# mem_stage_sram_ctrl_flat

==> mem_stage_sram_ctrl_flat/ff_map.png <==
Other sequential cells in the stronger gray, the rest of the logic in the fainter gray.
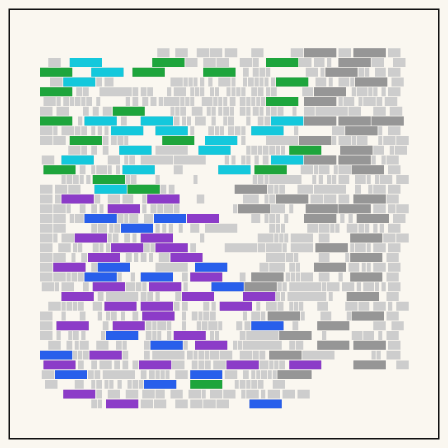
### src/rtl/mem_stage_sram_ctrl_if.sv
// rtl/mem_stage_sram_ctrl_if.sv - pipeline and SRAM signal bundle for mem_stage_sram_ctrl
// addr_err exists only when SRAM_RANGE_CHECK_EN is defined.
interface mem_stage_sram_ctrl_if #(
  parameter int SRAM_AW = 18
);
  logic               mem_read;
  logic               mem_write;
  logic [31:0]        ALU_result;
  logic [31:0]        Rm;
  logic [31:0]        read_data;
  logic               ready;
  logic               freeze;
  logic [SRAM_AW-1:0] sram_addr;
  logic [15:0]        sram_dq_out;
  logic               sram_dq_oe;
  logic [15:0]        sram_dq_in;
  logic               sram_we_n;
`ifdef SRAM_RANGE_CHECK_EN
  logic               addr_err;

  modport slave (
    input  mem_read, mem_write, ALU_result, Rm, sram_dq_in,
    output read_data, ready, freeze, sram_addr, sram_dq_out, sram_dq_oe, sram_we_n, addr_err
  );
  modport master (
    output mem_read, mem_write, ALU_result, Rm, sram_dq_in,
    input  read_data, ready, freeze, sram_addr, sram_dq_out, sram_dq_oe, sram_we_n, addr_err
  );
`else
  modport slave (
    input  mem_read, mem_write, ALU_result, Rm, sram_dq_in,
    output read_data, ready, freeze, sram_addr, sram_dq_out, sram_dq_oe, sram_we_n
  );
  modport master (
    output mem_read, mem_write, ALU_result, Rm, sram_dq_in,
    input  read_data, ready, freeze, sram_addr, sram_dq_out, sram_dq_oe, sram_we_n
  );
`endif
endinterface

### src/rtl/mem_stage_sram_ctrl.sv
// rtl/mem_stage_sram_ctrl.sv - MEM-stage 32-bit access over a 16-bit async SRAM in two half-word phases
// Optional address checking is enabled by defining SRAM_RANGE_CHECK_EN.
module mem_stage_sram_ctrl #(
  parameter int BASE_ADDR   = 1024,
  parameter int SRAM_AW     = 18,
  parameter int WAIT_CYCLES = 3
) (
  input logic                  clk,
  input logic                  reset,
  mem_stage_sram_ctrl_if.slave bus
);
  typedef enum logic [1:0] {IDLE, LOW, HIGH, DONE} state_t;

  localparam int         WW   = SRAM_AW - 1;
  localparam logic [3:0] LAST = 4'(WAIT_CYCLES - 1);

  state_t          state, state_n;
  logic [3:0]      cnt, cnt_n;
  logic            start;
  logic            req, req_wr, bad;
  logic [WW-1:0]   req_word, word_q, cur_word;
  logic            wr_q, cur_wr;
  logic [31:0]     wdata_q, cur_wdata, rdata;
  logic            active_n, oe_n, we_n_n, oe_q, we_n_q;
  logic [SRAM_AW-1:0] addr_n, addr_q;
  logic [15:0]     dq_n, dq_q;

  assign req      = bus.mem_read | bus.mem_write;
  assign req_wr   = bus.mem_write;
  assign req_word = WW'((bus.ALU_result - 32'(BASE_ADDR)) >> 2);

`ifdef SRAM_RANGE_CHECK_EN
  localparam logic [31:0] MAX_WORD = 32'((64'd1 << WW) - 64'd1);
  logic err_q;

  assign bad = (bus.ALU_result < 32'(BASE_ADDR)) || (bus.ALU_result[1:0] != 2'b00) ||
               (((bus.ALU_result - 32'(BASE_ADDR)) >> 2) > MAX_WORD);
  assign bus.addr_err = err_q & (state == DONE);

  always_ff @(posedge clk or negedge reset) begin
    if (!reset) err_q <= 1'b0;
    else if (start) err_q <= bad;
  end
`else
  assign bad = 1'b0;
`endif

  always_comb begin
    state_n = state;
    cnt_n   = cnt;
    start   = 1'b0;
    case (state)
      IDLE: if (req) begin
        start   = 1'b1;
        state_n = bad ? DONE : LOW;
      end
      LOW: if (cnt == LAST) begin
        state_n = HIGH;
        cnt_n   = '0;
      end else cnt_n = cnt + 4'd1;
      HIGH: if (cnt == LAST) begin
        state_n = DONE;
        cnt_n   = '0;
      end else cnt_n = cnt + 4'd1;
      DONE:    state_n = IDLE;
      default: state_n = IDLE;
    endcase
  end

  // Operation is latched at acceptance so a flush dropping req cannot disturb the bus.
  assign cur_wr    = (state == IDLE) ? req_wr   : wr_q;
  assign cur_word  = (state == IDLE) ? req_word : word_q;
  assign cur_wdata = (state == IDLE) ? bus.Rm   : wdata_q;

  // Bus outputs are registered from next-state so strobes are glitch-free.
  always_comb begin
    active_n = (state_n == LOW) || (state_n == HIGH);
    addr_n   = active_n ? {cur_word, state_n == HIGH} : '0;
    oe_n     = active_n & cur_wr;
    dq_n     = oe_n ? ((state_n == HIGH) ? cur_wdata[31:16] : cur_wdata[15:0]) : 16'h0000;
    we_n_n   = ~(oe_n & (cnt_n != LAST));
  end

  always_ff @(posedge clk or negedge reset) begin
    if (!reset) begin
      state   <= IDLE;
      cnt     <= '0;
      wr_q    <= 1'b0;
      word_q  <= '0;
      wdata_q <= '0;
      rdata   <= '0;
      addr_q  <= '0;
      dq_q    <= '0;
      oe_q    <= 1'b0;
      we_n_q  <= 1'b1;
    end else begin
      state  <= state_n;
      cnt    <= cnt_n;
      addr_q <= addr_n;
      dq_q   <= dq_n;
      oe_q   <= oe_n;
      we_n_q <= we_n_n;
      if (start) begin
        wr_q    <= req_wr;
        word_q  <= req_word;
        wdata_q <= bus.Rm;
      end
      if (!wr_q && cnt == LAST) begin
        if (state == LOW)  rdata[15:0]  <= bus.sram_dq_in;
        if (state == HIGH) rdata[31:16] <= bus.sram_dq_in;
      end
      if (start && bad && !req_wr) rdata <= '0;
    end
  end

  assign bus.ready       = (state == DONE);
  assign bus.freeze      = req & ~bus.ready;
  assign bus.read_data   = rdata;
  assign bus.sram_addr   = addr_q;
  assign bus.sram_dq_out = dq_q;
  assign bus.sram_dq_oe  = oe_q;
  assign bus.sram_we_n   = we_n_q;
endmodule

### src/flat_wrapper.sv
// flat-port wrapper written by rule: the top's interface ports become plain ports
module mem_stage_sram_ctrl_flat 
#(
  parameter int BASE_ADDR   = 1024,
  parameter int SRAM_AW     = 18,
  parameter int WAIT_CYCLES = 3
)
  (clk, reset, bus_mem_read, bus_mem_write, bus_ALU_result, bus_Rm, bus_sram_dq_in, bus_read_data, bus_ready, bus_freeze, bus_sram_addr, bus_sram_dq_out, bus_sram_dq_oe, bus_sram_we_n);
  mem_stage_sram_ctrl_if #(.SRAM_AW(SRAM_AW)) bus_i ();
  input logic clk;
  input logic reset;
  input wire logic [$bits(bus_i.mem_read)-1:0] bus_mem_read;
  input wire logic [$bits(bus_i.mem_write)-1:0] bus_mem_write;
  input wire logic [$bits(bus_i.ALU_result)-1:0] bus_ALU_result;
  input wire logic [$bits(bus_i.Rm)-1:0] bus_Rm;
  input wire logic [$bits(bus_i.sram_dq_in)-1:0] bus_sram_dq_in;
  output wire logic [$bits(bus_i.read_data)-1:0] bus_read_data;
  output wire logic [$bits(bus_i.ready)-1:0] bus_ready;
  output wire logic [$bits(bus_i.freeze)-1:0] bus_freeze;
  output wire logic [$bits(bus_i.sram_addr)-1:0] bus_sram_addr;
  output wire logic [$bits(bus_i.sram_dq_out)-1:0] bus_sram_dq_out;
  output wire logic [$bits(bus_i.sram_dq_oe)-1:0] bus_sram_dq_oe;
  output wire logic [$bits(bus_i.sram_we_n)-1:0] bus_sram_we_n;
  assign bus_i.mem_read = bus_mem_read;
  assign bus_i.mem_write = bus_mem_write;
  assign bus_i.ALU_result = bus_ALU_result;
  assign bus_i.Rm = bus_Rm;
  assign bus_i.sram_dq_in = bus_sram_dq_in;
  assign bus_read_data = bus_i.read_data;
  assign bus_ready = bus_i.ready;
  assign bus_freeze = bus_i.freeze;
  assign bus_sram_addr = bus_i.sram_addr;
  assign bus_sram_dq_out = bus_i.sram_dq_out;
  assign bus_sram_dq_oe = bus_i.sram_dq_oe;
  assign bus_sram_we_n = bus_i.sram_we_n;
  mem_stage_sram_ctrl #(.BASE_ADDR(BASE_ADDR), .SRAM_AW(SRAM_AW), .WAIT_CYCLES(WAIT_CYCLES)) u_core (.clk(clk), .reset(reset), .bus(bus_i));
endmodule
### config.mk
export PLATFORM = sky130hd
export DESIGN_NAME = mem_stage_sram_ctrl_flat
export DESIGN_NICKNAME = d
export VERILOG_FILES = /design/src/rtl/mem_stage_sram_ctrl_if.sv /design/src/rtl/mem_stage_sram_ctrl.sv /design/src/flat_wrapper.sv
export SDC_FILE = /design/constraint.sdc
export NUM_CORES = 1
export LEC_CHECK = 0
export ABC_AREA = 1
export CAP_MARGIN = 20
export CORE_MARGIN = 8
export CORE_UTILIZATION = 52
export CTS_BUF_LIST = sky130_fd_sc_hd__clkbuf_16
export CTS_CLUSTER_DIAMETER = 80
export DETAILED_ROUTE_END_ITERATION = 6
export GPL_ROUTABILITY_DRIVEN = 0
export PLACE_DENSITY = 0.86
export SKIP_LAST_GASP = 1
export SLEW_MARGIN = 10
export SYNTH_ARGS = -nofsm -noshare
export SYNTH_HDL_FRONTEND = slang
export SYNTH_SLANG_ARGS = --single-unit
### constraint.sdc
create_clock -name clk -period 5.26 [get_ports clk]
set_clock_uncertainty 0.2 [all_clocks]
set_input_delay 0.789 -clock clk [delete_from_list [all_inputs] [get_ports clk]]
set_output_delay 0.789 -clock clk [all_outputs]
set_load 0.03 [all_outputs]
==> qor.yml <==
yosys:
  top_non_seq_family: "AND-OR/OR-AND gates"
  yosys_chip_area_sq_mm: 0.00556
  mappedNetlistNets: 705
  synth-seq-cells: 124
power_and_ir_drop:
  p_clk_share_pct: 20.9
clock_tree:
  cts.hold.buffers_added: 0
  clk_latency_ps: 400
  post-cts-setup-buffer-count: 0
  clock-sinks: 124
  clk_path_buf_depth: 2
detailed_routing:
  wl_met2_mm: 6.62
  ant_nets: 0
  drt_pass_1_iters: 5
worst_setup_path:
  critical_path.n_buffers_inverters: 3
  timing.critical_path.to_type: "register"
  crit_path_start_kind: "register"
  worstPathRequired_ps: 5370
global_routing:
  use_met2_pct: 32.0
  grt_antenna_before_repair: 0
  global_route.usage.met1_pct: 25.1
status:
  outcome: "finished clean"
final_timing:
  report.final.setup_viol: 0
  final_cycle_share_pct: 64.5
die:
  rows: 37
final_layout:
  area.sequential_sq_mm: 0.00310
  comb_area_share_pct: 25.4
About mem_stage_sram_ctrl_flat/ff_map.png:
u_core.bus.sram_dq_out -> blue  # flops 16
u_core.word_q -> cyan  # flops 17
u_core.wdata_q -> purple  # flops 32
u_core.bus.sram_addr -> green  # flops 18

[power groups by stage]
stage	Combinational (W)	Sequential (W)	Clock, W
floorplan	0.00130	0.00196	0
global placement	0.00233	0.00159	0
detailed placement	0.00243	0.00162	0
CTS	0.00245	0.00161	0.00109
global route	0.00269	0.00166	0.00113
finish	0.00243	0.00162	0.00107
[metrics by stage]
step | power, W | instance area (sq um) | instances
finish | 0.00511 | 7480 | 890
global route | 0.00548 | 7480 | 890
CTS | 0.00516 | 7470 | 890
detailed placement | 0.00405 | 6930 | 859
global placement | 0.00392 | 6930 | 859
floorplan | 0.00326 | 5560 | 614

# tft_pattern_gen_flat

==> tft_pattern_gen_flat/layers.png <==
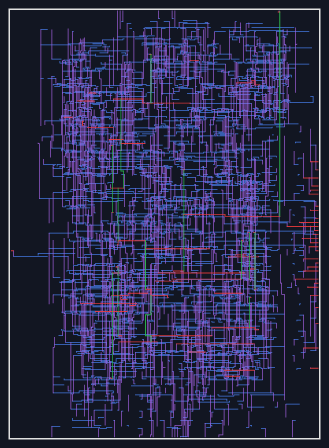
[src/rtl/tft_pattern_gen_if.sv]
// Panel-side signal bundle of tft_pattern_gen: pattern controls in,
// RGB565 pixel data, sync, data enable and raster position out.
interface tft_pattern_gen_if;
    logic [2:0]  mode;
    logic [2:0]  color_sel;
    logic [15:0] TFT_RGB;
    logic        TFT_HS;
    logic        TFT_VS;
    logic        TFT_DE;
    logic [11:0] hcount;
    logic [11:0] vcount;
    logic        frame_start;
    logic [2:0]  active_mode;

    modport master (
        input  mode, color_sel,
        output TFT_RGB, TFT_HS, TFT_VS, TFT_DE, hcount, vcount, frame_start, active_mode
    );

    modport slave (
        output mode, color_sel,
        input  TFT_RGB, TFT_HS, TFT_VS, TFT_DE, hcount, vcount, frame_start, active_mode
    );
endinterface

[src/rtl/tft_pattern_gen.sv]
// Parametrised RGB565 TFT timing and test-pattern generator: raster counters,
// divider-free segment counters, frame-synchronous pattern select and auto-cycle.
module tft_pattern_gen #(
    parameter int H_ACTIVE    = 800,
    parameter int H_FP        = 40,
    parameter int H_SYNC      = 128,
    parameter int H_BP        = 88,
    parameter int V_ACTIVE    = 480,
    parameter int V_FP        = 10,
    parameter int V_SYNC      = 2,
    parameter int V_BP        = 33,
    parameter bit HS_POL      = 1'b0,
    parameter bit VS_POL      = 1'b0,
    parameter int COLS        = 2,
    parameter int ROWS        = 4,
    parameter int CHK_LOG2    = 5,
    parameter int GRAD_SHIFT  = 5,
    parameter int AUTO_FRAMES = 60
) (
    input  logic              Clk,
    input  logic              Rst_n,
    tft_pattern_gen_if.master tft
);
    localparam int          H_TOTAL   = H_SYNC + H_BP + H_ACTIVE + H_FP;
    localparam int          V_TOTAL   = V_SYNC + V_BP + V_ACTIVE + V_FP;
    localparam logic [11:0] H_LAST    = 12'(H_TOTAL - 1);
    localparam logic [11:0] V_LAST    = 12'(V_TOTAL - 1);
    localparam logic [11:0] H_START   = 12'(H_SYNC + H_BP);
    localparam logic [11:0] H_END     = 12'(H_SYNC + H_BP + H_ACTIVE);
    localparam logic [11:0] V_START   = 12'(V_SYNC + V_BP);
    localparam logic [11:0] V_END     = 12'(V_SYNC + V_BP + V_ACTIVE);
    localparam logic [11:0] HS_END    = 12'(H_SYNC);
    localparam logic [11:0] VS_END    = 12'(V_SYNC);
    localparam logic [11:0] COL_LAST  = 12'(H_ACTIVE / COLS - 1);
    localparam logic [11:0] ROW_LAST  = 12'(V_ACTIVE / ROWS - 1);
    localparam logic [11:0] BAR_LAST  = 12'(H_ACTIVE / 8 - 1);
    localparam logic [15:0] AUTO_LAST = 16'(AUTO_FRAMES - 1);

    typedef enum logic [2:0] {
        PAT_SOLID, PAT_GRID, PAT_BARS, PAT_CHECK, PAT_GRAD, PAT_RSV5, PAT_RSV6, PAT_AUTO
    } pattern_e;

    function automatic logic [15:0] palette(input logic [2:0] idx);
        case (idx)
            3'd0:    palette = 16'h0000;
            3'd1:    palette = 16'h001F;
            3'd2:    palette = 16'hF800;
            3'd3:    palette = 16'hF81F;
            3'd4:    palette = 16'h07E0;
            3'd5:    palette = 16'h07FF;
            3'd6:    palette = 16'hFFE0;
            default: palette = 16'hFFFF;
        endcase
    endfunction

    logic [11:0] hcnt_q, hcnt_d, vcnt_q, vcnt_d;
    logic [11:0] col_q, col_d, col_cnt_q, col_cnt_d;
    logic [11:0] row_q, row_d, row_cnt_q, row_cnt_d;
    logic [2:0]  bar_q, bar_d;
    logic [11:0] bar_cnt_q, bar_cnt_d;
    pattern_e    pat_q, pat_d;
    logic        auto_q, auto_d;
    logic [15:0] frm_q, frm_d;

    logic [15:0] rgb_q, rgb_d;
    logic        hs_q, hs_d, vs_q, vs_d, de_q, de_d, fs_q, fs_d;
    logic [11:0] hcount_q, hcount_d, vcount_q, vcount_d;

    logic        line_end, frame_end, h_act, v_act, de;
    logic [11:0] x, y, lvl_full;
    logic [4:0]  lvl;
    logic [2:0]  grid_idx;
    logic [15:0] pixel;

    // NOTE: every signal gets a default first so no path through the block leaves it unassigned (no latch).
    always_comb begin
        line_end  = (hcnt_q == H_LAST);
        frame_end = line_end && (vcnt_q == V_LAST);
        h_act     = (hcnt_q >= H_START) && (hcnt_q < H_END);
        v_act     = (vcnt_q >= V_START) && (vcnt_q < V_END);
        hcnt_d    = line_end ? '0 : hcnt_q + 12'd1;
        vcnt_d    = vcnt_q;
        if (line_end) vcnt_d = frame_end ? '0 : vcnt_q + 12'd1;

        col_d     = '0;
        col_cnt_d = '0;
        bar_d     = '0;
        bar_cnt_d = '0;
        if (h_act) begin
            col_d     = col_q;
            col_cnt_d = col_cnt_q + 12'd1;
            if (col_cnt_q == COL_LAST) begin
                col_cnt_d = '0;
                col_d     = col_q + 12'd1;
            end
            // Bar 7 absorbs any remainder pixels at the right edge.
            bar_d     = bar_q;
            bar_cnt_d = bar_cnt_q + 12'd1;
            if (bar_q == 3'd7) begin
                bar_cnt_d = '0;
            end else if (bar_cnt_q == BAR_LAST) begin
                bar_cnt_d = '0;
                bar_d     = bar_q + 3'd1;
            end
        end

        row_d     = row_q;
        row_cnt_d = row_cnt_q;
        if (line_end) begin
            if (!v_act) begin
                row_d     = '0;
                row_cnt_d = '0;
            end else if (row_cnt_q == ROW_LAST) begin
                row_cnt_d = '0;
                row_d     = row_q + 12'd1;
            end else begin
                row_cnt_d = row_cnt_q + 12'd1;
            end
        end
    end

    // Mode is only looked at on the last clock of a frame, so a frame never changes pattern mid-way.
    always_comb begin
        pat_d  = pat_q;
        auto_d = auto_q;
        frm_d  = frm_q;
        if (frame_end) begin
            if (tft.mode != PAT_AUTO) begin
                pat_d  = pattern_e'(tft.mode);
                auto_d = 1'b0;
                frm_d  = '0;
            end else if (!auto_q) begin
                pat_d  = PAT_SOLID;
                auto_d = 1'b1;
                frm_d  = '0;
            end else if (frm_q == AUTO_LAST) begin
                frm_d  = '0;
                pat_d  = (pat_q == PAT_GRAD) ? PAT_SOLID : pattern_e'(pat_q + 3'd1);
            end else begin
                frm_d  = frm_q + 16'd1;
            end
        end
    end

    always_comb begin
        x        = hcnt_q - H_START;
        y        = vcnt_q - V_START;
        de       = h_act && v_act;
        grid_idx = row_q[2:0] * 3'(COLS) + col_q[2:0];
        lvl_full = x >> GRAD_SHIFT;
        lvl      = (lvl_full > 12'd31) ? 5'd31 : lvl_full[4:0];
        case (pat_q)
            PAT_GRID:  pixel = palette(grid_idx);
            PAT_BARS:  pixel = palette(bar_q);
            PAT_CHECK: pixel = (x[CHK_LOG2] ^ y[CHK_LOG2]) ? 16'hFFFF : 16'h0000;
            PAT_GRAD:  pixel = {lvl, lvl, lvl[4], lvl};
            default:   pixel = palette(tft.color_sel);
        endcase
        rgb_d    = de ? pixel : '0;
        hcount_d = de ? x : '0;
        vcount_d = de ? y : '0;
        de_d     = de;
        hs_d     = (hcnt_q < HS_END) ? HS_POL : ~HS_POL;
        vs_d     = (vcnt_q < VS_END) ? VS_POL : ~VS_POL;
        fs_d     = (hcnt_q == '0) && (vcnt_q == '0);
    end

    // NOTE: non-blocking assignments make every register update from the same pre-edge values.
    always_ff @(posedge Clk or negedge Rst_n) begin
        if (!Rst_n) begin
            hcnt_q    <= '0;
            vcnt_q    <= '0;
            col_q     <= '0;
            col_cnt_q <= '0;
            row_q     <= '0;
            row_cnt_q <= '0;
            bar_q     <= '0;
            bar_cnt_q <= '0;
            pat_q     <= PAT_SOLID;
            auto_q    <= 1'b0;
            frm_q     <= '0;
            rgb_q     <= '0;
            hs_q      <= ~HS_POL;
            vs_q      <= ~VS_POL;
            de_q      <= 1'b0;
            fs_q      <= 1'b0;
            hcount_q  <= '0;
            vcount_q  <= '0;
        end else begin
            hcnt_q    <= hcnt_d;
            vcnt_q    <= vcnt_d;
            col_q     <= col_d;
            col_cnt_q <= col_cnt_d;
            row_q     <= row_d;
            row_cnt_q <= row_cnt_d;
            bar_q     <= bar_d;
            bar_cnt_q <= bar_cnt_d;
            pat_q     <= pat_d;
            auto_q    <= auto_d;
            frm_q     <= frm_d;
            rgb_q     <= rgb_d;
            hs_q      <= hs_d;
            vs_q      <= vs_d;
            de_q      <= de_d;
            fs_q      <= fs_d;
            hcount_q  <= hcount_d;
            vcount_q  <= vcount_d;
        end
    end

    assign tft.TFT_RGB     = rgb_q;
    assign tft.TFT_HS      = hs_q;
    assign tft.TFT_VS      = vs_q;
    assign tft.TFT_DE      = de_q;
    assign tft.hcount      = hcount_q;
    assign tft.vcount      = vcount_q;
    assign tft.frame_start = fs_q;
    assign tft.active_mode = pat_q;
endmodule

[src/flat_wrapper.sv]
// flat-port wrapper written by rule: the top's interface ports become plain ports
module tft_pattern_gen_flat 
#(
    parameter int H_ACTIVE    = 800,
    parameter int H_FP        = 40,
    parameter int H_SYNC      = 128,
    parameter int H_BP        = 88,
    parameter int V_ACTIVE    = 480,
    parameter int V_FP        = 10,
    parameter int V_SYNC      = 2,
    parameter int V_BP        = 33,
    parameter bit HS_POL      = 1'b0,
    parameter bit VS_POL      = 1'b0,
    parameter int COLS        = 2,
    parameter int ROWS        = 4,
    parameter int CHK_LOG2    = 5,
    parameter int GRAD_SHIFT  = 5,
    parameter int AUTO_FRAMES = 60
)
  (Clk, Rst_n, tft_mode, tft_color_sel, tft_TFT_RGB, tft_TFT_HS, tft_TFT_VS, tft_TFT_DE, tft_hcount, tft_vcount, tft_frame_start, tft_active_mode);
  tft_pattern_gen_if tft_i ();
  input  logic Clk;
  input  logic Rst_n;
  input wire logic [$bits(tft_i.mode)-1:0] tft_mode;
  input wire logic [$bits(tft_i.color_sel)-1:0] tft_color_sel;
  output wire logic [$bits(tft_i.TFT_RGB)-1:0] tft_TFT_RGB;
  output wire logic [$bits(tft_i.TFT_HS)-1:0] tft_TFT_HS;
  output wire logic [$bits(tft_i.TFT_VS)-1:0] tft_TFT_VS;
  output wire logic [$bits(tft_i.TFT_DE)-1:0] tft_TFT_DE;
  output wire logic [$bits(tft_i.hcount)-1:0] tft_hcount;
  output wire logic [$bits(tft_i.vcount)-1:0] tft_vcount;
  output wire logic [$bits(tft_i.frame_start)-1:0] tft_frame_start;
  output wire logic [$bits(tft_i.active_mode)-1:0] tft_active_mode;
  assign tft_i.mode = tft_mode;
  assign tft_i.color_sel = tft_color_sel;
  assign tft_TFT_RGB = tft_i.TFT_RGB;
  assign tft_TFT_HS = tft_i.TFT_HS;
  assign tft_TFT_VS = tft_i.TFT_VS;
  assign tft_TFT_DE = tft_i.TFT_DE;
  assign tft_hcount = tft_i.hcount;
  assign tft_vcount = tft_i.vcount;
  assign tft_frame_start = tft_i.frame_start;
  assign tft_active_mode = tft_i.active_mode;
  tft_pattern_gen #(.H_ACTIVE(H_ACTIVE), .H_FP(H_FP), .H_SYNC(H_SYNC), .H_BP(H_BP), .V_ACTIVE(V_ACTIVE), .V_FP(V_FP), .V_SYNC(V_SYNC), .V_BP(V_BP), .HS_POL(HS_POL), .VS_POL(VS_POL), .COLS(COLS), .ROWS(ROWS), .CHK_LOG2(CHK_LOG2), .GRAD_SHIFT(GRAD_SHIFT), .AUTO_FRAMES(AUTO_FRAMES)) u_core (.Clk(Clk), .Rst_n(Rst_n), .tft(tft_i));
endmodule
[config.mk]
export PLATFORM = sky130hd
export DESIGN_NAME = tft_pattern_gen_flat
export DESIGN_NICKNAME = d
export VERILOG_FILES = /design/src/rtl/tft_pattern_gen_if.sv /design/src/rtl/tft_pattern_gen.sv /design/src/flat_wrapper.sv
export SDC_FILE = /design/constraint.sdc
export NUM_CORES = 1
export LEC_CHECK = 0
export ABC_AREA = 1
export CORE_ASPECT_RATIO = 1.4
export CORE_MARGIN = 2
export CORE_UTILIZATION = 50
export CTS_CLUSTER_DIAMETER = 80
export DETAILED_ROUTE_END_ITERATION = 8
export GPL_TIMING_DRIVEN = 0
export PLACE_DENSITY = 0.75
export SLEW_MARGIN = 25
export SYNTH_ARGS = -nofsm -noshare
export SYNTH_HDL_FRONTEND = slang
export SYNTH_SLANG_ARGS = --single-unit
[constraint.sdc]
create_clock -name Clk -period 5.09 [get_ports Clk]
set_input_delay 0.509 -clock Clk [delete_from_list [all_inputs] [get_ports Clk]]
set_output_delay 0.509 -clock Clk [all_outputs]
set_load 0.01 [all_outputs]
==> qor.yml <==
die:
  num_io_pins: 55
min_path:
  hold_class: "in -> async"
global_routing:
  globalRouteMet3Util_pct: 3.67
  track_usage_pct: 21.6
  number_of_global_route_vias_before_repair: 5630
  global_route.usage.met1_pct: 24.3
  use_met2_pct: 40.8
worst_setup_path:
  worstPathRequired_ps: 5400
  crit_path_start: "u_core.hcnt_q[3]$_DFF_PN0_"
final_layout:
  insertedDiodeCount: 0
  comb_area_share_pct: 37.3
  buffer_area_share_pct: 8.13
final_timing:
  fin_setup_tns_ps: 0
  final_cycle_share_pct: 40.8
detailed_routing:
  highest-signal-layer: "met4"
  num_vias: 5740
yosys:
  cell_total_in_the_yosys_stat_output: 851
  synth-seq-cells: 131
  adder_cell_share_of_the_synthesized_area_pct: 3.76
power_and_ir_drop:
  power_density_mw_per_mm2: 280
  totalPowerFinal_w: 0.00235
  p_clk_share_pct: 54.2
  internal_power_w: 0.00187
  power.combinational.fraction_pct: 1.4
flow_run:
  max-cap-violations: 0
status:
  outcome: "finished clean"
placement:
  gp_congestion: 0.901
clock_tree:
  clock-sinks: 131
About tft_pattern_gen_flat/layers.png:
M4 -> green  # wire length 342 um
M1 -> blue  # wire length 6320 um
M3 -> red  # wire length 481 um
M2 -> purple  # wire length 8120 um

-- flip-flops by register name, indices dropped and copies added (netlist names) --
signal and cells:
u_core.frm_q 16, u_core.tft.TFT_RGB 15, u_core.bar_cnt_q 12, u_core.col_cnt_q 12, u_core.hcnt_q 12, u_core.row_cnt_q 12
u_core.tft.hcount 12, u_core.tft.vcount 12, u_core.vcnt_q 12, u_core.bar_q 3, u_core.col_q 3, u_core.tft.active_mode 3
u_core.row_q 2, u_core.auto_q 1, u_core.tft.TFT_DE 1, u_core.tft.TFT_HS 1, u_core.tft.TFT_VS 1, u_core.tft.frame_start 1

# inbuf_offset_cal

==> inbuf_offset_cal/ff_map.png <==
Other sequential cells in the stronger gray, the rest of the logic in the fainter gray.
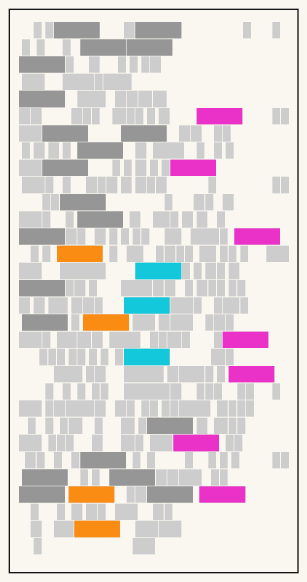
==> inbuf_offset_cal/pinout.png <==
Pins as bars across the die edge, other pins in gray.
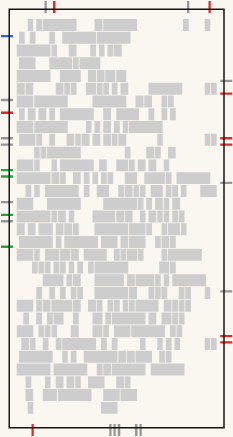
==> inbuf_offset_cal/gates.png <==
Bar = 10 um.
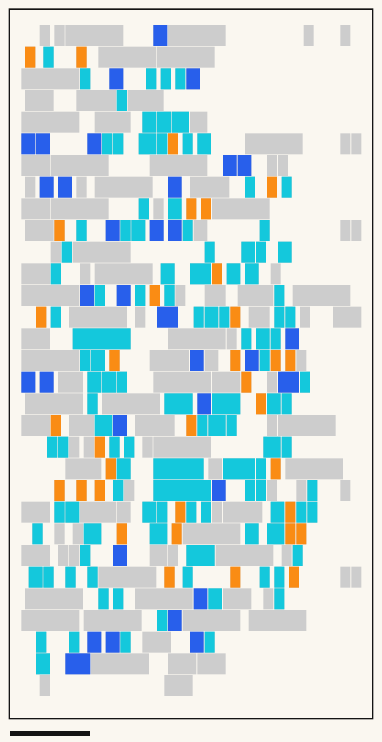
<file path="config.mk">
export PLATFORM = sky130hd
export DESIGN_NAME = inbuf_offset_cal
export DESIGN_NICKNAME = d
export VERILOG_FILES = /design/src/rtl/inbuf_cal_pkg.sv /design/src/rtl/inbuf_cal_sync.sv /design/src/rtl/inbuf_offset_cal.sv
export SDC_FILE = /design/constraint.sdc
export NUM_CORES = 1
export LEC_CHECK = 0
export ABC_AREA = 1
export CAP_MARGIN = 25
export CORE_ASPECT_RATIO = 2
export CORE_UTILIZATION = 50
export CTS_CLUSTER_SIZE = 30
export DETAILED_ROUTE_END_ITERATION = 6
export PLACE_DENSITY = 0.75
export SLEW_MARGIN = 40
export SYNTH_ARGS = -nofsm -noshare
export SYNTH_HDL_FRONTEND = slang
export SYNTH_SLANG_ARGS = --single-unit
</file>
<file path="constraint.sdc">
create_clock -name clk -period 3.3 [get_ports clk]
set_clock_uncertainty 0.1 [all_clocks]
set_input_delay 0.99 -clock clk [delete_from_list [all_inputs] [get_ports clk]]
set_output_delay 0.99 -clock clk [all_outputs]
set_load 0.02 [all_outputs]
</file>
<file path="src/rtl/inbuf_cal_pkg.sv">
// Shared types and helpers for the INBUF offset calibrator: FSM states and
// the sweep-index to OSC code mapping.
package inbuf_cal_pkg;

    typedef enum logic [2:0] {
        IDLE,
        SETTLE,
        SAMPLE,
        EVAL,
        DONE
    } cal_state_t;

    localparam logic [3:0] OSC_ZERO = 4'b1000;

    // Index 0..15 walks the offset from -35 through -0, +0 up to +35 in steps of 5
    function automatic logic [3:0] idx2code(input logic [3:0] i);
        if (i[3]) begin
            return {1'b1, i[2:0]};
        end else begin
            return {1'b0, 3'd7 - i[2:0]};
        end
    endfunction

endpackage

</file>
<file path="src/rtl/inbuf_cal_sync.sv">
// Two-flop synchroniser bringing the asynchronous INBUF output into the clk domain.
module inbuf_cal_sync (
    input  logic clk,
    input  logic rst_n,
    input  logic d,
    output logic q
);

    logic meta_q;
    logic sync_q;

    always_ff @(posedge clk) begin
        if (!rst_n) begin
            meta_q <= 1'b0;
            sync_q <= 1'b0;
        end else begin
            meta_q <= d;
            sync_q <= meta_q;
        end
    end

    assign q = sync_q;

endmodule

</file>
<file path="src/rtl/inbuf_offset_cal.sv">
// Sweeps the 16 INBUF offset codes and picks the first one where the buffer output turns to 1.
// Define INBUF_OFFSET_CAL_TRACE_EN to expose the last evaluated index and ones count.
module inbuf_offset_cal
    import inbuf_cal_pkg::*;
#(
    parameter int SETTLE_CYCLES = 16,
    parameter int SAMPLES       = 64
) (
    input  logic       clk,
    input  logic       rst_n,
    input  logic       start,
    input  logic       pad_o,
    output logic [3:0] osc,
    output logic       osc_en,
    output logic       busy,
    output logic       done,
    output logic       found,
    output logic [3:0] cal_code,
    output logic [3:0] trace_idx,
    output logic [8:0] trace_ones
);

    localparam int OW   = $clog2(SAMPLES) + 1;
    localparam int CMAX = (SETTLE_CYCLES > SAMPLES) ? SETTLE_CYCLES : SAMPLES;
    localparam int CW   = $clog2(CMAX) + 1;

    cal_state_t    state_q;
    logic [3:0]    idx_q;
    logic [CW-1:0] cnt_q;
    logic [OW-1:0] ones_q;
    logic [3:0]    osc_q;
    logic          osc_en_q;
    logic          busy_q;
    logic          done_q;
    logic          found_q;
    logic [3:0]    cal_code_q;
    logic          pad_sync;
    logic          hit;

    inbuf_cal_sync u_sync (
        .clk   (clk),
        .rst_n (rst_n),
        .d     (pad_o),
        .q     (pad_sync)
    );

    // Majority vote: at least half of the samples for this code saw a 1
    assign hit = {ones_q, 1'b0} >= (OW + 1)'(SAMPLES);

    always_ff @(posedge clk) begin
        if (!rst_n) begin
            state_q    <= IDLE;
            idx_q      <= '0;
            cnt_q      <= '0;
            ones_q     <= '0;
            osc_q      <= OSC_ZERO;
            osc_en_q   <= 1'b0;
            busy_q     <= 1'b0;
            done_q     <= 1'b0;
            found_q    <= 1'b0;
            cal_code_q <= OSC_ZERO;
        end else begin
            case (state_q)
                IDLE: begin
                    if (start) begin
                        idx_q    <= '0;
                        cnt_q    <= '0;
                        ones_q   <= '0;
                        osc_q    <= idx2code(4'd0);
                        osc_en_q <= 1'b1;
                        busy_q   <= 1'b1;
                        state_q  <= SETTLE;
                    end
                end
                SETTLE: begin
                    if (cnt_q == CW'(SETTLE_CYCLES - 1)) begin
                        cnt_q   <= '0;
                        state_q <= SAMPLE;
                    end else begin
                        cnt_q <= cnt_q + CW'(1);
                    end
                end
                SAMPLE: begin
                    ones_q <= ones_q + OW'(pad_sync);
                    if (cnt_q == CW'(SAMPLES - 1)) begin
                        cnt_q   <= '0;
                        state_q <= EVAL;
                    end else begin
                        cnt_q <= cnt_q + CW'(1);
                    end
                end
                EVAL: begin
                    if (hit || idx_q == 4'd15) begin
                        // A hit on the very first code means the buffer is saturated positive
                        found_q    <= hit && (idx_q != 4'd0);
                        cal_code_q <= osc_q;
                        done_q     <= 1'b1;
                        osc_en_q   <= 1'b0;
                        state_q    <= DONE;
                    end else begin
                        idx_q   <= idx_q + 4'd1;
                        osc_q   <= idx2code(idx_q + 4'd1);
                        ones_q  <= '0;
                        state_q <= SETTLE;
                    end
                end
                DONE: begin
                    done_q  <= 1'b0;
                    busy_q  <= 1'b0;
                    state_q <= IDLE;
                end
                default: state_q <= IDLE;
            endcase
        end
    end

    assign osc      = osc_q;
    assign osc_en   = osc_en_q;
    assign busy     = busy_q;
    assign done     = done_q;
    assign found    = found_q;
    assign cal_code = cal_code_q;

`ifdef INBUF_OFFSET_CAL_TRACE_EN
    logic [3:0] trace_idx_q;
    logic [8:0] trace_ones_q;

    always_ff @(posedge clk) begin
        if (!rst_n) begin
            trace_idx_q  <= '0;
            trace_ones_q <= '0;
        end else if (state_q == EVAL) begin
            trace_idx_q  <= idx_q;
            trace_ones_q <= 9'(ones_q);
        end
    end

    assign trace_idx  = trace_idx_q;
    assign trace_ones = trace_ones_q;
`else
    assign trace_idx  = '0;
    assign trace_ones = '0;
`endif

endmodule

</file>
==> qor.yml <==
status:
  outcome: "finished clean"
detailed_routing:
  num_vias: 1679
  wl_met3_um: 98
  ant_nets: 0
  drt_pass_1_iters: 4
placement:
  detailedPlacementHpwl_mm: 3.06
  gp_congestion: 0.835
yosys:
  adder_cell_share_of_the_synthesized_area_pct: 3.32
  synth.cells.most_frequent: "sky130_fd_sc_hd__nand2_1 (73), sky130_fd_sc_hd__dfxtp_1 (35), sky130_fd_sc_hd__inv_1 (29)"
final_timing:
  worst_slew_margin_rel_pct: 65.3
final_layout:
  finish.cell_count_without_fillers: 341
  buffer_area_share_pct: 7.77
clock_tree:
  clk_path_buf_depth: 2
  tritoncts.num_buffers: 5
  post-cts-setup-buffer-count: 0
worst_setup_path:
  worstPathRequired_ps: 2210
  crit_path_start_kind: "register"
  worst_path_depth: 1
  criticalPathCategory: "reg -> out"
  cp_data_arrival_time_ps: 1280
  crit_end: "osc[3]"
  critical_path_cell_by_cell: "clkdlybuf4s50_1"
die:
  dieArea_sq_mm: 0.00404
  initCoreUtil_pct: 52.3
  rows: 31
  fp.dieH_um: 88.9
power_and_ir_drop:
  cellLeakagePower_nw: 0.947
  power.combinational.fraction_pct: 36.2
global_routing:
  global_route.overflow_total: 0
About inbuf_offset_cal/ff_map.png:
state_q -> cyan  # flops 3
cnt_q -> magenta  # flops 7
idx_q -> orange  # flops 4
not colored = 21

About inbuf_offset_cal/pinout.png:
osc -> green  # pins 4, direction output, edge west
trace_ones -> red  # pins 9, direction output, edge 5 east, 2 north, 1 south, 1 west
clk -> blue  # pins 1, direction input, edge west
all pins by edge = 11 west, 8 east, 6 south, 4 north

About inbuf_offset_cal/gates.png:
aoi and oai cells -> blue  # cells 33, most used a21oi_1
nand cells -> cyan  # cells 113, most used nand2_1
inv cells -> orange  # cells 34, most used inv_1

## state kept, by name (all words and copies together), names as in the netlist, 3 cells and up
signal    cells
state_q       3
ones_q        7
osc           4
cal_code      4
cnt_q         7
idx_q         4
## power groups by stage
stage | Sequential [W] | Clock [W] | Combinational [W]
finish | 0.000520 | 0.000308 | 0.000470
global route | 0.000527 | 0.000332 | 0.000520
CTS | 0.000520 | 0.000314 | 0.000474
detailed placement | 0.000528 | 0 | 0.000470
global placement | 0.000529 | 0 | 0.000462
floorplan | 0.000558 | 0 | 0.000313

# reg8_rr_arbiter

==> reg8_rr_arbiter/ff_map.png <==
Other sequential cells in the stronger gray, the rest of the logic in the fainter gray.
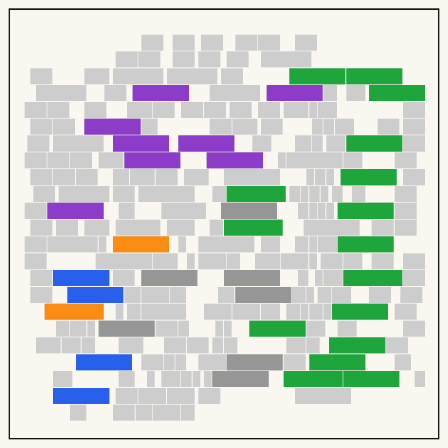
==> reg8_rr_arbiter/gates.png <==
Bar = 20 um.
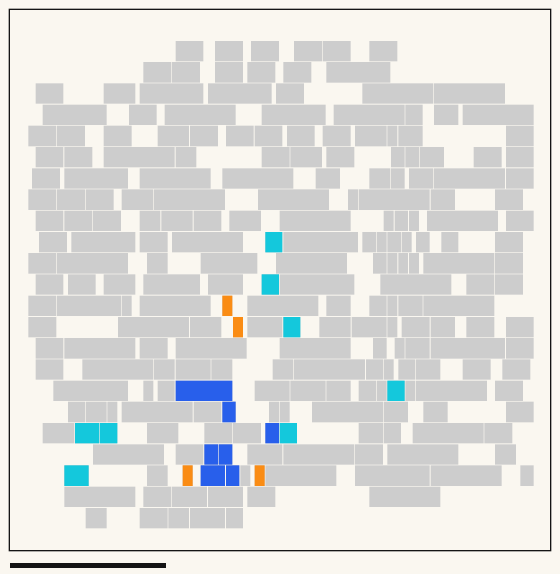
==> reg8_rr_arbiter/layers.png <==
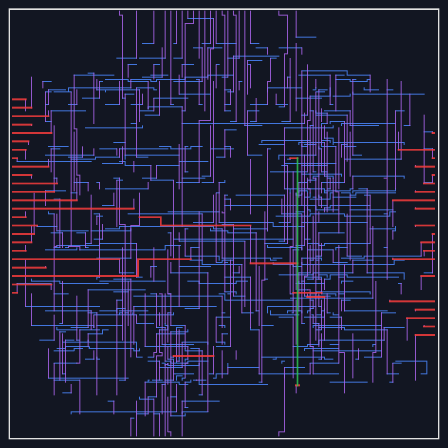
## src/rtl/reg8_rr_arbiter.sv

```systemverilog
// Round-robin arbiter that shares one W-bit holding register among N requesters.
// A request is granted for one cycle. If it is still present at the next edge, its data is loaded.
module reg8_rr_arbiter #(
  parameter int N  = 4,
  parameter int W  = 8,
  parameter int IW = 2
) (
  input  logic           clk,
  input  logic           rst,
  input  logic [N-1:0]   req,
  input  logic [N*W-1:0] data_in,
  output logic [N-1:0]   gnt,
  output logic [N-1:0]   ack,
  output logic [IW-1:0]  owner,
  output logic           busy,
  output logic [W-1:0]   q,
  output logic [15:0]    wr_cnt
);

  typedef enum logic {
    S_IDLE  = 1'b0,
    S_GRANT = 1'b1
  } state_t;

  state_t        r_state;
  logic [IW-1:0] r_ptr;
  logic [N-1:0]  r_gnt;
  logic [N-1:0]  r_ack;
  logic [IW-1:0] r_owner;
  logic          r_busy;
  logic [W-1:0]  r_q;
  logic [15:0]   r_wr_cnt;

  state_t        w_nxt_state;
  logic [IW-1:0] w_nxt_ptr;
  logic [N-1:0]  w_nxt_gnt;
  logic [N-1:0]  w_nxt_ack;
  logic [IW-1:0] w_nxt_owner;
  logic          w_nxt_busy;
  logic [W-1:0]  w_nxt_q;
  logic [15:0]   w_nxt_wr_cnt;

  logic          w_sel_valid;
  logic [IW-1:0] w_sel_idx;

  // Search starts at r_ptr and wraps. The first hit wins, so r_ptr has top priority.
  always_comb begin : sel_search
    int j;
    w_sel_valid = 1'b0;
    w_sel_idx   = '0;
    j           = 0;
    for (int k = 0; k < N; k++) begin
      j = int'(r_ptr) + k;
      if (j >= N) j = j - N;
      if (!w_sel_valid && req[j]) begin
        w_sel_valid = 1'b1;
        w_sel_idx   = IW'(j);
      end
    end
  end

  // NOTE: every output of this block gets a default before the case statement, so no path can leave a signal unassigned and infer a latch.
  always_comb begin
    w_nxt_state  = r_state;
    w_nxt_ptr    = r_ptr;
    w_nxt_gnt    = '0;
    w_nxt_ack    = '0;
    w_nxt_owner  = r_owner;
    w_nxt_busy   = 1'b0;
    w_nxt_q      = r_q;
    w_nxt_wr_cnt = r_wr_cnt;

    case (r_state)
      S_IDLE: begin
        if (w_sel_valid) begin
          w_nxt_gnt[w_sel_idx] = 1'b1;
          w_nxt_owner          = w_sel_idx;
          w_nxt_busy           = 1'b1;
          w_nxt_state          = S_GRANT;
        end
      end
      S_GRANT: begin
        // A withdrawn request returns to IDLE without touching r_ptr, so the same order is retried.
        if (req[r_owner]) begin
          w_nxt_q              = data_in[int'(r_owner)*W +: W];
          w_nxt_ack[r_owner]   = 1'b1;
          w_nxt_ptr            = (r_owner == IW'(N-1)) ? '0 : r_owner + IW'(1);
          w_nxt_wr_cnt         = r_wr_cnt + 16'd1;
        end
        w_nxt_state = S_IDLE;
      end
      default: w_nxt_state = S_IDLE;
    endcase
  end

  // NOTE: state is updated with non-blocking assignments, so every register samples the pre-edge values of the others.
  always_ff @(posedge clk or negedge rst) begin
    if (!rst) begin
      r_state  <= S_IDLE;
      r_ptr    <= '0;
      r_gnt    <= '0;
      r_ack    <= '0;
      r_owner  <= '0;
      r_busy   <= 1'b0;
      r_q      <= '0;
      r_wr_cnt <= '0;
    end else begin
      r_state  <= w_nxt_state;
      r_ptr    <= w_nxt_ptr;
      r_gnt    <= w_nxt_gnt;
      r_ack    <= w_nxt_ack;
      r_owner  <= w_nxt_owner;
      r_busy   <= w_nxt_busy;
      r_q      <= w_nxt_q;
      r_wr_cnt <= w_nxt_wr_cnt;
    end
  end

  assign gnt    = r_gnt;
  assign ack    = r_ack;
  assign owner  = r_owner;
  assign busy   = r_busy;
  assign q      = r_q;
  assign wr_cnt = r_wr_cnt;

endmodule

```

## config.mk

```make
export PLATFORM = sky130hd
export DESIGN_NAME = reg8_rr_arbiter
export DESIGN_NICKNAME = d
export VERILOG_FILES = /design/src/rtl/reg8_rr_arbiter.sv
export SDC_FILE = /design/constraint.sdc
export NUM_CORES = 1
export LEC_CHECK = 0
export CAP_MARGIN = 5
export CORE_MARGIN = 2
export CORE_UTILIZATION = 43
export CTS_BUF_LIST = sky130_fd_sc_hd__clkbuf_16
export DETAILED_ROUTE_END_ITERATION = 6
export HOLD_SLACK_MARGIN = 0.03
export PLACE_DENSITY = 0.87
export SETUP_SLACK_MARGIN = 0.15
export SLEW_MARGIN = 20
export SYNTH_ARGS = -nofsm -noshare
export SYNTH_HDL_FRONTEND = slang
export SYNTH_SLANG_ARGS = --single-unit
```

## constraint.sdc

```tcl
create_clock -name clk -period 2.1 [get_ports clk]
set_clock_uncertainty 0.15 [all_clocks]
set_input_delay 0.525 -clock clk [delete_from_list [all_inputs] [get_ports clk]]
set_output_delay 0.525 -clock clk [all_outputs]
set_load 0.005 [all_outputs]
```

==> qor.yml <==
power_and_ir_drop:
  p_clk_share_pct: 20.3
worst_setup_path:
  timing.critical_path.to_type: "output pin"
yosys:
  count_of_distinct_cell_types_in_the_synthesized_netlist: 29
  synth-async-reset-ratio_pct: 100
  yosysSeqAreaShare_pct: 50.7
flow_run:
  max-cap-violations: 0
global_routing:
  grt_pass1_wl_mm: 6.53
final_layout:
  areaGrowthSynthToFinish_pct: 58.6
  area.combinational_sq_um: 861
status:
  outcome: "finished clean"
final_timing:
  final_cycle_share_pct: 90.7
clock_tree:
  tritoncts.num_buffers: 5
  cts-root-buf: "sky130_fd_sc_hd__clkbuf_16"
placement:
  place_inst: 271
die:
  fp.dieH_um: 69.2
## Picture notes: reg8_rr_arbiter/ff_map.png
owner -> orange  # flops 2
wr_cnt -> green  # flops 16
q -> purple  # flops 8
gnt -> blue  # flops 4, where south-west
not colored = 7

## Picture notes: reg8_rr_arbiter/gates.png
inv cells -> orange  # cells 4, most used inv_1
aoi and oai cells -> blue  # cells 7, most used a21oi_1, where south
and/or cells -> cyan  # cells 8, most used and2_1

## Picture notes: reg8_rr_arbiter/layers.png
M1 -> blue  # wire length 1650 um
M2 -> purple  # wire length 2100 um
M3 -> red  # wire length 254 um
M4 -> green  # wire length 36.7 um

-- state kept, by name, indices dropped and copies added, names as in the netlist --
| signal | count |
|---|---|
| gnt | 4 |
| r_ptr | 2 |
| owner | 2 |
| wr_cnt | 16 |
| busy | 1 |
| q | 8 |
| ack | 4 |
-- what timing repair did --
action,CTS,global route
endpoints found under the setup margin,3,17
endpoints found under the hold margin,0,0
hold buffers,0,0
pin swaps,0,1
gates cloned,0,2
setup buffers,0,4
gates resized,3,8

# priority_heap_flat

==> priority_heap_flat/ff_map.png <==
Other sequential cells in the stronger gray, the rest of the logic in the fainter gray.
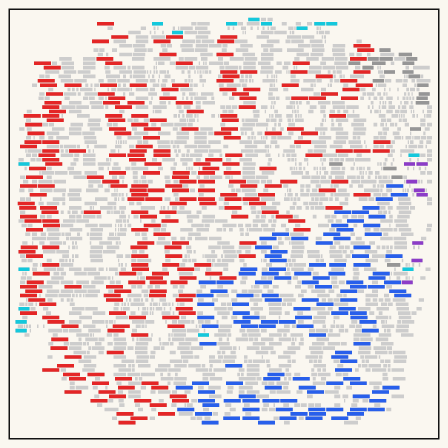
==> priority_heap_flat/pinout.png <==
Pins as bars across the die edge, other pins in gray.
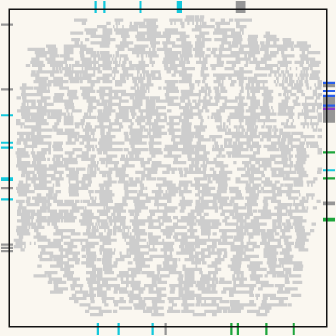
<file path="src/rtl/priority_heap_if.sv">
// Request/response bundle for priority_heap: insert and extract handshakes plus status.
// The heap itself uses the slave modport and the requester uses the master modport.
interface priority_heap_if #(
  parameter int unsigned KEY_WD  = 16,
  parameter int unsigned TAG_WD  = 8,
  parameter int unsigned ADDR_WD = 4
) ();

  logic                ins_valid;
  logic [KEY_WD-1:0]   ins_key;
  logic [TAG_WD-1:0]   ins_tag;
  logic                ins_ready;
  logic                ext_req;
  logic                ext_valid;
  logic [KEY_WD-1:0]   ext_key;
  logic [TAG_WD-1:0]   ext_tag;
  logic [ADDR_WD-1:0]  count;
  logic                empty;
  logic                full;
  logic                busy;
  logic                err_underflow;

  modport slave (
    input  ins_valid, ins_key, ins_tag, ext_req,
    output ins_ready, ext_valid, ext_key, ext_tag, count, empty, full, busy, err_underflow
  );

  modport master (
    output ins_valid, ins_key, ins_tag, ext_req,
    input  ins_ready, ext_valid, ext_key, ext_tag, count, empty, full, busy, err_underflow
  );

endinterface

</file>
<file path="src/rtl/priority_heap.sv">
// Binary heap priority queue of {key,tag}. Insert sifts up and extract/replace sift down,
// one level per cycle. MAX_MODE selects between a min-heap and a max-heap.
module priority_heap #(
  parameter int unsigned KEY_WD   = 16,
  parameter int unsigned TAG_WD   = 8,
  parameter int unsigned ADDR_WD  = 4,
  parameter int unsigned DEPTH    = 15,
  parameter bit          MAX_MODE = 1'b0
) (
  input logic             clk,
  input logic             rst,
  priority_heap_if.slave  hif
);

  typedef logic [ADDR_WD:0]   idx_t;
  typedef logic [ADDR_WD-1:0] addr_t;
  typedef enum logic [1:0] {StIdle, StSiftUp, StSiftDown} state_e;

  localparam addr_t FullCnt = addr_t'(DEPTH);
  localparam addr_t Root    = addr_t'(1);

  function automatic logic better(input logic [KEY_WD-1:0] a, input logic [KEY_WD-1:0] b);
    return MAX_MODE ? (a > b) : (a < b);
  endfunction

  logic [KEY_WD-1:0] key_q [2**ADDR_WD];
  logic [TAG_WD-1:0] tag_q [2**ADDR_WD];

  state_e            state_q, state_d;
  idx_t              cursor_q, cursor_d;
  addr_t             count_q, count_d;
  logic              ext_valid_q, ext_valid_d;
  logic [KEY_WD-1:0] ext_key_q, ext_key_d;
  logic [TAG_WD-1:0] ext_tag_q, ext_tag_d;
  logic              err_q, err_d;

  logic              wa_en, wb_en;
  addr_t             wa_idx, wb_idx;
  logic [KEY_WD-1:0] wa_key, wb_key;
  logic [TAG_WD-1:0] wa_tag, wb_tag;

  logic  empty, full;
  idx_t  cnt_ext, lchild, rchild, pick, pick_child;
  addr_t cur, par;
  logic  l_ok, r_ok;

  assign empty   = (count_q == '0);
  assign full    = (count_q == FullCnt);
  assign cnt_ext = {1'b0, count_q};
  assign cur     = cursor_q[ADDR_WD-1:0];
  assign par     = cursor_q[ADDR_WD:1];

  // Children computed one bit wider so 2c+1 cannot wrap; only read when index <= count.
  assign lchild     = {cursor_q[ADDR_WD-1:0], 1'b0};
  assign rchild     = {cursor_q[ADDR_WD-1:0], 1'b1};
  assign l_ok       = (lchild <= cnt_ext);
  assign r_ok       = (rchild <= cnt_ext);
  assign pick       = (r_ok && better(key_q[rchild[ADDR_WD-1:0]], key_q[lchild[ADDR_WD-1:0]]))
                      ? rchild : lchild;
  assign pick_child = {pick[ADDR_WD-1:0], 1'b0};

  always_comb begin
    state_d     = state_q;
    cursor_d    = cursor_q;
    count_d     = count_q;
    ext_valid_d = 1'b0;
    ext_key_d   = ext_key_q;
    ext_tag_d   = ext_tag_q;
    err_d       = 1'b0;
    wa_en       = 1'b0;
    wa_idx      = '0;
    wa_key      = '0;
    wa_tag      = '0;
    wb_en       = 1'b0;
    wb_idx      = '0;
    wb_key      = '0;
    wb_tag      = '0;

    unique case (state_q)
      StIdle: begin
        if (hif.ext_req && !empty) begin
          ext_valid_d = 1'b1;
          ext_key_d   = key_q[Root];
          ext_tag_d   = tag_q[Root];
          cursor_d    = idx_t'(1);
          wa_en       = 1'b1;
          wa_idx      = Root;
          if (hif.ins_valid) begin
            // Replace: new entry takes the root slot, count unchanged.
            wa_key  = hif.ins_key;
            wa_tag  = hif.ins_tag;
            state_d = StSiftDown;
          end else begin
            wa_key  = key_q[count_q];
            wa_tag  = tag_q[count_q];
            count_d = count_q - 1'b1;
            state_d = (count_q > addr_t'(2)) ? StSiftDown : StIdle;
          end
        end else if (hif.ins_valid && !full) begin
          wa_en    = 1'b1;
          wa_idx   = count_q + 1'b1;
          wa_key   = hif.ins_key;
          wa_tag   = hif.ins_tag;
          count_d  = count_q + 1'b1;
          cursor_d = {1'b0, count_q + 1'b1};
          state_d  = StSiftUp;
        end else if (hif.ext_req) begin
          err_d = 1'b1;
        end
      end

      StSiftUp: begin
        state_d = StIdle;
        if (cursor_q > idx_t'(1) && better(key_q[cur], key_q[par])) begin
          wa_en    = 1'b1;
          wa_idx   = par;
          wa_key   = key_q[cur];
          wa_tag   = tag_q[cur];
          wb_en    = 1'b1;
          wb_idx   = cur;
          wb_key   = key_q[par];
          wb_tag   = tag_q[par];
          cursor_d = {1'b0, par};
          // Reaching the root ends the sift without spending an extra compare cycle.
          state_d  = (par == Root) ? StIdle : StSiftUp;
        end
      end

      StSiftDown: begin
        state_d = StIdle;
        if (l_ok && better(key_q[pick[ADDR_WD-1:0]], key_q[cur])) begin
          wa_en    = 1'b1;
          wa_idx   = cur;
          wa_key   = key_q[pick[ADDR_WD-1:0]];
          wa_tag   = tag_q[pick[ADDR_WD-1:0]];
          wb_en    = 1'b1;
          wb_idx   = pick[ADDR_WD-1:0];
          wb_key   = key_q[cur];
          wb_tag   = tag_q[cur];
          cursor_d = pick;
          // A leaf has nothing below it, so stop now.
          state_d  = (pick_child > cnt_ext) ? StIdle : StSiftDown;
        end
      end

      default: state_d = StIdle;
    endcase
  end

  always_ff @(posedge clk) begin
    if (rst) begin
      state_q     <= StIdle;
      cursor_q    <= '0;
      count_q     <= '0;
      ext_valid_q <= 1'b0;
      ext_key_q   <= '0;
      ext_tag_q   <= '0;
      err_q       <= 1'b0;
    end else begin
      state_q     <= state_d;
      cursor_q    <= cursor_d;
      count_q     <= count_d;
      ext_valid_q <= ext_valid_d;
      ext_key_q   <= ext_key_d;
      ext_tag_q   <= ext_tag_d;
      err_q       <= err_d;
    end
  end

  // Storage needs no reset: count gates every read.
  always_ff @(posedge clk) begin
    if (wa_en) begin
      key_q[wa_idx] <= wa_key;
      tag_q[wa_idx] <= wa_tag;
    end
    if (wb_en) begin
      key_q[wb_idx] <= wb_key;
      tag_q[wb_idx] <= wb_tag;
    end
  end

  assign hif.ins_ready     = (state_q == StIdle) && !full;
  assign hif.ext_valid     = ext_valid_q;
  assign hif.ext_key       = ext_key_q;
  assign hif.ext_tag       = ext_tag_q;
  assign hif.count         = count_q;
  assign hif.empty         = empty;
  assign hif.full          = full;
  assign hif.busy          = (state_q != StIdle);
  assign hif.err_underflow = err_q;

endmodule

</file>
<file path="src/flat_wrapper.sv">
// flat-port wrapper written by rule: the top's interface ports become plain ports
module priority_heap_flat 
#(
  parameter int unsigned KEY_WD   = 16,
  parameter int unsigned TAG_WD   = 8,
  parameter int unsigned ADDR_WD  = 4,
  parameter int unsigned DEPTH    = 15,
  parameter bit          MAX_MODE = 1'b0
)
  (clk, rst, hif_ins_valid, hif_ins_key, hif_ins_tag, hif_ext_req, hif_ins_ready, hif_ext_valid, hif_ext_key, hif_ext_tag, hif_count, hif_empty, hif_full, hif_busy, hif_err_underflow);
  priority_heap_if #(.KEY_WD(KEY_WD), .TAG_WD(TAG_WD), .ADDR_WD(ADDR_WD)) hif_i ();
  input logic clk;
  input logic rst;
  input wire logic [$bits(hif_i.ins_valid)-1:0] hif_ins_valid;
  input wire logic [$bits(hif_i.ins_key)-1:0] hif_ins_key;
  input wire logic [$bits(hif_i.ins_tag)-1:0] hif_ins_tag;
  input wire logic [$bits(hif_i.ext_req)-1:0] hif_ext_req;
  output wire logic [$bits(hif_i.ins_ready)-1:0] hif_ins_ready;
  output wire logic [$bits(hif_i.ext_valid)-1:0] hif_ext_valid;
  output wire logic [$bits(hif_i.ext_key)-1:0] hif_ext_key;
  output wire logic [$bits(hif_i.ext_tag)-1:0] hif_ext_tag;
  output wire logic [$bits(hif_i.count)-1:0] hif_count;
  output wire logic [$bits(hif_i.empty)-1:0] hif_empty;
  output wire logic [$bits(hif_i.full)-1:0] hif_full;
  output wire logic [$bits(hif_i.busy)-1:0] hif_busy;
  output wire logic [$bits(hif_i.err_underflow)-1:0] hif_err_underflow;
  assign hif_i.ins_valid = hif_ins_valid;
  assign hif_i.ins_key = hif_ins_key;
  assign hif_i.ins_tag = hif_ins_tag;
  assign hif_i.ext_req = hif_ext_req;
  assign hif_ins_ready = hif_i.ins_ready;
  assign hif_ext_valid = hif_i.ext_valid;
  assign hif_ext_key = hif_i.ext_key;
  assign hif_ext_tag = hif_i.ext_tag;
  assign hif_count = hif_i.count;
  assign hif_empty = hif_i.empty;
  assign hif_full = hif_i.full;
  assign hif_busy = hif_i.busy;
  assign hif_err_underflow = hif_i.err_underflow;
  priority_heap #(.KEY_WD(KEY_WD), .TAG_WD(TAG_WD), .ADDR_WD(ADDR_WD), .DEPTH(DEPTH), .MAX_MODE(MAX_MODE)) u_core (.clk(clk), .rst(rst), .hif(hif_i));
endmodule
</file>
<file path="config.mk">
export PLATFORM = sky130hd
export DESIGN_NAME = priority_heap_flat
export DESIGN_NICKNAME = d
export VERILOG_FILES = /design/src/rtl/priority_heap_if.sv /design/src/rtl/priority_heap.sv /design/src/flat_wrapper.sv
export SDC_FILE = /design/constraint.sdc
export NUM_CORES = 1
export LEC_CHECK = 0
export CAP_MARGIN = 15
export CORE_MARGIN = 3
export CORE_UTILIZATION = 50
export DETAILED_ROUTE_END_ITERATION = 8
export PLACE_DENSITY = 0.64
export SLEW_MARGIN = 20
export SYNTH_ARGS = -nofsm -noshare
export SYNTH_HDL_FRONTEND = slang
export SYNTH_SLANG_ARGS = --single-unit
</file>
<file path="constraint.sdc">
create_clock -name clk -period 16.3 [get_ports clk]
set_clock_uncertainty 0.05 [all_clocks]
set_input_delay 3.26 -clock clk [delete_from_list [all_inputs] [get_ports clk]]
set_output_delay 3.26 -clock clk [all_outputs]
set_load 0.005 [all_outputs]
</file>
==> qor.yml <==
final_layout:
  final_layout_size_suffix_gt1_share_pct: 35.9
  nonClockBufferCount: 134
  buffer_area_share_pct: 3.49
  flop-count: 430
power_and_ir_drop:
  cellLeakagePower_nw: 13.0
  power.combinational.fraction_pct: 61.9
  pwr.group.clock_w: 0.00120
placement:
  gp_congestion: 0.934
detailed_routing:
  highest-signal-layer: "met4"
  postRouteWirelength_mm: 125
yosys:
  synth-async-reset-ratio_pct: 0
  mappedNetlistNets: 2451
  edf_count: 384
die:
  initCoreUtil_pct: 50.9
  dieArea_sq_mm: 0.0706
global_routing:
  global_route.usage.met1_pct: 50.0
flow_run:
  warning_count: 34
worst_setup_path:
  criticalPathCategory: "reg -> reg"
  reg2regPathDepth: 25
final_timing:
  fin_setup_tns_ps: 0
  drv_slew: 0
  timing.hold.ws_ps: 405
clock_tree:
  clk_latency_ps: 620
status:
  outcome: "finished clean"
Notes on priority_heap_flat/ff_map.png above:
u_core.key_q -> red  # flops 256
u_core.hif.ext_tag -> purple  # flops 8, where east
u_core.hif.ext_key -> cyan  # flops 16, where all over the die
u_core.tag_q -> blue  # flops 128

Notes on priority_heap_flat/pinout.png above:
hif_busy -> purple  # pins 1, direction output, edge east
hif_ins_key -> cyan  # pins 16, direction input, edge 6 west, 6 north, 3 south, 1 east
hif_ins_tag -> green  # pins 8, direction input, edge 4 east, 4 south
hif_count -> blue  # pins 4, direction output, edge east
all pins by edge = 28 east, 14 north, 12 west, 8 south

==> per-stage QoR <==
step / instance area, sq um / std cells / utilization (%)
CTS: 36800 / 3196 / 55.6
global placement: 35000 / 3098 / 52.8
finish: 36900 / 3198 / 55.7
global route: 36900 / 3197 / 55.7
detailed placement: 35100 / 3103 / 53.0
floorplan: 33700 / 2365 / -
==> worst min-delay path: stages, from the launching register on <==
cell and delay (ps):
sky130_fd_sc_hd__dfxtp_1 300, sky130_fd_sc_hd__nand2_1 50, sky130_fd_sc_hd__a21oi_1 50

# serial_subtractor

==> serial_subtractor/ff_map.png <==
Other sequential cells in the stronger gray, the rest of the logic in the fainter gray.
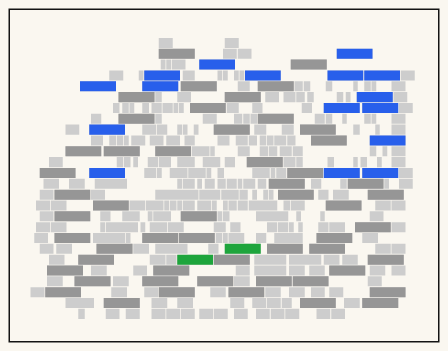
==> serial_subtractor/layers.png <==
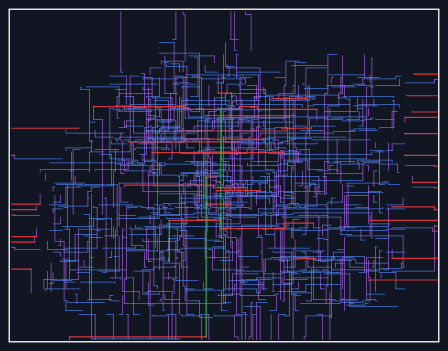
<file path="src/rtl/serial_subtractor.sv">
// -----------------------------------------------------------------------------
// serial_subtractor
//
// Multi-cycle subtractor: diff = a - b - bin over WIDTH-bit operands. It
// processes CHUNK bits per clock, starting with the least significant slice.
// The borrow between slices is held in a register. A start/busy/done
// handshake connects the block to a controlling FSM.
//
// Parameters
//   WIDTH  operand/result width; must be an integer multiple of CHUNK
//   CHUNK  bits subtracted per clock (1..WIDTH)
//
// Ports
//   clk    rising-edge clock
//   rst_n  asynchronous active-low reset
//   start  request; accepted only when busy=0 (IDLE or DONE)
//   a      minuend, sampled on the accepting edge
//   b      subtrahend, sampled on the accepting edge
//   bin    borrow-in, sampled on the accepting edge
//   busy   high while slices are being processed
//   done   one-cycle pulse; diff/bout (and ovf) are valid from this cycle
//   diff   a - b - bin modulo 2^WIDTH; holds until the next completion
//   bout   final borrow; 1 when a < b + bin (unsigned)
//   ovf    signed overflow flag (present only with SERIAL_SUBTRACTOR_OVF_EN)
//
// Optional feature
//   SERIAL_SUBTRACTOR_OVF_EN  adds the ovf output and its sign-tracking logic
// -----------------------------------------------------------------------------
module serial_subtractor #(
  parameter int unsigned WIDTH = 16,
  parameter int unsigned CHUNK = 4
) (
  input  logic             clk,
  input  logic             rst_n,
  input  logic             start,
  input  logic [WIDTH-1:0] a,
  input  logic [WIDTH-1:0] b,
  input  logic             bin,
  output logic             busy,
  output logic             done,
  output logic [WIDTH-1:0] diff,
  output logic             bout
`ifdef SERIAL_SUBTRACTOR_OVF_EN
  ,
  output logic             ovf
`endif
);

  localparam int unsigned NSLICE = WIDTH / CHUNK;
  localparam int unsigned CW     = (NSLICE > 1) ? $clog2(NSLICE) : 1;
  // IW must be able to hold WIDTH itself, so that the CHUNK factor is not
  // truncated.
  localparam int unsigned IW     = (WIDTH > 1) ? $clog2(WIDTH + 1) : 1;
  localparam logic [CW-1:0] LAST = CW'(NSLICE - 1);

  typedef enum logic [1:0] {
    IDLE = 2'd0,
    RUN  = 2'd1,
    DONE = 2'd2
  } state_t;

  state_t           r_state;
  logic [WIDTH-1:0] r_a;
  logic [WIDTH-1:0] r_b;
  logic [WIDTH-1:0] r_acc;
  logic             r_brw;
  logic [CW-1:0]    r_cnt;
`ifdef SERIAL_SUBTRACTOR_OVF_EN
  logic             r_sa;
  logic             r_sb;
`endif

  logic [IW-1:0]    w_base;
  logic [CHUNK-1:0] w_as;
  logic [CHUNK-1:0] w_bs;
  logic [CHUNK:0]   w_full;
  logic [WIDTH-1:0] w_res;
  logic             w_last;

  // Slice arithmetic is done in CHUNK+1 bits. The MSB is the borrow into the
  // next slice. The current slice is merged into a copy of the accumulator,
  // so the final slice can go straight to diff on the edge that enters DONE.
  always_comb begin
    w_base = IW'(r_cnt) * IW'(CHUNK);
    w_as   = r_a[w_base +: CHUNK];
    w_bs   = r_b[w_base +: CHUNK];
    w_full = {1'b0, w_as} - {1'b0, w_bs} - (CHUNK + 1)'(r_brw);
    w_res  = r_acc;
    w_res[w_base +: CHUNK] = w_full[CHUNK-1:0];
    w_last = (r_cnt == LAST);
  end

  always_ff @(posedge clk or negedge rst_n) begin
    if (!rst_n) begin
      r_state <= IDLE;
      r_a     <= '0;
      r_b     <= '0;
      r_acc   <= '0;
      r_brw   <= 1'b0;
      r_cnt   <= '0;
      busy    <= 1'b0;
      done    <= 1'b0;
      diff    <= '0;
      bout    <= 1'b0;
`ifdef SERIAL_SUBTRACTOR_OVF_EN
      r_sa    <= 1'b0;
      r_sb    <= 1'b0;
      ovf     <= 1'b0;
`endif
    end else begin
      unique case (r_state)
        IDLE, DONE: begin
          done <= 1'b0;
          if (start) begin
            r_a     <= a;
            r_b     <= b;
            r_brw   <= bin;
            r_cnt   <= '0;
            busy    <= 1'b1;
            r_state <= RUN;
`ifdef SERIAL_SUBTRACTOR_OVF_EN
            r_sa    <= a[WIDTH-1];
            r_sb    <= b[WIDTH-1];
`endif
          end else begin
            r_state <= IDLE;
          end
        end

        RUN: begin
          r_acc <= w_res;
          r_brw <= w_full[CHUNK];
          if (w_last) begin
            busy    <= 1'b0;
            done    <= 1'b1;
            diff    <= w_res;
            bout    <= w_full[CHUNK];
            r_state <= DONE;
`ifdef SERIAL_SUBTRACTOR_OVF_EN
            // w_full[CHUNK-1] is the result sign on the last slice.
            ovf     <= (r_sa ^ r_sb) & (w_full[CHUNK-1] ^ r_sa);
`endif
          end else begin
            r_cnt <= r_cnt + CW'(1);
          end
        end

        default: begin
          busy    <= 1'b0;
          done    <= 1'b0;
          r_state <= IDLE;
        end
      endcase
    end
  end

endmodule

</file>
<file path="config.mk">
export PLATFORM = sky130hd
export DESIGN_NAME = serial_subtractor
export DESIGN_NICKNAME = d
export VERILOG_FILES = /design/src/rtl/serial_subtractor.sv
export SDC_FILE = /design/constraint.sdc
export NUM_CORES = 1
export LEC_CHECK = 0
export ABC_CLOCK_PERIOD_IN_PS = 3300
export CORE_ASPECT_RATIO = 0.75
export CORE_MARGIN = 5
export CORE_UTILIZATION = 46
export CTS_BUF_LIST = sky130_fd_sc_hd__clkbuf_4
export CTS_CLUSTER_DIAMETER = 120
export DETAILED_ROUTE_END_ITERATION = 16
export GPL_ROUTABILITY_DRIVEN = 1
export PLACE_DENSITY = 0.73
export SETUP_SLACK_MARGIN = 0.4
export SYNTH_ARGS = -nofsm -noshare
export SYNTH_HDL_FRONTEND = slang
export SYNTH_SLANG_ARGS = --single-unit
</file>
<file path="constraint.sdc">
create_clock -name clk -period 3.3 [get_ports clk]
set_clock_uncertainty 0.05 [all_clocks]
set_input_delay 0.66 -clock clk [delete_from_list [all_inputs] [get_ports clk]]
set_output_delay 0.66 -clock clk [all_outputs]
set_load 0.02 [all_outputs]
</file>
==> qor.yml <==
final_layout:
  comb.multi_input.count: 163
  num-clock-buffers: 9
worst_setup_path:
  largest_delay_share_family_worst_path: "adder cells"
global_routing:
  track_usage_pct: 17.2
  global_route.usage.met1_pct: 25.5
yosys:
  netlist.top_cell.by_instances: "sky130_fd_sc_hd__dfrtp_1"
power_and_ir_drop:
  power.combinational.fraction_pct: 55.3
  p_comb_w: 0.00249
  switching_share_pct: 42.3
placement:
  detailedPlacementHpwl_mm: 5.05
  placed_inst_area_sq_mm: 0.00395
  place_inst: 408
final_timing:
  fin_setup_tns_ps: 0
status:
  outcome: "finished clean"
detailed_routing:
  drt-met1-wl_mm: 3.37
## Picture notes: serial_subtractor/ff_map.png
r_cnt -> green  # flops 2
diff -> blue  # flops 16
not colored = 53

## Picture notes: serial_subtractor/layers.png
M1 -> blue  # wire length 3370 um
M2 -> purple  # wire length 3040 um
M4 -> green  # wire length 94.5 um
M3 -> red  # wire length 491 um

sequential cells by signal, indices dropped and copies added (netlist names):
name and flops:
r_brw 1, r_a 16, done 1, r_acc 16, bout 1, busy 1, r_b 16, diff 16
r_cnt 2, r_state 1
metrics by stage:
step	hold WS, ps	util, %
floorplan	314	-
global placement	413	57.5
detailed placement	420	57.5
CTS	201	59.4
global route	203	59.4
finish	201	59.4
kinds of logic (layout without fill, tap and decap cells):
kind of cell / after synthesis / count (layout)
buf+inv: 28 / 92
compound gates: 54 / 54
flops: 71 / 71
xor+xnor: 4 / 4
simple gates: 53 / 53
fa+ha+maj: 12 / 12
mux: 40 / 40

# membank_pingpong_ctrl

==> membank_pingpong_ctrl/layers.png <==
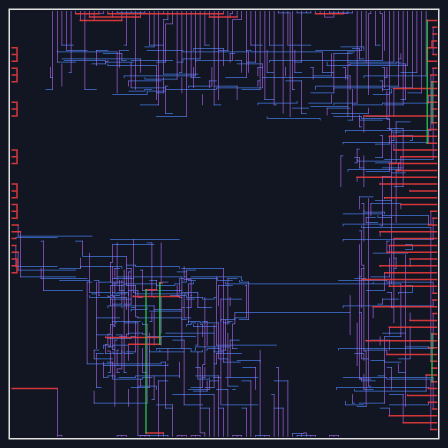
==> membank_pingpong_ctrl/ff_map.png <==
Other sequential cells in the stronger gray, the rest of the logic in the fainter gray.
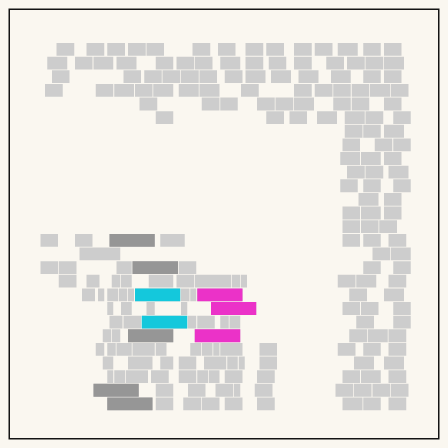
==> membank_pingpong_ctrl/gates.png <==
Bar = 20 um.
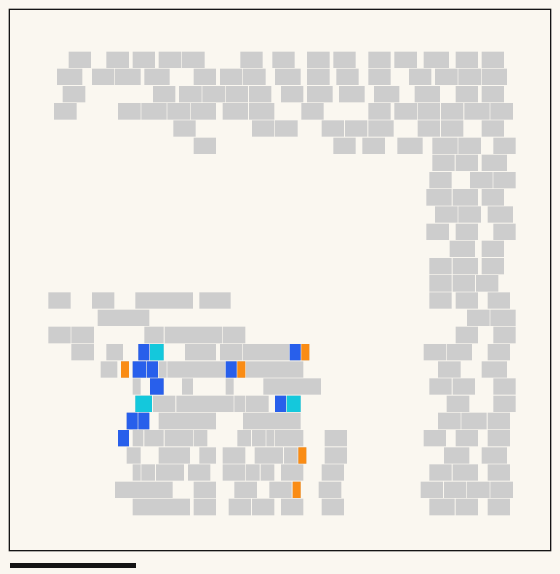
### src/rtl/membank_pingpong_ctrl.sv
// Ping-pong sequencer for two 8x32 banks (sync write, async read) feeding an FFT stage.
// Latency: a frame is readable in the cycle right after its 8th word is accepted; write strobes are same-cycle combinational.
// Backpressure: in_ready = !full[wsel] (drops only when both banks hold frames); out_valid = full[rsel], independent of out_ready.
//
// Ports:
//   clk, reset (async, active-high), flush (sync clear, beats any transfer)
//   in_valid/in_ready/in_data      producer handshake
//   out_valid/out_ready/out_data   consumer handshake, out_last marks word 8 of a frame
//   bank_full[1:0]                 per-bank frame-held flag
//   bankN_write_add/_data/_memwrite_en, bankN_read_add/_read_data   bank N memory port
//
// Build option: define BITREV_READ_EN to drain each frame in 3-bit bit-reversed address order.

module membank_pingpong_ctrl (
   input  logic        clk,
   input  logic        reset,
   input  logic        flush,
   input  logic        in_valid,
   input  logic [31:0] in_data,
   output logic        in_ready,
   output logic        out_valid,
   output logic [31:0] out_data,
   output logic        out_last,
   input  logic        out_ready,
   output logic [1:0]  bank_full,
   output logic [2:0]  bank0_write_add,
   output logic [31:0] bank0_write_data,
   output logic        bank0_memwrite_en,
   output logic [2:0]  bank0_read_add,
   input  logic [31:0] bank0_read_data,
   output logic [2:0]  bank1_write_add,
   output logic [31:0] bank1_write_data,
   output logic        bank1_memwrite_en,
   output logic [2:0]  bank1_read_add,
   input  logic [31:0] bank1_read_data
);

   logic       wsel;
   logic       rsel;
   logic [2:0] wcnt;
   logic [2:0] rcnt;
   logic [1:0] full;
   logic [1:0] full_nxt;
   logic       wr_fire;
   logic       rd_fire;
   logic [2:0] rd_addr;

   assign in_ready  = !full[wsel];
   assign out_valid = full[rsel];
   assign out_last  = out_valid && (rcnt == 3'd7);
   assign bank_full = full;

   // A flush cycle must not touch the banks, so it also masks the fires.
   assign wr_fire = in_valid && in_ready && !flush;
   assign rd_fire = out_valid && out_ready && !flush;

`ifdef BITREV_READ_EN
   assign rd_addr = {rcnt[0], rcnt[1], rcnt[2]};
`else
   assign rd_addr = rcnt;
`endif

   // Both banks see the same address/data; only the enable selects the bank.
   assign bank0_write_add   = wcnt;
   assign bank1_write_add   = wcnt;
   assign bank0_write_data  = in_data;
   assign bank1_write_data  = in_data;
   assign bank0_memwrite_en = wr_fire && !wsel;
   assign bank1_memwrite_en = wr_fire && wsel;

   assign bank0_read_add = rd_addr;
   assign bank1_read_add = rd_addr;
   assign out_data       = rsel ? bank1_read_data : bank0_read_data;

   // Write needs !full[wsel] and read needs full[rsel], so the set and the
   // clear below never hit the same bank in one cycle.
   always_comb begin
      full_nxt = full;
      if (wr_fire && (wcnt == 3'd7)) begin
         full_nxt[wsel] = 1'b1;
      end
      if (rd_fire && (rcnt == 3'd7)) begin
         full_nxt[rsel] = 1'b0;
      end
   end

   always_ff @(posedge clk or posedge reset) begin
      if (reset) begin
         wsel <= 1'b0;
         rsel <= 1'b0;
         wcnt <= 3'd0;
         rcnt <= 3'd0;
         full <= 2'b00;
      end else if (flush) begin
         wsel <= 1'b0;
         rsel <= 1'b0;
         wcnt <= 3'd0;
         rcnt <= 3'd0;
         full <= 2'b00;
      end else begin
         if (wr_fire) begin
            wcnt <= wcnt + 3'd1;
            if (wcnt == 3'd7) begin
               wsel <= ~wsel;
            end
         end
         if (rd_fire) begin
            rcnt <= rcnt + 3'd1;
            if (rcnt == 3'd7) begin
               rsel <= ~rsel;
            end
         end
         full <= full_nxt;
      end
   end

endmodule

### config.mk
export PLATFORM = sky130hd
export DESIGN_NAME = membank_pingpong_ctrl
export DESIGN_NICKNAME = d
export VERILOG_FILES = /design/src/rtl/membank_pingpong_ctrl.sv
export SDC_FILE = /design/constraint.sdc
export NUM_CORES = 1
export LEC_CHECK = 0
export CAP_MARGIN = 20
export CORE_MARGIN = 5
export CORE_UTILIZATION = 26
export DETAILED_ROUTE_END_ITERATION = 8
export PLACE_DENSITY = 0.88
export SYNTH_ARGS = -nofsm -noshare
export SYNTH_HDL_FRONTEND = slang
export SYNTH_SLANG_ARGS = --single-unit
export TNS_END_PERCENT = 20
### constraint.sdc
create_clock -name clk -period 2.61 [get_ports clk]
set_clock_uncertainty 0.2 [all_clocks]
set_input_delay 0.261 -clock clk [delete_from_list [all_inputs] [get_ports clk]]
set_output_delay 0.261 -clock clk [all_outputs]
set_load 0.005 [all_outputs]
==> qor.yml <==
yosys:
  top_non_seq_family: "buffers and inverters"
  mappedNetlistNets: 269
  synth_top_cell_by_area: "sky130_fd_sc_hd__buf_4"
flow_run:
  max-cap-violations: 0
  warning_count: 26
final_layout:
  comb.multi_input.count: 74
  final_net_count: 320
  seq_area_share_pct: 11.0
  area.combinational_sq_um: 662
  nonClockInverterCount: 5
  fillerInstances: 521
  comb_area_share_pct: 29.0
worst_setup_path:
  ff2ff_setup_slack_ps: 1060
  crit_end: "bank1_memwrite_en"
  worstPathRequired_ps: 2150
  worst_path_depth: 4
  critical_path_peak_fanout: 6
detailed_routing:
  postRouteWirelength_mm: 4.43
  highest-signal-layer: "met4"
global_routing:
  grt_pass1_wl_mm: 6.66
clock_tree:
  clk_pin_slew_worst_paths_ps: 40
  clock-sinks: 10
power_and_ir_drop:
  switching_share_pct: 19.9
  internal_power_w: 0.000424
placement:
  port_buffers: 119
  gp_congestion: 0.745
status:
  outcome: "finished clean"
Notes on membank_pingpong_ctrl/layers.png above:
M1 -> blue  # wire length 1720 um
M3 -> red  # wire length 463 um
M2 -> purple  # wire length 2170 um
M4 -> green  # wire length 83.0 um

Notes on membank_pingpong_ctrl/ff_map.png above:
bank0_read_add -> magenta  # flops 3
bank_full -> cyan  # flops 2

Notes on membank_pingpong_ctrl/gates.png above:
inv cells -> orange  # cells 5, most used inv_1
and/or cells -> cyan  # cells 3, most used or3_1
aoi and oai cells -> blue  # cells 10, most used o21ai_0

==> registers in the layout, indices dropped and copies added, names as in the netlist <==
name / cells
bank0_write_add: 3
wsel: 1
bank_full: 2
bank0_read_add: 3
rsel: 1
==> power by group through the flow <==
stage	clock network (W)	logic, W	registers [W]
after floorplan	0	0.000126	0.000163
after global placement	0	0.000213	0.000163
after detailed placement	0	0.000216	0.000164
after CTS	0.000161	0.000219	0.000161
after global routing	0.000168	0.000230	0.000162
final	0.000153	0.000215	0.000161

# div_ss

`src/rtl/div_ss_pkg.sv`:
```
// Shared definitions for the shift-subtract divider: FSM states and
// two's-complement mode bit positions.
package div_ss_pkg;

  typedef enum logic [1:0] {
    IDLE,
    CALC,
    DONE
  } div_state_e;

  localparam int unsigned TcA = 0;
  localparam int unsigned TcB = 1;

endpackage

```
`src/rtl/twos_abs.sv`:
```
// Conditional two's-complement negate; the most-negative value maps to its
// own bit pattern, which reads correctly as an unsigned magnitude.
module twos_abs #(
  parameter int unsigned W = 8
) (
  input  logic [W-1:0] a_i,
  input  logic         neg_i,
  output logic [W-1:0] y_o
);

  logic [W-1:0] w_one;

  assign w_one = {{(W-1){1'b0}}, 1'b1};
  assign y_o   = neg_i ? ((~a_i) + w_one) : a_i;

endmodule

```
`src/rtl/div_ss.sv`:
```
// Restoring shift-subtract divider: one quotient bit per cycle on operand
// magnitudes, with sign fixup of quotient and remainder at the end.
module div_ss
  import div_ss_pkg::*;
#(
  parameter int unsigned ADw = 8,
  parameter int unsigned BDw = 8
) (
  input  logic           clk_i,
  input  logic           rst_ni,
  input  logic [1:0]     tc_mode_i,
  input  logic           en_pi,
  input  logic [ADw-1:0] a_i,
  input  logic [BDw-1:0] b_i,
  output logic           busy_o,
  output logic           valid_o,
  output logic [ADw-1:0] q_o,
  output logic [BDw-1:0] r_o,
  output logic           dz_o
);

  localparam int unsigned    CntW    = (ADw > 1) ? $clog2(ADw) : 1;
  localparam logic [CntW-1:0] CntInit = CntW'(ADw - 1);
  localparam logic [CntW-1:0] CntOne  = CntW'(1);

  div_state_e r_state, w_state_d;

  logic [BDw:0]    r_pr;
  logic [ADw-1:0]  r_sr;
  logic [BDw-1:0]  r_b;
  logic [BDw-1:0]  r_a_lo;
  logic            r_qneg;
  logic            r_rneg;
  logic            r_dz;
  logic [CntW-1:0] r_cnt;
  logic            r_valid;
  logic [ADw-1:0]  r_q;
  logic [BDw-1:0]  r_r;
  logic            r_dz_o;

  logic           w_accept;
  logic           w_a_neg;
  logic           w_b_neg;
  logic [ADw-1:0] w_a_mag;
  logic [BDw-1:0] w_b_mag;
  logic [BDw:0]   w_shift;
  logic [BDw+1:0] w_trial;
  logic           w_ge;
  logic [BDw:0]   w_pr_step;
  logic [ADw-1:0] w_sr_step;
  logic [ADw-1:0] w_q_fix;
  logic [BDw-1:0] w_r_fix;

  assign w_accept = (r_state == IDLE) && en_pi;
  assign w_a_neg  = tc_mode_i[TcA] & a_i[ADw-1];
  assign w_b_neg  = tc_mode_i[TcB] & b_i[BDw-1];

  twos_abs #(.W(ADw)) u_abs_a (
    .a_i   (a_i),
    .neg_i (w_a_neg),
    .y_o   (w_a_mag)
  );

  twos_abs #(.W(BDw)) u_abs_b (
    .a_i   (b_i),
    .neg_i (w_b_neg),
    .y_o   (w_b_mag)
  );

  // Partial remainder stays below |b| between steps, so its top bit is
  // always clear before the shift and the shifted value fits in BDw+1 bits.
  assign w_shift   = {r_pr[BDw-1:0], r_sr[ADw-1]};
  assign w_trial   = {1'b0, w_shift} - {2'b00, r_b};
  assign w_ge      = ~w_trial[BDw+1];
  assign w_pr_step = w_ge ? w_trial[BDw:0] : w_shift;
  assign w_sr_step = {r_sr[ADw-2:0], w_ge};

  twos_abs #(.W(ADw)) u_fix_q (
    .a_i   (r_sr),
    .neg_i (r_qneg),
    .y_o   (w_q_fix)
  );

  twos_abs #(.W(BDw)) u_fix_r (
    .a_i   (r_pr[BDw-1:0]),
    .neg_i (r_rneg),
    .y_o   (w_r_fix)
  );

  always_comb begin
    w_state_d = r_state;
    unique case (r_state)
      IDLE:    if (en_pi) w_state_d = CALC;
      CALC:    if (r_cnt == '0) w_state_d = DONE;
      DONE:    w_state_d = IDLE;
      default: w_state_d = IDLE;
    endcase
  end

  always_ff @(posedge clk_i or negedge rst_ni) begin
    if (!rst_ni) begin
      r_state <= IDLE;
    end else begin
      r_state <= w_state_d;
    end
  end

  always_ff @(posedge clk_i or negedge rst_ni) begin
    if (!rst_ni) begin
      r_pr    <= '0;
      r_sr    <= '0;
      r_b     <= '0;
      r_a_lo  <= '0;
      r_qneg  <= 1'b0;
      r_rneg  <= 1'b0;
      r_dz    <= 1'b0;
      r_cnt   <= '0;
      r_valid <= 1'b0;
      r_q     <= '0;
      r_r     <= '0;
      r_dz_o  <= 1'b0;
    end else begin
      r_valid <= (r_state == DONE);
      if (w_accept) begin
        r_pr   <= '0;
        r_sr   <= w_a_mag;
        r_b    <= w_b_mag;
        r_a_lo <= a_i[BDw-1:0];
        r_qneg <= w_a_neg ^ w_b_neg;
        r_rneg <= w_a_neg;
        r_dz   <= (b_i == '0);
        r_cnt  <= CntInit;
      end else if (r_state == CALC) begin
        r_pr <= w_pr_step;
        r_sr <= w_sr_step;
        if (r_cnt != '0) r_cnt <= r_cnt - CntOne;
      end else if (r_state == DONE) begin
        if (r_dz) begin
          r_q    <= '1;
          r_r    <= r_a_lo;
          r_dz_o <= 1'b1;
        end else begin
          r_q    <= w_q_fix;
          r_r    <= w_r_fix;
          r_dz_o <= 1'b0;
        end
      end
    end
  end

  assign busy_o  = (r_state != IDLE);
  assign valid_o = r_valid;
  assign q_o     = r_q;
  assign r_o     = r_r;
  assign dz_o    = r_dz_o;

endmodule

```
`config.mk`:
```
export PLATFORM = sky130hd
export DESIGN_NAME = div_ss
export DESIGN_NICKNAME = d
export VERILOG_FILES = /design/src/rtl/div_ss_pkg.sv /design/src/rtl/twos_abs.sv /design/src/rtl/div_ss.sv
export SDC_FILE = /design/constraint.sdc
export NUM_CORES = 1
export LEC_CHECK = 0
export CAP_MARGIN = 10
export CORE_ASPECT_RATIO = 0.6
export CORE_UTILIZATION = 50
export CTS_CLUSTER_DIAMETER = 80
export CTS_CLUSTER_SIZE = 12
export DETAILED_ROUTE_END_ITERATION = 6
export PLACE_DENSITY = 0.7
export SLEW_MARGIN = 10
export SYNTH_ARGS = -nofsm -noshare
export SYNTH_HDL_FRONTEND = slang
export SYNTH_SLANG_ARGS = --single-unit
```
`constraint.sdc`:
```
create_clock -name clk_i -period 2.2 [get_ports clk_i]
set_input_delay 0.44 -clock clk_i [delete_from_list [all_inputs] [get_ports clk_i]]
set_output_delay 0.44 -clock clk_i [all_outputs]
set_load 0.03 [all_outputs]
```
==> div_ss/route_heat.png <==
22 x 13 tiles, from dark blue (low) to red (high), scaled to the fullest tile. Values are wire area over tile area, all layers added.
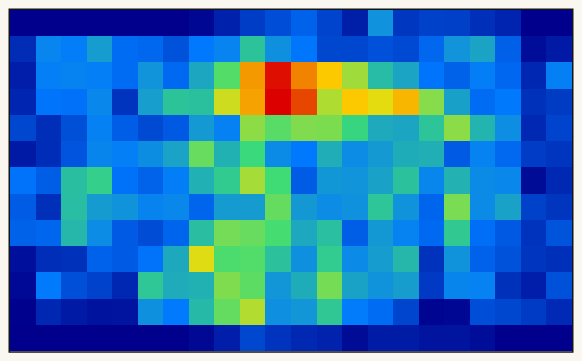
mean over tiles = 0.18
tiles over half the peak = 13%
nearly empty tiles = 8.7%
fullest tile = 0.65
densest ninth of the die = north

==> qor.yml <==
power_and_ir_drop:
  switching_share_pct: 44.7
  pwr.group.clock_w: 0.000855
  p_comb_w: 0.00358
  seqPwrFrac_pct: 31.5
status:
  outcome: "finished clean"
final_timing:
  final.setup_skew_ps: 7.66
  drv_slew: 0
  fin_setup_tns_ps: 0
  transition_time_at_the_pin_with_the_least_slew_margin_ps: 663
final_layout:
  insertedDiodeCount: 0
  post_route_standard_cell_area_excluding_fillers_sq_mm: 0.00407
  final_layout_size_suffix_gt1_share_pct: 9.84
  top_area_cell_class: "multi-input combinational cells"
yosys:
  adder_cell_share_of_the_synthesized_area_pct: 5.82
  yosysSeqAreaShare_pct: 43.3
  ys_dominant_reg_cell: "sky130_fd_sc_hd__dfrtp_1"
  yosys_chip_area_sq_mm: 0.00335
global_routing:
  global_route.overflow_total: 0
  busiest_layer_in_global_routing: "met1"
worst_setup_path:
  critical_path_peak_fanout: 5
  critical_path.n_buffers_inverters: 2
  timing.critical_path.to_type: "output pin"
  crit_path_max_incr_delay_ps: 590
  worstPathRequired_ps: 1760
detailed_routing:
  ant_nets: 0
  num_vias: 2830
placement:
  port_buffers: 39
  gp_congestion: 0.946
## worst reg2reg max path: stages (launching register included)
cell                       delay, ps
sky130_fd_sc_hd__dfrtp_1         470
sky130_fd_sc_hd__ha_1            380
sky130_fd_sc_hd__nor2_1           70
sky130_fd_sc_hd__a21oi_1         240
sky130_fd_sc_hd__a21oi_2         100
sky130_fd_sc_hd__buf_4           180
sky130_fd_sc_hd__buf_4           150
sky130_fd_sc_hd__o311ai_0        290

# mem_arbiter_flat

==> mem_arbiter_flat/pinout.png <==
Pins as bars across the die edge, other pins in gray.
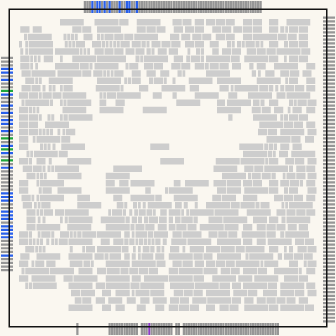
==> mem_arbiter_flat/gates.png <==
Bar = 20 um.
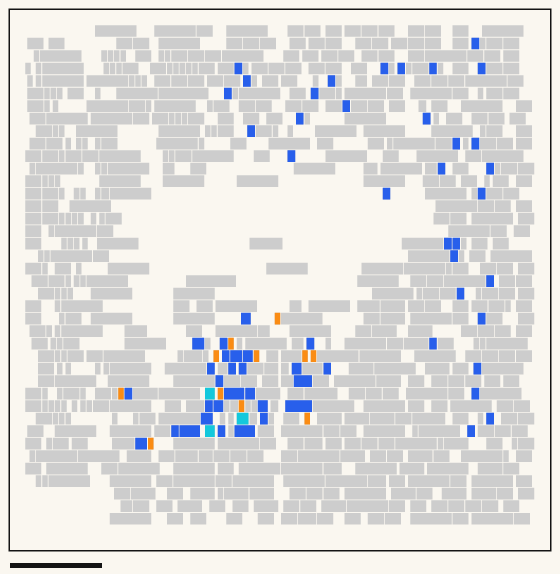
==> mem_arbiter_flat/clock_nets.png <==
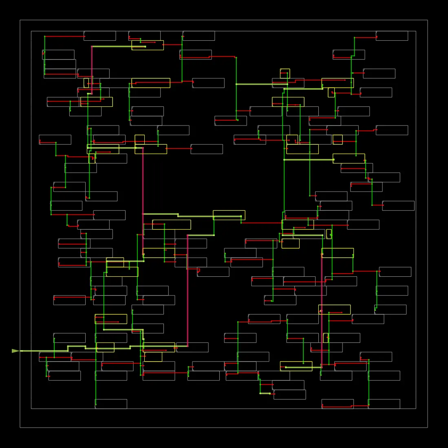
File: src/rtl/mem_arbiter_if.sv
// mem_arbiter_if: AXI-lite master/slave bundle for the memory arbiter.
// The write response and read response codes are not carried; they are ignored.
interface mem_arbiter_if;
    logic        awvalid;
    logic        awready;
    logic [31:0] awaddr;
    logic        wvalid;
    logic        wready;
    logic [31:0] wdata;
    logic [3:0]  wstrb;
    logic        bvalid;
    logic        bready;
    logic        arvalid;
    logic        arready;
    logic [31:0] araddr;
    logic        rvalid;
    logic        rready;
    logic [31:0] rdata_m;
    modport master (
        output awvalid, awaddr, wvalid, wdata, wstrb, bready, arvalid, araddr, rready,
        input  awready, wready, bvalid, arready, rvalid, rdata_m
    );
    modport slave (
        input  awvalid, awaddr, wvalid, wdata, wstrb, bready, arvalid, araddr, rready,
        output awready, wready, bvalid, arready, rvalid, rdata_m
    );
endinterface

File: src/rtl/mem_arbiter.sv
// mem_arbiter: shares one AXI-lite master between a fetch port and a data port,
// one transaction at a time, data first but never starving fetch beyond MAX_D_STREAK.
module mem_arbiter #(
    parameter int MAX_D_STREAK = 4
) (
    input  logic          clk,
    input  logic          nreset,
    input  logic          i_req,
    input  logic [31:0]   i_addr,
    output logic          i_ack,
    input  logic          d_req,
    input  logic          d_we,
    input  logic [31:0]   d_addr,
    input  logic [31:0]   d_wdata,
    input  logic [3:0]    d_wstrb,
    output logic          d_ack,
    output logic [31:0]   rdata,
    output logic          busy,
    mem_arbiter_if.master axi
);
    typedef enum logic [2:0] {IDLE, RD_ADDR, RD_DATA, WR, WR_RESP, ACK} state_t;
    localparam int SW = $clog2(MAX_D_STREAK + 1);
    localparam logic [SW-1:0] SMAX = SW'(MAX_D_STREAK);
    state_t        state;
    logic [SW-1:0] streak;
    logic          owner_d;
    logic [31:0]   addr;
    logic [31:0]   wdata_q;
    logic [3:0]    wstrb_q;
    logic          arvalid, rready, awvalid, wvalid, bready;
    logic          pick_i, aw_done, w_done;
    assign pick_i  = i_req && (!d_req || streak == SMAX);
    assign aw_done = !awvalid || axi.awready;
    assign w_done  = !wvalid || axi.wready;
    assign busy    = state != IDLE;
    assign axi.arvalid = arvalid;
    assign axi.araddr  = addr;
    assign axi.rready  = rready;
    assign axi.awvalid = awvalid;
    assign axi.awaddr  = addr;
    assign axi.wvalid  = wvalid;
    assign axi.wdata   = wdata_q;
    assign axi.wstrb   = wstrb_q;
    assign axi.bready  = bready;
    always_ff @(posedge clk or negedge nreset) begin
        if (!nreset) begin
            state   <= IDLE;
            streak  <= '0;
            rdata   <= '0;
            owner_d <= 1'b0;
            addr    <= '0;
            wdata_q <= '0;
            wstrb_q <= '0;
            arvalid <= 1'b0;
            rready  <= 1'b0;
            awvalid <= 1'b0;
            wvalid  <= 1'b0;
            bready  <= 1'b0;
            i_ack   <= 1'b0;
            d_ack   <= 1'b0;
        end else begin
            case (state)
                IDLE: if (i_req || d_req) begin
                    owner_d <= !pick_i;
                    addr    <= pick_i ? i_addr : d_addr;
                    wdata_q <= d_wdata;
                    wstrb_q <= d_wstrb;
                    // a data win over a pending fetch implies streak < SMAX, so this saturates
                    streak  <= (!pick_i && i_req) ? streak + SW'(1) : '0;
                    if (!pick_i && d_we) begin
                        state   <= WR;
                        awvalid <= 1'b1;
                        wvalid  <= 1'b1;
                    end else begin
                        state   <= RD_ADDR;
                        arvalid <= 1'b1;
                    end
                end
                RD_ADDR: if (axi.arready) begin
                    arvalid <= 1'b0;
                    rready  <= 1'b1;
                    state   <= RD_DATA;
                end
                RD_DATA: if (axi.rvalid) begin
                    rready <= 1'b0;
                    rdata  <= axi.rdata_m;
                    i_ack  <= !owner_d;
                    d_ack  <= owner_d;
                    state  <= ACK;
                end
                WR: begin
                    if (axi.awready) awvalid <= 1'b0;
                    if (axi.wready) wvalid <= 1'b0;
                    if (aw_done && w_done) begin
                        bready <= 1'b1;
                        state  <= WR_RESP;
                    end
                end
                WR_RESP: if (axi.bvalid) begin
                    bready <= 1'b0;
                    d_ack  <= 1'b1;
                    state  <= ACK;
                end
                ACK: begin
                    i_ack <= 1'b0;
                    d_ack <= 1'b0;
                    state <= IDLE;
                end
                default: state <= IDLE;
            endcase
        end
    end
endmodule

File: src/flat_wrapper.sv
// flat-port wrapper written by rule: the top's interface ports become plain ports
module mem_arbiter_flat 
#(
    parameter int MAX_D_STREAK = 4
)
  (clk, nreset, i_req, i_addr, i_ack, d_req, d_we, d_addr, d_wdata, d_wstrb, d_ack, rdata, busy, axi_awvalid, axi_awaddr, axi_wvalid, axi_wdata, axi_wstrb, axi_bready, axi_arvalid, axi_araddr, axi_rready, axi_awready, axi_wready, axi_bvalid, axi_arready, axi_rvalid, axi_rdata_m);
  mem_arbiter_if axi_i ();
  input  logic clk;
  input  logic nreset;
  input  logic i_req;
  input  logic [31:0] i_addr;
  output logic i_ack;
  input  logic d_req;
  input  logic d_we;
  input  logic [31:0] d_addr;
  input  logic [31:0] d_wdata;
  input  logic [3:0] d_wstrb;
  output logic d_ack;
  output logic [31:0] rdata;
  output logic busy;
  output wire logic [$bits(axi_i.awvalid)-1:0] axi_awvalid;
  output wire logic [$bits(axi_i.awaddr)-1:0] axi_awaddr;
  output wire logic [$bits(axi_i.wvalid)-1:0] axi_wvalid;
  output wire logic [$bits(axi_i.wdata)-1:0] axi_wdata;
  output wire logic [$bits(axi_i.wstrb)-1:0] axi_wstrb;
  output wire logic [$bits(axi_i.bready)-1:0] axi_bready;
  output wire logic [$bits(axi_i.arvalid)-1:0] axi_arvalid;
  output wire logic [$bits(axi_i.araddr)-1:0] axi_araddr;
  output wire logic [$bits(axi_i.rready)-1:0] axi_rready;
  input wire logic [$bits(axi_i.awready)-1:0] axi_awready;
  input wire logic [$bits(axi_i.wready)-1:0] axi_wready;
  input wire logic [$bits(axi_i.bvalid)-1:0] axi_bvalid;
  input wire logic [$bits(axi_i.arready)-1:0] axi_arready;
  input wire logic [$bits(axi_i.rvalid)-1:0] axi_rvalid;
  input wire logic [$bits(axi_i.rdata_m)-1:0] axi_rdata_m;
  assign axi_awvalid = axi_i.awvalid;
  assign axi_awaddr = axi_i.awaddr;
  assign axi_wvalid = axi_i.wvalid;
  assign axi_wdata = axi_i.wdata;
  assign axi_wstrb = axi_i.wstrb;
  assign axi_bready = axi_i.bready;
  assign axi_arvalid = axi_i.arvalid;
  assign axi_araddr = axi_i.araddr;
  assign axi_rready = axi_i.rready;
  assign axi_i.awready = axi_awready;
  assign axi_i.wready = axi_wready;
  assign axi_i.bvalid = axi_bvalid;
  assign axi_i.arready = axi_arready;
  assign axi_i.rvalid = axi_rvalid;
  assign axi_i.rdata_m = axi_rdata_m;
  mem_arbiter #(.MAX_D_STREAK(MAX_D_STREAK)) u_core (.clk(clk), .nreset(nreset), .i_req(i_req), .i_addr(i_addr), .i_ack(i_ack), .d_req(d_req), .d_we(d_we), .d_addr(d_addr), .d_wdata(d_wdata), .d_wstrb(d_wstrb), .d_ack(d_ack), .rdata(rdata), .busy(busy), .axi(axi_i));
endmodule
File: config.mk
export PLATFORM = sky130hd
export DESIGN_NAME = mem_arbiter_flat
export DESIGN_NICKNAME = d
export VERILOG_FILES = /design/src/rtl/mem_arbiter_if.sv /design/src/rtl/mem_arbiter.sv /design/src/flat_wrapper.sv
export SDC_FILE = /design/constraint.sdc
export NUM_CORES = 1
export LEC_CHECK = 0
export ABC_AREA = 0
export CORE_MARGIN = 3
export CORE_UTILIZATION = 42
export DETAILED_ROUTE_END_ITERATION = 8
export PLACE_DENSITY = 0.95
export SLEW_MARGIN = 10
export SYNTH_ARGS = -nofsm -noshare
export SYNTH_HDL_FRONTEND = slang
export SYNTH_SLANG_ARGS = --single-unit
File: constraint.sdc
create_clock -name clk -period 3.4 [get_ports clk]
set_input_delay 0.68 -clock clk [delete_from_list [all_inputs] [get_ports clk]]
set_output_delay 0.68 -clock clk [all_outputs]
set_load 0.05 [all_outputs]
==> qor.yml <==
worst_setup_path:
  slowest_stage: "sky130_fd_sc_hd__clkdlybuf4s50_1"
  crit_end: "busy"
  cp_data_arrival_time_ps: 2270
  worst_r2r_endpoint: "u_core.axi.araddr[7]$_DFFE_PN0P_"
yosys:
  synth_top_cell_by_area: "sky130_fd_sc_hd__dfrtp_1"
  avgSynthCellArea_sq_um: 10.9
  mappedNetlistNets: 624
  edf_count: 0
final_layout:
  post_route_standard_cell_area_excluding_fillers_sq_mm: 0.00847
global_routing:
  globalRouteMet3Util_pct: 7.91
clock_tree:
  htree_levels: 4
detailed_routing:
  drc: 0
  highest-signal-layer: "met4"
status:
  outcome: "finished clean"
flow_run:
  warning_count: 29
About mem_arbiter_flat/pinout.png:
axi_wstrb -> green  # pins 4, direction output, edge west
axi_arready -> purple  # pins 1, direction input, edge south
d_wdata -> blue  # pins 32, direction input, edge 23 west, 9 north

About mem_arbiter_flat/gates.png:
inv cells -> orange  # cells 11, most used inv_1
aoi and oai cells -> blue  # cells 60, most used o21ai_1
and/or cells -> cyan  # cells 3

About mem_arbiter_flat/clock_nets.png:
total number of sequential cells: 114
total clock network power: 0.00176 W
final setup skew: 8.19 ps
Layout clock buffers: 24
Sink Count: 114

final cells by class:
cell class	instances	area (sq um)	share of cell area, %
inverter	11	41.3	0.488
multi-input combinational	297	1890	22.3
clock inverter	8	101	1.20
tap	168	210	2.48
timing repair buffer	286	2890	34.1
sequential	114	2850	33.7
clock buffer	24	492	5.81
kinds of logic (layout without fill, tap and decap cells):
group                    Yosys count  after routing  synth area share, %
buffers and inverters             69            329                 9.43
flip-flops                       114            114                 54.7
AND/OR/NAND/NOR                  166            166                 12.8
adder cells (fa/ha/maj)            2              2                0.480
AND-OR/OR-AND                     62             62                 6.93
multiplexers                      67             67                 15.7

# load_store_sequencer_flat

--- src/rtl/load_store_sequencer_if.sv ---
// Request/response and byte-memory bus for the load/store sequencer.
// The slave modport is the sequencer. The master modport is the pipeline plus memory side.
interface load_store_sequencer_if #(
  parameter int unsigned ADDRESS_WIDTH = 32,
  parameter int unsigned DATA_WIDTH    = 32,
  parameter int unsigned BYTE_WIDTH    = 8
) ();
  logic                     req_valid;
  logic                     req_ready;
  logic                     req_we;
  logic [2:0]               req_funct3;
  logic [ADDRESS_WIDTH-1:0] req_addr;
  logic [DATA_WIDTH-1:0]    req_wdata;
  logic                     resp_valid;
  logic                     resp_err;
  logic [DATA_WIDTH-1:0]    resp_rdata;
  logic                     mem_we;
  logic [ADDRESS_WIDTH-1:0] mem_a;
  logic [BYTE_WIDTH-1:0]    mem_wd;
  logic [BYTE_WIDTH-1:0]    mem_rd;

  modport master (
    output req_valid, req_we, req_funct3, req_addr, req_wdata, mem_rd,
    input  req_ready, resp_valid, resp_err, resp_rdata, mem_we, mem_a, mem_wd
  );

  modport slave (
    input  req_valid, req_we, req_funct3, req_addr, req_wdata, mem_rd,
    output req_ready, resp_valid, resp_err, resp_rdata, mem_we, mem_a, mem_wd
  );
endinterface

--- src/rtl/load_store_sequencer.sv ---
// Splits one RV32I load/store into 1, 2 or 4 little-endian byte accesses on a byte-wide memory.
// Loads are assembled and then sign- or zero-extended in the single response cycle.
module load_store_sequencer #(
  parameter int unsigned ADDRESS_WIDTH = 32,
  parameter int unsigned DATA_WIDTH    = 32,
  parameter int unsigned BYTE_WIDTH    = 8
) (
  input logic                   clk,
  input logic                   rst_n,
  load_store_sequencer_if.slave bus
);
  localparam int unsigned HalfWidth = 2 * BYTE_WIDTH;

  typedef enum logic [1:0] {StIdle, StAccess, StResp} state_e;

  state_e                   state_q, state_d;
  logic [1:0]               cnt_q, cnt_d;
  logic [ADDRESS_WIDTH-1:0] addr_q, addr_d;
  logic [ADDRESS_WIDTH-1:0] mem_a_q, mem_a_d;
  logic [DATA_WIDTH-1:0]    wdata_q, wdata_d;
  logic [DATA_WIDTH-1:0]    data_q, data_d;
  logic [2:0]               funct3_q, funct3_d;
  logic                     we_q, we_d;
  logic                     err_q, err_d;

  logic                     legal;
  logic [1:0]               last_cnt;
  logic [ADDRESS_WIDTH-1:0] beat_addr;

  // Stores only have byte/half/word sizes; loads add the unsigned byte/half variants.
  always_comb begin
    if (bus.req_we) begin
      legal = bus.req_funct3 inside {3'b000, 3'b001, 3'b010};
    end else begin
      legal = bus.req_funct3 inside {3'b000, 3'b001, 3'b010, 3'b100, 3'b101};
    end
  end

  assign last_cnt  = funct3_q[1] ? 2'd3 : (funct3_q[0] ? 2'd1 : 2'd0);
  assign beat_addr = addr_q + ADDRESS_WIDTH'(cnt_q);

  always_comb begin
    state_d        = state_q;
    cnt_d          = cnt_q;
    addr_d         = addr_q;
    mem_a_d        = mem_a_q;
    wdata_d        = wdata_q;
    data_d         = data_q;
    funct3_d       = funct3_q;
    we_d           = we_q;
    err_d          = err_q;
    bus.req_ready  = (state_q == StIdle);
    bus.resp_valid = 1'b0;
    bus.resp_err   = 1'b0;
    bus.resp_rdata = '0;
    bus.mem_we     = 1'b0;
    bus.mem_a      = mem_a_q;
    bus.mem_wd     = '0;

    unique case (state_q)
      StIdle: begin
        if (bus.req_valid) begin
          addr_d   = bus.req_addr;
          wdata_d  = bus.req_wdata;
          funct3_d = bus.req_funct3;
          we_d     = bus.req_we;
          err_d    = !legal;
          cnt_d    = 2'd0;
          data_d   = '0;
          state_d  = legal ? StAccess : StResp;
        end
      end
      StAccess: begin
        bus.mem_a  = beat_addr;
        mem_a_d    = beat_addr;
        bus.mem_we = we_q;
        bus.mem_wd = wdata_q[BYTE_WIDTH*cnt_q +: BYTE_WIDTH];
        if (!we_q) begin
          data_d[BYTE_WIDTH*cnt_q +: BYTE_WIDTH] = bus.mem_rd;
        end
        if (cnt_q == last_cnt) begin
          state_d = StResp;
        end else begin
          cnt_d = cnt_q + 2'd1;
        end
      end
      StResp: begin
        bus.resp_valid = 1'b1;
        bus.resp_err   = err_q;
        if (!err_q && !we_q) begin
          unique case (funct3_q)
            3'b000: bus.resp_rdata = {{(DATA_WIDTH-BYTE_WIDTH){data_q[BYTE_WIDTH-1]}},
                                      data_q[BYTE_WIDTH-1:0]};
            3'b001: bus.resp_rdata = {{(DATA_WIDTH-HalfWidth){data_q[HalfWidth-1]}},
                                      data_q[HalfWidth-1:0]};
            3'b100: bus.resp_rdata = {{(DATA_WIDTH-BYTE_WIDTH){1'b0}}, data_q[BYTE_WIDTH-1:0]};
            3'b101: bus.resp_rdata = {{(DATA_WIDTH-HalfWidth){1'b0}}, data_q[HalfWidth-1:0]};
            default: bus.resp_rdata = data_q;
          endcase
        end
        cnt_d   = 2'd0;
        state_d = StIdle;
      end
      default: state_d = StIdle;
    endcase
  end

  always_ff @(posedge clk or negedge rst_n) begin
    if (!rst_n) begin
      state_q  <= StIdle;
      cnt_q    <= 2'd0;
      addr_q   <= '0;
      mem_a_q  <= '0;
      wdata_q  <= '0;
      data_q   <= '0;
      funct3_q <= 3'b000;
      we_q     <= 1'b0;
      err_q    <= 1'b0;
    end else begin
      state_q  <= state_d;
      cnt_q    <= cnt_d;
      addr_q   <= addr_d;
      mem_a_q  <= mem_a_d;
      wdata_q  <= wdata_d;
      data_q   <= data_d;
      funct3_q <= funct3_d;
      we_q     <= we_d;
      err_q    <= err_d;
    end
  end
endmodule
--- src/flat_wrapper.sv ---
// flat-port wrapper written by rule: the top's interface ports become plain ports
module load_store_sequencer_flat 
#(
  parameter int unsigned ADDRESS_WIDTH = 32,
  parameter int unsigned DATA_WIDTH    = 32,
  parameter int unsigned BYTE_WIDTH    = 8
)
  (clk, rst_n, bus_req_valid, bus_req_we, bus_req_funct3, bus_req_addr, bus_req_wdata, bus_mem_rd, bus_req_ready, bus_resp_valid, bus_resp_err, bus_resp_rdata, bus_mem_we, bus_mem_a, bus_mem_wd);
  load_store_sequencer_if #(.ADDRESS_WIDTH(ADDRESS_WIDTH), .DATA_WIDTH(DATA_WIDTH), .BYTE_WIDTH(BYTE_WIDTH)) bus_i ();
  input logic clk;
  input logic rst_n;
  input wire logic [$bits(bus_i.req_valid)-1:0] bus_req_valid;
  input wire logic [$bits(bus_i.req_we)-1:0] bus_req_we;
  input wire logic [$bits(bus_i.req_funct3)-1:0] bus_req_funct3;
  input wire logic [$bits(bus_i.req_addr)-1:0] bus_req_addr;
  input wire logic [$bits(bus_i.req_wdata)-1:0] bus_req_wdata;
  input wire logic [$bits(bus_i.mem_rd)-1:0] bus_mem_rd;
  output wire logic [$bits(bus_i.req_ready)-1:0] bus_req_ready;
  output wire logic [$bits(bus_i.resp_valid)-1:0] bus_resp_valid;
  output wire logic [$bits(bus_i.resp_err)-1:0] bus_resp_err;
  output wire logic [$bits(bus_i.resp_rdata)-1:0] bus_resp_rdata;
  output wire logic [$bits(bus_i.mem_we)-1:0] bus_mem_we;
  output wire logic [$bits(bus_i.mem_a)-1:0] bus_mem_a;
  output wire logic [$bits(bus_i.mem_wd)-1:0] bus_mem_wd;
  assign bus_i.req_valid = bus_req_valid;
  assign bus_i.req_we = bus_req_we;
  assign bus_i.req_funct3 = bus_req_funct3;
  assign bus_i.req_addr = bus_req_addr;
  assign bus_i.req_wdata = bus_req_wdata;
  assign bus_i.mem_rd = bus_mem_rd;
  assign bus_req_ready = bus_i.req_ready;
  assign bus_resp_valid = bus_i.resp_valid;
  assign bus_resp_err = bus_i.resp_err;
  assign bus_resp_rdata = bus_i.resp_rdata;
  assign bus_mem_we = bus_i.mem_we;
  assign bus_mem_a = bus_i.mem_a;
  assign bus_mem_wd = bus_i.mem_wd;
  load_store_sequencer #(.ADDRESS_WIDTH(ADDRESS_WIDTH), .DATA_WIDTH(DATA_WIDTH), .BYTE_WIDTH(BYTE_WIDTH)) u_core (.clk(clk), .rst_n(rst_n), .bus(bus_i));
endmodule
--- config.mk ---
export PLATFORM = sky130hd
export DESIGN_NAME = load_store_sequencer_flat
export DESIGN_NICKNAME = d
export VERILOG_FILES = /design/src/rtl/load_store_sequencer_if.sv /design/src/rtl/load_store_sequencer.sv /design/src/flat_wrapper.sv
export SDC_FILE = /design/constraint.sdc
export NUM_CORES = 1
export LEC_CHECK = 0
export CAP_MARGIN = 20
export CORE_MARGIN = 5
export CORE_UTILIZATION = 45
export CTS_CLUSTER_DIAMETER = 60
export CTS_CLUSTER_SIZE = 40
export DETAILED_ROUTE_END_ITERATION = 10
export GPL_TIMING_DRIVEN = 0
export HOLD_SLACK_MARGIN = 0.05
export PLACE_DENSITY_LB_ADDON = 0.2
export SYNTH_ARGS = -nofsm -noshare
export SYNTH_HDL_FRONTEND = slang
export SYNTH_SLANG_ARGS = --single-unit
--- constraint.sdc ---
create_clock -name clk -period 2.45 [get_ports clk]
set_input_delay 0.49 -clock clk [delete_from_list [all_inputs] [get_ports clk]]
set_output_delay 0.49 -clock clk [all_outputs]
set_load 0.05 [all_outputs]
==> qor.yml <==
clock_tree:
  clock-sinks: 137
  htree_levels: 4
  cts-root-buf: "sky130_fd_sc_hd__clkbuf_16"
yosys:
  yosys.area_share.simple_pct: 12.2
  synth-seq-cells: 137
  synth_top_cell_by_area: "sky130_fd_sc_hd__dfrtp_1"
  synthTopCellsByArea: "sky130_fd_sc_hd__dfrtp_1 (53%), sky130_fd_sc_hd__mux2_2 (12%), sky130_fd_sc_hd__a22o_1 (4.3%)"
  netlist.top_cell.by_instances: "sky130_fd_sc_hd__dfrtp_1"
detailed_routing:
  num_vias: 5200
  drt-met1-wl_mm: 7.74
  drt-wirelength-per-cell_um: 18.8
worst_setup_path:
  worst_r2r_endpoint: "u_core.data_q[26]$_DFFE_PN0P_"
  slowest_stage: "sky130_fd_sc_hd__dfrtp_2"
  worst_path_depth: 9
power_and_ir_drop:
  pwr.group.clock_w: 0.00268
  sequential_power_w: 0.00388
  p_clk_share_pct: 18.8
min_path:
  hold_path_startpoint: "u_core.mem_a_q[17]$_DFF_PN0_"
  hold_end: "u_core.mem_a_q[17]$_DFF_PN0_"
final_layout:
  comb.multi_input.count: 363
  clock_cell_area_share_pct: 6.09
  layout_top_cells_excl_fill_tap: "sky130_fd_sc_hd__dfrtp_1 (129), sky130_fd_sc_hd__clkdlybuf4s50_1 (77), sky130_fd_sc_hd__buf_6 (67), sky130_fd_sc_hd__mux2_2 (67), sky130_fd_sc_hd__nand2_1 (50)"
final_timing:
  post-route-worst-setup-slack_ps: -521
  report.final.setup_viol: 41
  period_needed_ps: 2970
status:
  outcome: "finished with violations"
  failed_checks: "setup timing"
global_routing:
  grt_start_max_net_pins: 97
  use_met2_pct: 35.4
-- registers in the layout, indices dropped and copies added (netlist names) --
register / flops
u_core.wdata_q: 32
u_core.err_q: 1
u_core.state_q: 2
u_core.funct3_q: 3
u_core.mem_a_q: 32
u_core.we_q: 1
u_core.data_q: 32
u_core.addr_q: 32
u_core.cnt_q: 2
-- worst reg2reg max path: cells and delay by family, from the launching register on --
kind / cells / cell delay [ps]
adder cells (fa/ha/maj): 1 / 250
buffers and inverters: 5 / 670
AND/OR/NAND/NOR: 2 / 780
flip-flops: 1 / 370
AND-OR/OR-AND: 1 / 200
==> load_store_sequencer_flat/pinout.png <==
Pins as bars across the die edge, other pins in gray.
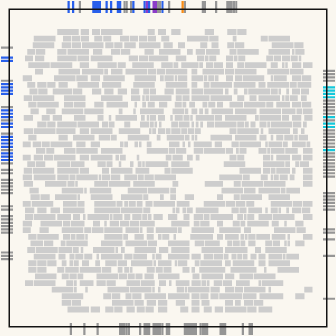
bus_mem_rd -> cyan  # pins 8, direction input, edge east
bus_resp_valid -> orange  # pins 1, direction output, edge north
bus_req_wdata -> blue  # pins 32, direction input, edge 18 west, 14 north
bus_req_funct3 -> purple  # pins 3, direction input, edge north
all pins by edge = 43 east, 43 west, 35 south, 34 north

==> load_store_sequencer_flat/ff_map.png <==
Other sequential cells in the stronger gray, the rest of the logic in the fainter gray.
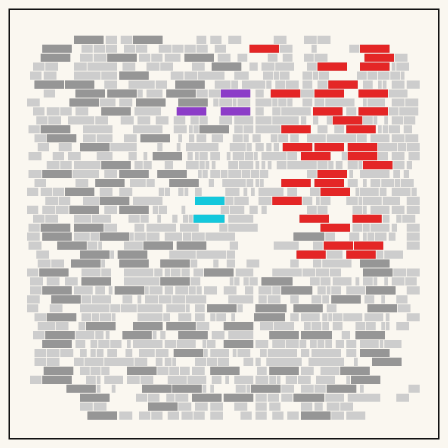
u_core.cnt_q -> cyan  # flops 2
u_core.funct3_q -> purple  # flops 3
u_core.data_q -> red  # flops 32

==> load_store_sequencer_flat/layers.png <==
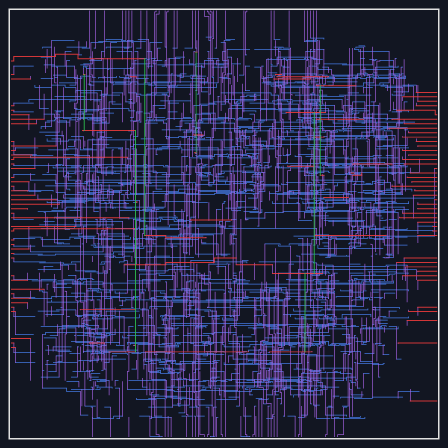
M3 -> red  # wire length 989 um
M2 -> purple  # wire length 9160 um
M1 -> blue  # wire length 7740 um
M4 -> green  # wire length 269 um


# ssfr_cfg_loader

==> ssfr_cfg_loader/ff_map.png <==
Other sequential cells in the stronger gray, the rest of the logic in the fainter gray.
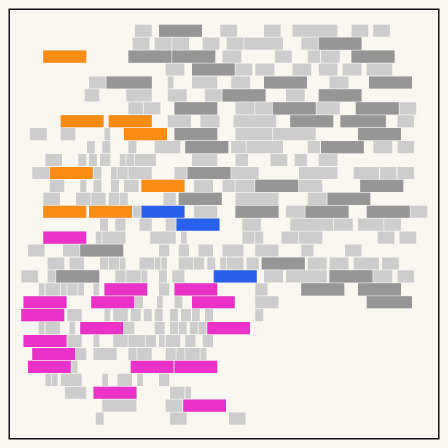
==> ssfr_cfg_loader/clock_nets.png <==
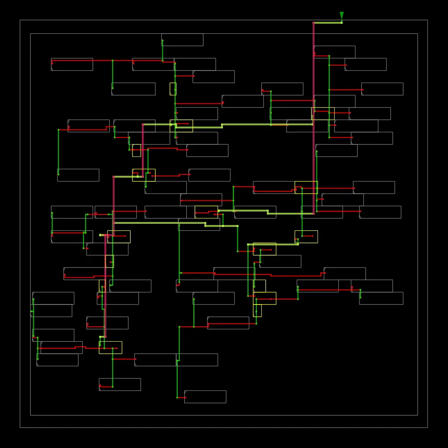
==> ssfr_cfg_loader/gates.png <==
Bar = 20 um.
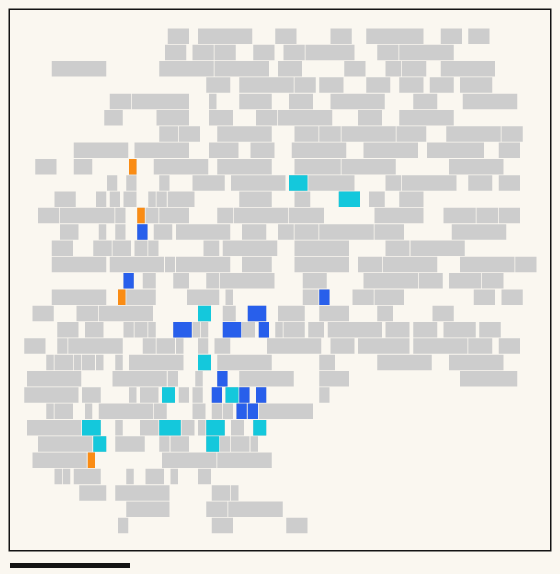
===== src/rtl/npu_cfg_pkg.sv =====
// Shared definitions for the SSFR configuration path: loader state
// encoding, the SSFR reset value and the default frame sync marker.
package npu_cfg_pkg;

    typedef enum logic [2:0] {
        ST_IDLE    = 3'd0,
        ST_GET_LO  = 3'd1,
        ST_GET_HI  = 3'd2,
        ST_GET_CHK = 3'd3,
        ST_COMMIT  = 3'd4
    } loader_state_t;

    localparam logic [15:0] SSFR_RST_VAL  = 16'h2280;
    localparam logic [7:0]  DEF_SYNC_BYTE = 8'hA5;

    // Frame checksum: XOR of the sync marker and both payload bytes.
    function automatic logic [7:0] frame_chk(input logic [7:0] sync,
                                             input logic [7:0] lo,
                                             input logic [7:0] hi);
        return sync ^ lo ^ hi;
    endfunction

endpackage


===== src/rtl/cfg_timeout_cnt.sv =====
// Clearable idle-cycle counter for the config loader. The terminal flag
// tells the loader that one more idle cycle would reach TIMEOUT_CYC, so a
// handshake arriving in that same cycle can still win over the timeout.
module cfg_timeout_cnt #(
    parameter int unsigned TO_W        = 16,
    parameter int unsigned TIMEOUT_CYC = 255
) (
    input  logic clk,
    input  logic rst_n,
    input  logic clr,
    input  logic inc,
    output logic tc
);

    localparam logic [TO_W-1:0] LAST = TO_W'(TIMEOUT_CYC - 1);

    logic [TO_W-1:0] count;

    // Clear has priority over increment; the count otherwise holds.
    always_ff @(posedge clk or negedge rst_n) begin
        if (!rst_n) begin
            count <= '0;
        end else if (clr) begin
            count <= '0;
        end else if (inc) begin
            count <= count + TO_W'(1);
        end
    end

    assign tc = (count == LAST);

endmodule


===== src/rtl/ssfr_cfg_loader.sv =====
// Byte-stream frame parser feeding the 16-bit SSFR configuration register.
// Frames are SYNC, LO, HI, CHK; a good frame updates DA/DB and pulses
// EN_CONFIG, bad checksums and stalled frames raise sticky error flags.
module ssfr_cfg_loader
    import npu_cfg_pkg::*;
#(
    parameter logic [7:0]  SYNC_BYTE   = DEF_SYNC_BYTE,
    parameter int unsigned TIMEOUT_CYC = 255,
    parameter int unsigned TO_W        = 16
) (
    input  logic       CLKEXT,
    input  logic       RST_N,
    input  logic [7:0] DIN,
    input  logic       DIN_VALID,
    output logic       DIN_READY,
    input  logic       ERR_CLR,
    output logic [7:0] DA,
    output logic [7:0] DB,
    output logic       EN_CONFIG,
    output logic       BUSY,
    output logic       ERR_CHK,
    output logic       ERR_TO,
    output logic [7:0] CFG_CNT
);

    loader_state_t state;
    logic [7:0]    lo_q;
    logic [7:0]    hi_q;
    logic          hs;
    logic          in_get;
    logic          to_inc;
    logic          to_clr;
    logic          to_tc;
    logic          to_hit;

    assign DIN_READY = (state != ST_COMMIT);
    assign BUSY      = (state != ST_IDLE);
    assign hs        = DIN_VALID && DIN_READY;
    assign in_get    = (state == ST_GET_LO) || (state == ST_GET_HI) || (state == ST_GET_CHK);
    assign to_inc    = in_get && !hs;
    assign to_hit    = to_inc && to_tc;
    assign to_clr    = !in_get || hs || to_hit;

    cfg_timeout_cnt #(
        .TO_W        (TO_W),
        .TIMEOUT_CYC (TIMEOUT_CYC)
    ) u_timeout (
        .clk   (CLKEXT),
        .rst_n (RST_N),
        .clr   (to_clr),
        .inc   (to_inc),
        .tc    (to_tc)
    );

    // Frame FSM and output registers. DA/DB/EN_CONFIG are loaded on the
    // CHK handshake so they are all visible together during the COMMIT cycle.
    // ERR_CLR is applied first so a same-cycle error set overrides it.
    always_ff @(posedge CLKEXT or negedge RST_N) begin
        if (!RST_N) begin
            state     <= ST_IDLE;
            lo_q      <= '0;
            hi_q      <= '0;
            DA        <= SSFR_RST_VAL[7:0];
            DB        <= SSFR_RST_VAL[15:8];
            EN_CONFIG <= 1'b0;
            ERR_CHK   <= 1'b0;
            ERR_TO    <= 1'b0;
            CFG_CNT   <= '0;
        end else begin
            EN_CONFIG <= 1'b0;
            if (ERR_CLR) begin
                ERR_CHK <= 1'b0;
                ERR_TO  <= 1'b0;
            end
            case (state)
                ST_IDLE: begin
                    if (hs && (DIN == SYNC_BYTE)) begin
                        state <= ST_GET_LO;
                    end
                end
                ST_GET_LO: begin
                    if (hs) begin
                        lo_q  <= DIN;
                        state <= ST_GET_HI;
                    end else if (to_hit) begin
                        state  <= ST_IDLE;
                        ERR_TO <= 1'b1;
                    end
                end
                ST_GET_HI: begin
                    if (hs) begin
                        hi_q  <= DIN;
                        state <= ST_GET_CHK;
                    end else if (to_hit) begin
                        state  <= ST_IDLE;
                        ERR_TO <= 1'b1;
                    end
                end
                ST_GET_CHK: begin
                    if (hs) begin
                        if (DIN == frame_chk(SYNC_BYTE, lo_q, hi_q)) begin
                            state     <= ST_COMMIT;
                            DA        <= lo_q;
                            DB        <= hi_q;
                            EN_CONFIG <= 1'b1;
                            CFG_CNT   <= CFG_CNT + 8'd1;
                        end else begin
                            state   <= ST_IDLE;
                            ERR_CHK <= 1'b1;
                        end
                    end else if (to_hit) begin
                        state  <= ST_IDLE;
                        ERR_TO <= 1'b1;
                    end
                end
                ST_COMMIT: begin
                    state <= ST_IDLE;
                end
                default: begin
                    state <= ST_IDLE;
                end
            endcase
        end
    end

endmodule


===== config.mk =====
export PLATFORM = sky130hd
export DESIGN_NAME = ssfr_cfg_loader
export DESIGN_NICKNAME = d
export VERILOG_FILES = /design/src/rtl/npu_cfg_pkg.sv /design/src/rtl/cfg_timeout_cnt.sv /design/src/rtl/ssfr_cfg_loader.sv
export SDC_FILE = /design/constraint.sdc
export NUM_CORES = 1
export LEC_CHECK = 0
export ABC_CLOCK_PERIOD_IN_PS = 2500
export CORE_MARGIN = 2
export CORE_UTILIZATION = 40
export DETAILED_ROUTE_END_ITERATION = 6
export PLACE_DENSITY = 0.68
export SLEW_MARGIN = 15
export SYNTH_ARGS = -nofsm -noshare
export SYNTH_HDL_FRONTEND = slang
export SYNTH_SLANG_ARGS = --single-unit

===== constraint.sdc =====
create_clock -name CLKEXT -period 2.5 [get_ports CLKEXT]
set_input_delay 0.625 -clock CLKEXT [delete_from_list [all_inputs] [get_ports CLKEXT]]
set_output_delay 0.625 -clock CLKEXT [all_outputs]
set_load 0.02 [all_outputs]

==> qor.yml <==
status:
  outcome: "finished clean"
clock_tree:
  cts.hold.buffers_added: 0
worst_setup_path:
  ff2ff_setup_slack_ps: 600
  criticalPathCategory: "reg -> out"
yosys:
  synthTopCellsByArea: "sky130_fd_sc_hd__dfrtp_1 (50%), sky130_fd_sc_hd__mux2_2 (9.5%), sky130_fd_sc_hd__mux2_4 (4.1%)"
  edf_count: 0
  synth.cells.most_frequent: "sky130_fd_sc_hd__dfrtp_1 (59), sky130_fd_sc_hd__mux2_2 (25), sky130_fd_sc_hd__nor2_1 (15)"
power_and_ir_drop:
  internal_power_w: 0.00221
  switching_share_pct: 31.5
  worst_ir_drop_vdd_uv: 389
  power_density_mw_per_mm2: 869
die:
  num_io_pins: 41
final_layout:
  final_layout_size_suffix_gt1_share_pct: 26.9
final_timing:
  report.final.setup_viol: 0
  transition_time_at_the_pin_with_the_least_slew_margin_ps: 545
  period_needed_ps: 2380
detailed_routing:
  num_vias: 1910
  drc: 0
  drt_iter0_markers: 48
flow_run:
  warning_count: 27
placement:
  preCtsSetupSlack_ps: 49.6
About ssfr_cfg_loader/ff_map.png:
CFG_CNT -> orange  # flops 8
u_timeout.count -> magenta  # flops 16
state -> blue  # flops 3

About ssfr_cfg_loader/clock_nets.png:
final setup skew: 6.15 ps
Layout clock buffers: 12
total number of sequential cells: 62

About ssfr_cfg_loader/gates.png:
aoi and oai cells -> blue  # cells 13, where center
inv cells -> orange  # cells 4, most used inv_1
and/or cells -> cyan  # cells 12, most used or3_1

## critical path, cell delays in order (launching register included)
cell                              delay [ps]
sky130_fd_sc_hd__dfrtp_1                 470
sky130_fd_sc_hd__or3_1                   400
sky130_fd_sc_hd__clkdlybuf4s50_1         550
## cell type report
type	instances	area, sq um	share of cell area (%)
Inverter	4	15.0	0.404
Clock buffer	12	145	3.91
Tap cell	99	124	3.34
Sequential cell	62	1560	41.9
Clock inverter	4	22.5	0.607
Multi-Input combinational cell	151	1350	36.2
Timing Repair Buffer	53	505	13.6


==> notes/layouts.md <==
Pictures saved along the way, in no particular order.

Pin map.
Pins as bars across the die edge, other pins in gray.
Plate I
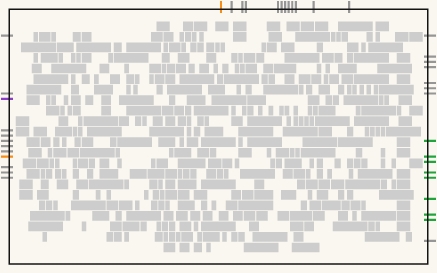
Plate II
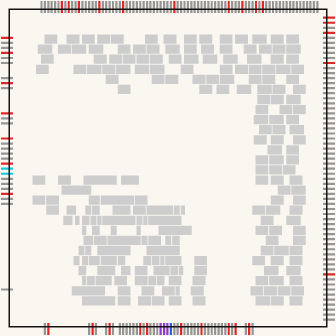
Plate III
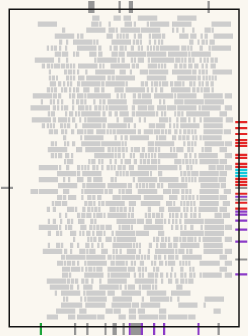
Plate IV
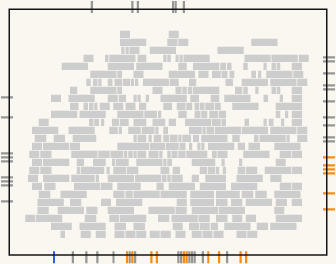
Plate V
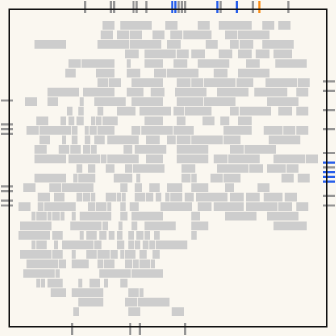
Plate VI
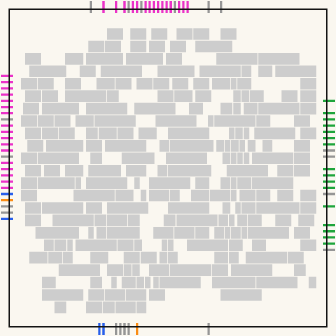
Of these, most pins: Plate II
Plate II is membank_pingpong_ctrl.
Plate III is tft_pattern_gen_flat.
Plate VI is reg8_rr_arbiter.
Plate I is div_ss.
Plate V is ssfr_cfg_loader.
Plate IV is serial_subtractor.

Key to Plate V:
CLKEXT -> orange  # pins 1, direction input, edge north
DIN -> blue  # pins 8, direction input, edge 4 east, 4 north


==> screenshots <==
Gate-type map.
shot_01.png
Bar = 20 um.
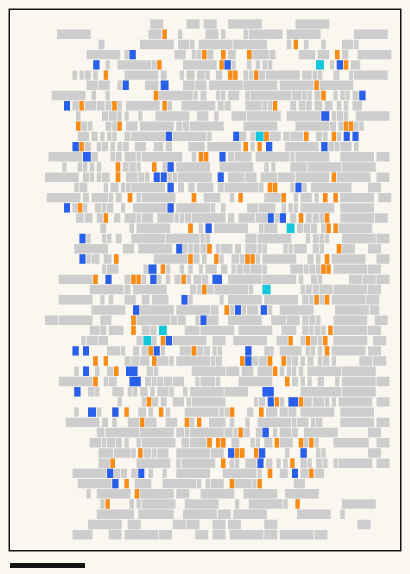
shot_02.png
Bar = 100 um.
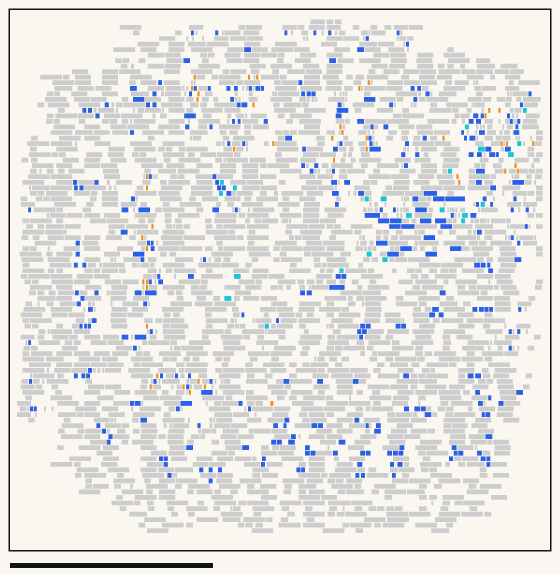
shot_03.png
Bar = 20 um.
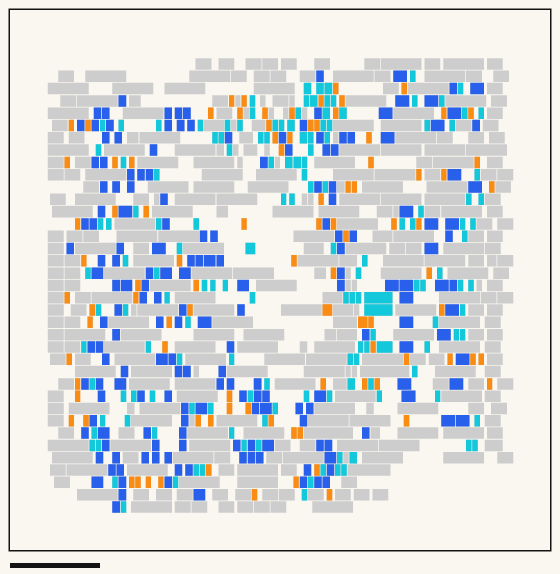
shot_04.png
Bar = 50 um.
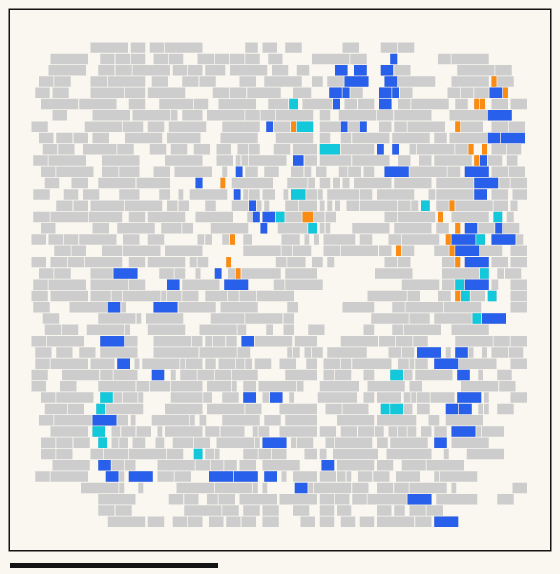
shot_05.png
Bar = 20 um.
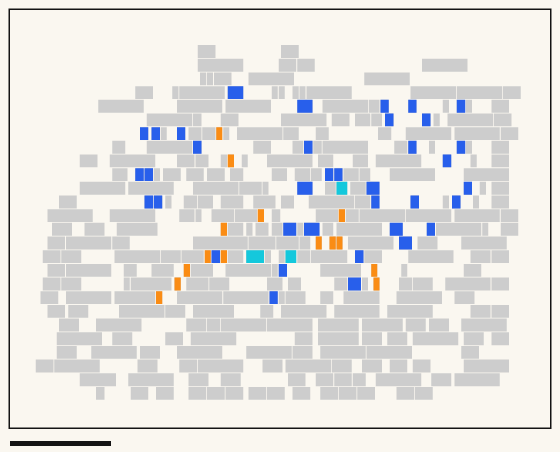
shot_06.png
Bar = 20 um.
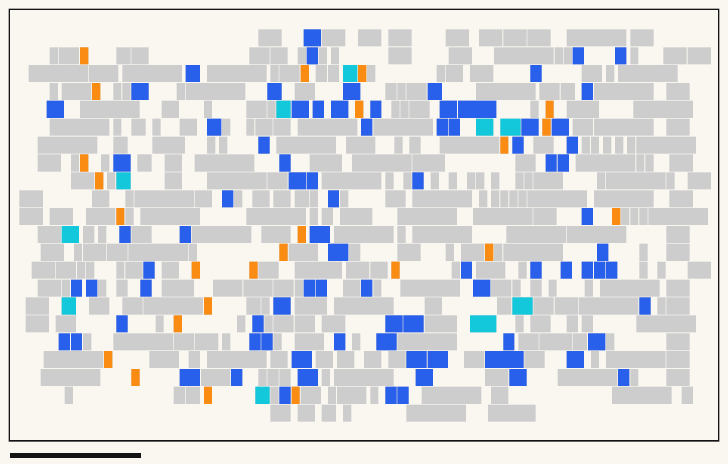
The one with the most cells is shot_02.png.
The one with the smallest die is shot_06.png.
- shot_01.png = tft_pattern_gen_flat
- shot_06.png = div_ss
- shot_04.png = load_store_sequencer_flat
- shot_05.png = serial_subtractor
- shot_02.png = priority_heap_flat
- shot_03.png = mem_stage_sram_ctrl_flat

Key to shot_04.png:
and/or cells -> cyan  # cells 22, most used and2_1
inv cells -> orange  # cells 22, most used inv_1
aoi and oai cells -> blue  # cells 75, most used o21ai_2, where all over the die

Power figures rest on the tool's default switching activity, not on a simulated workload.
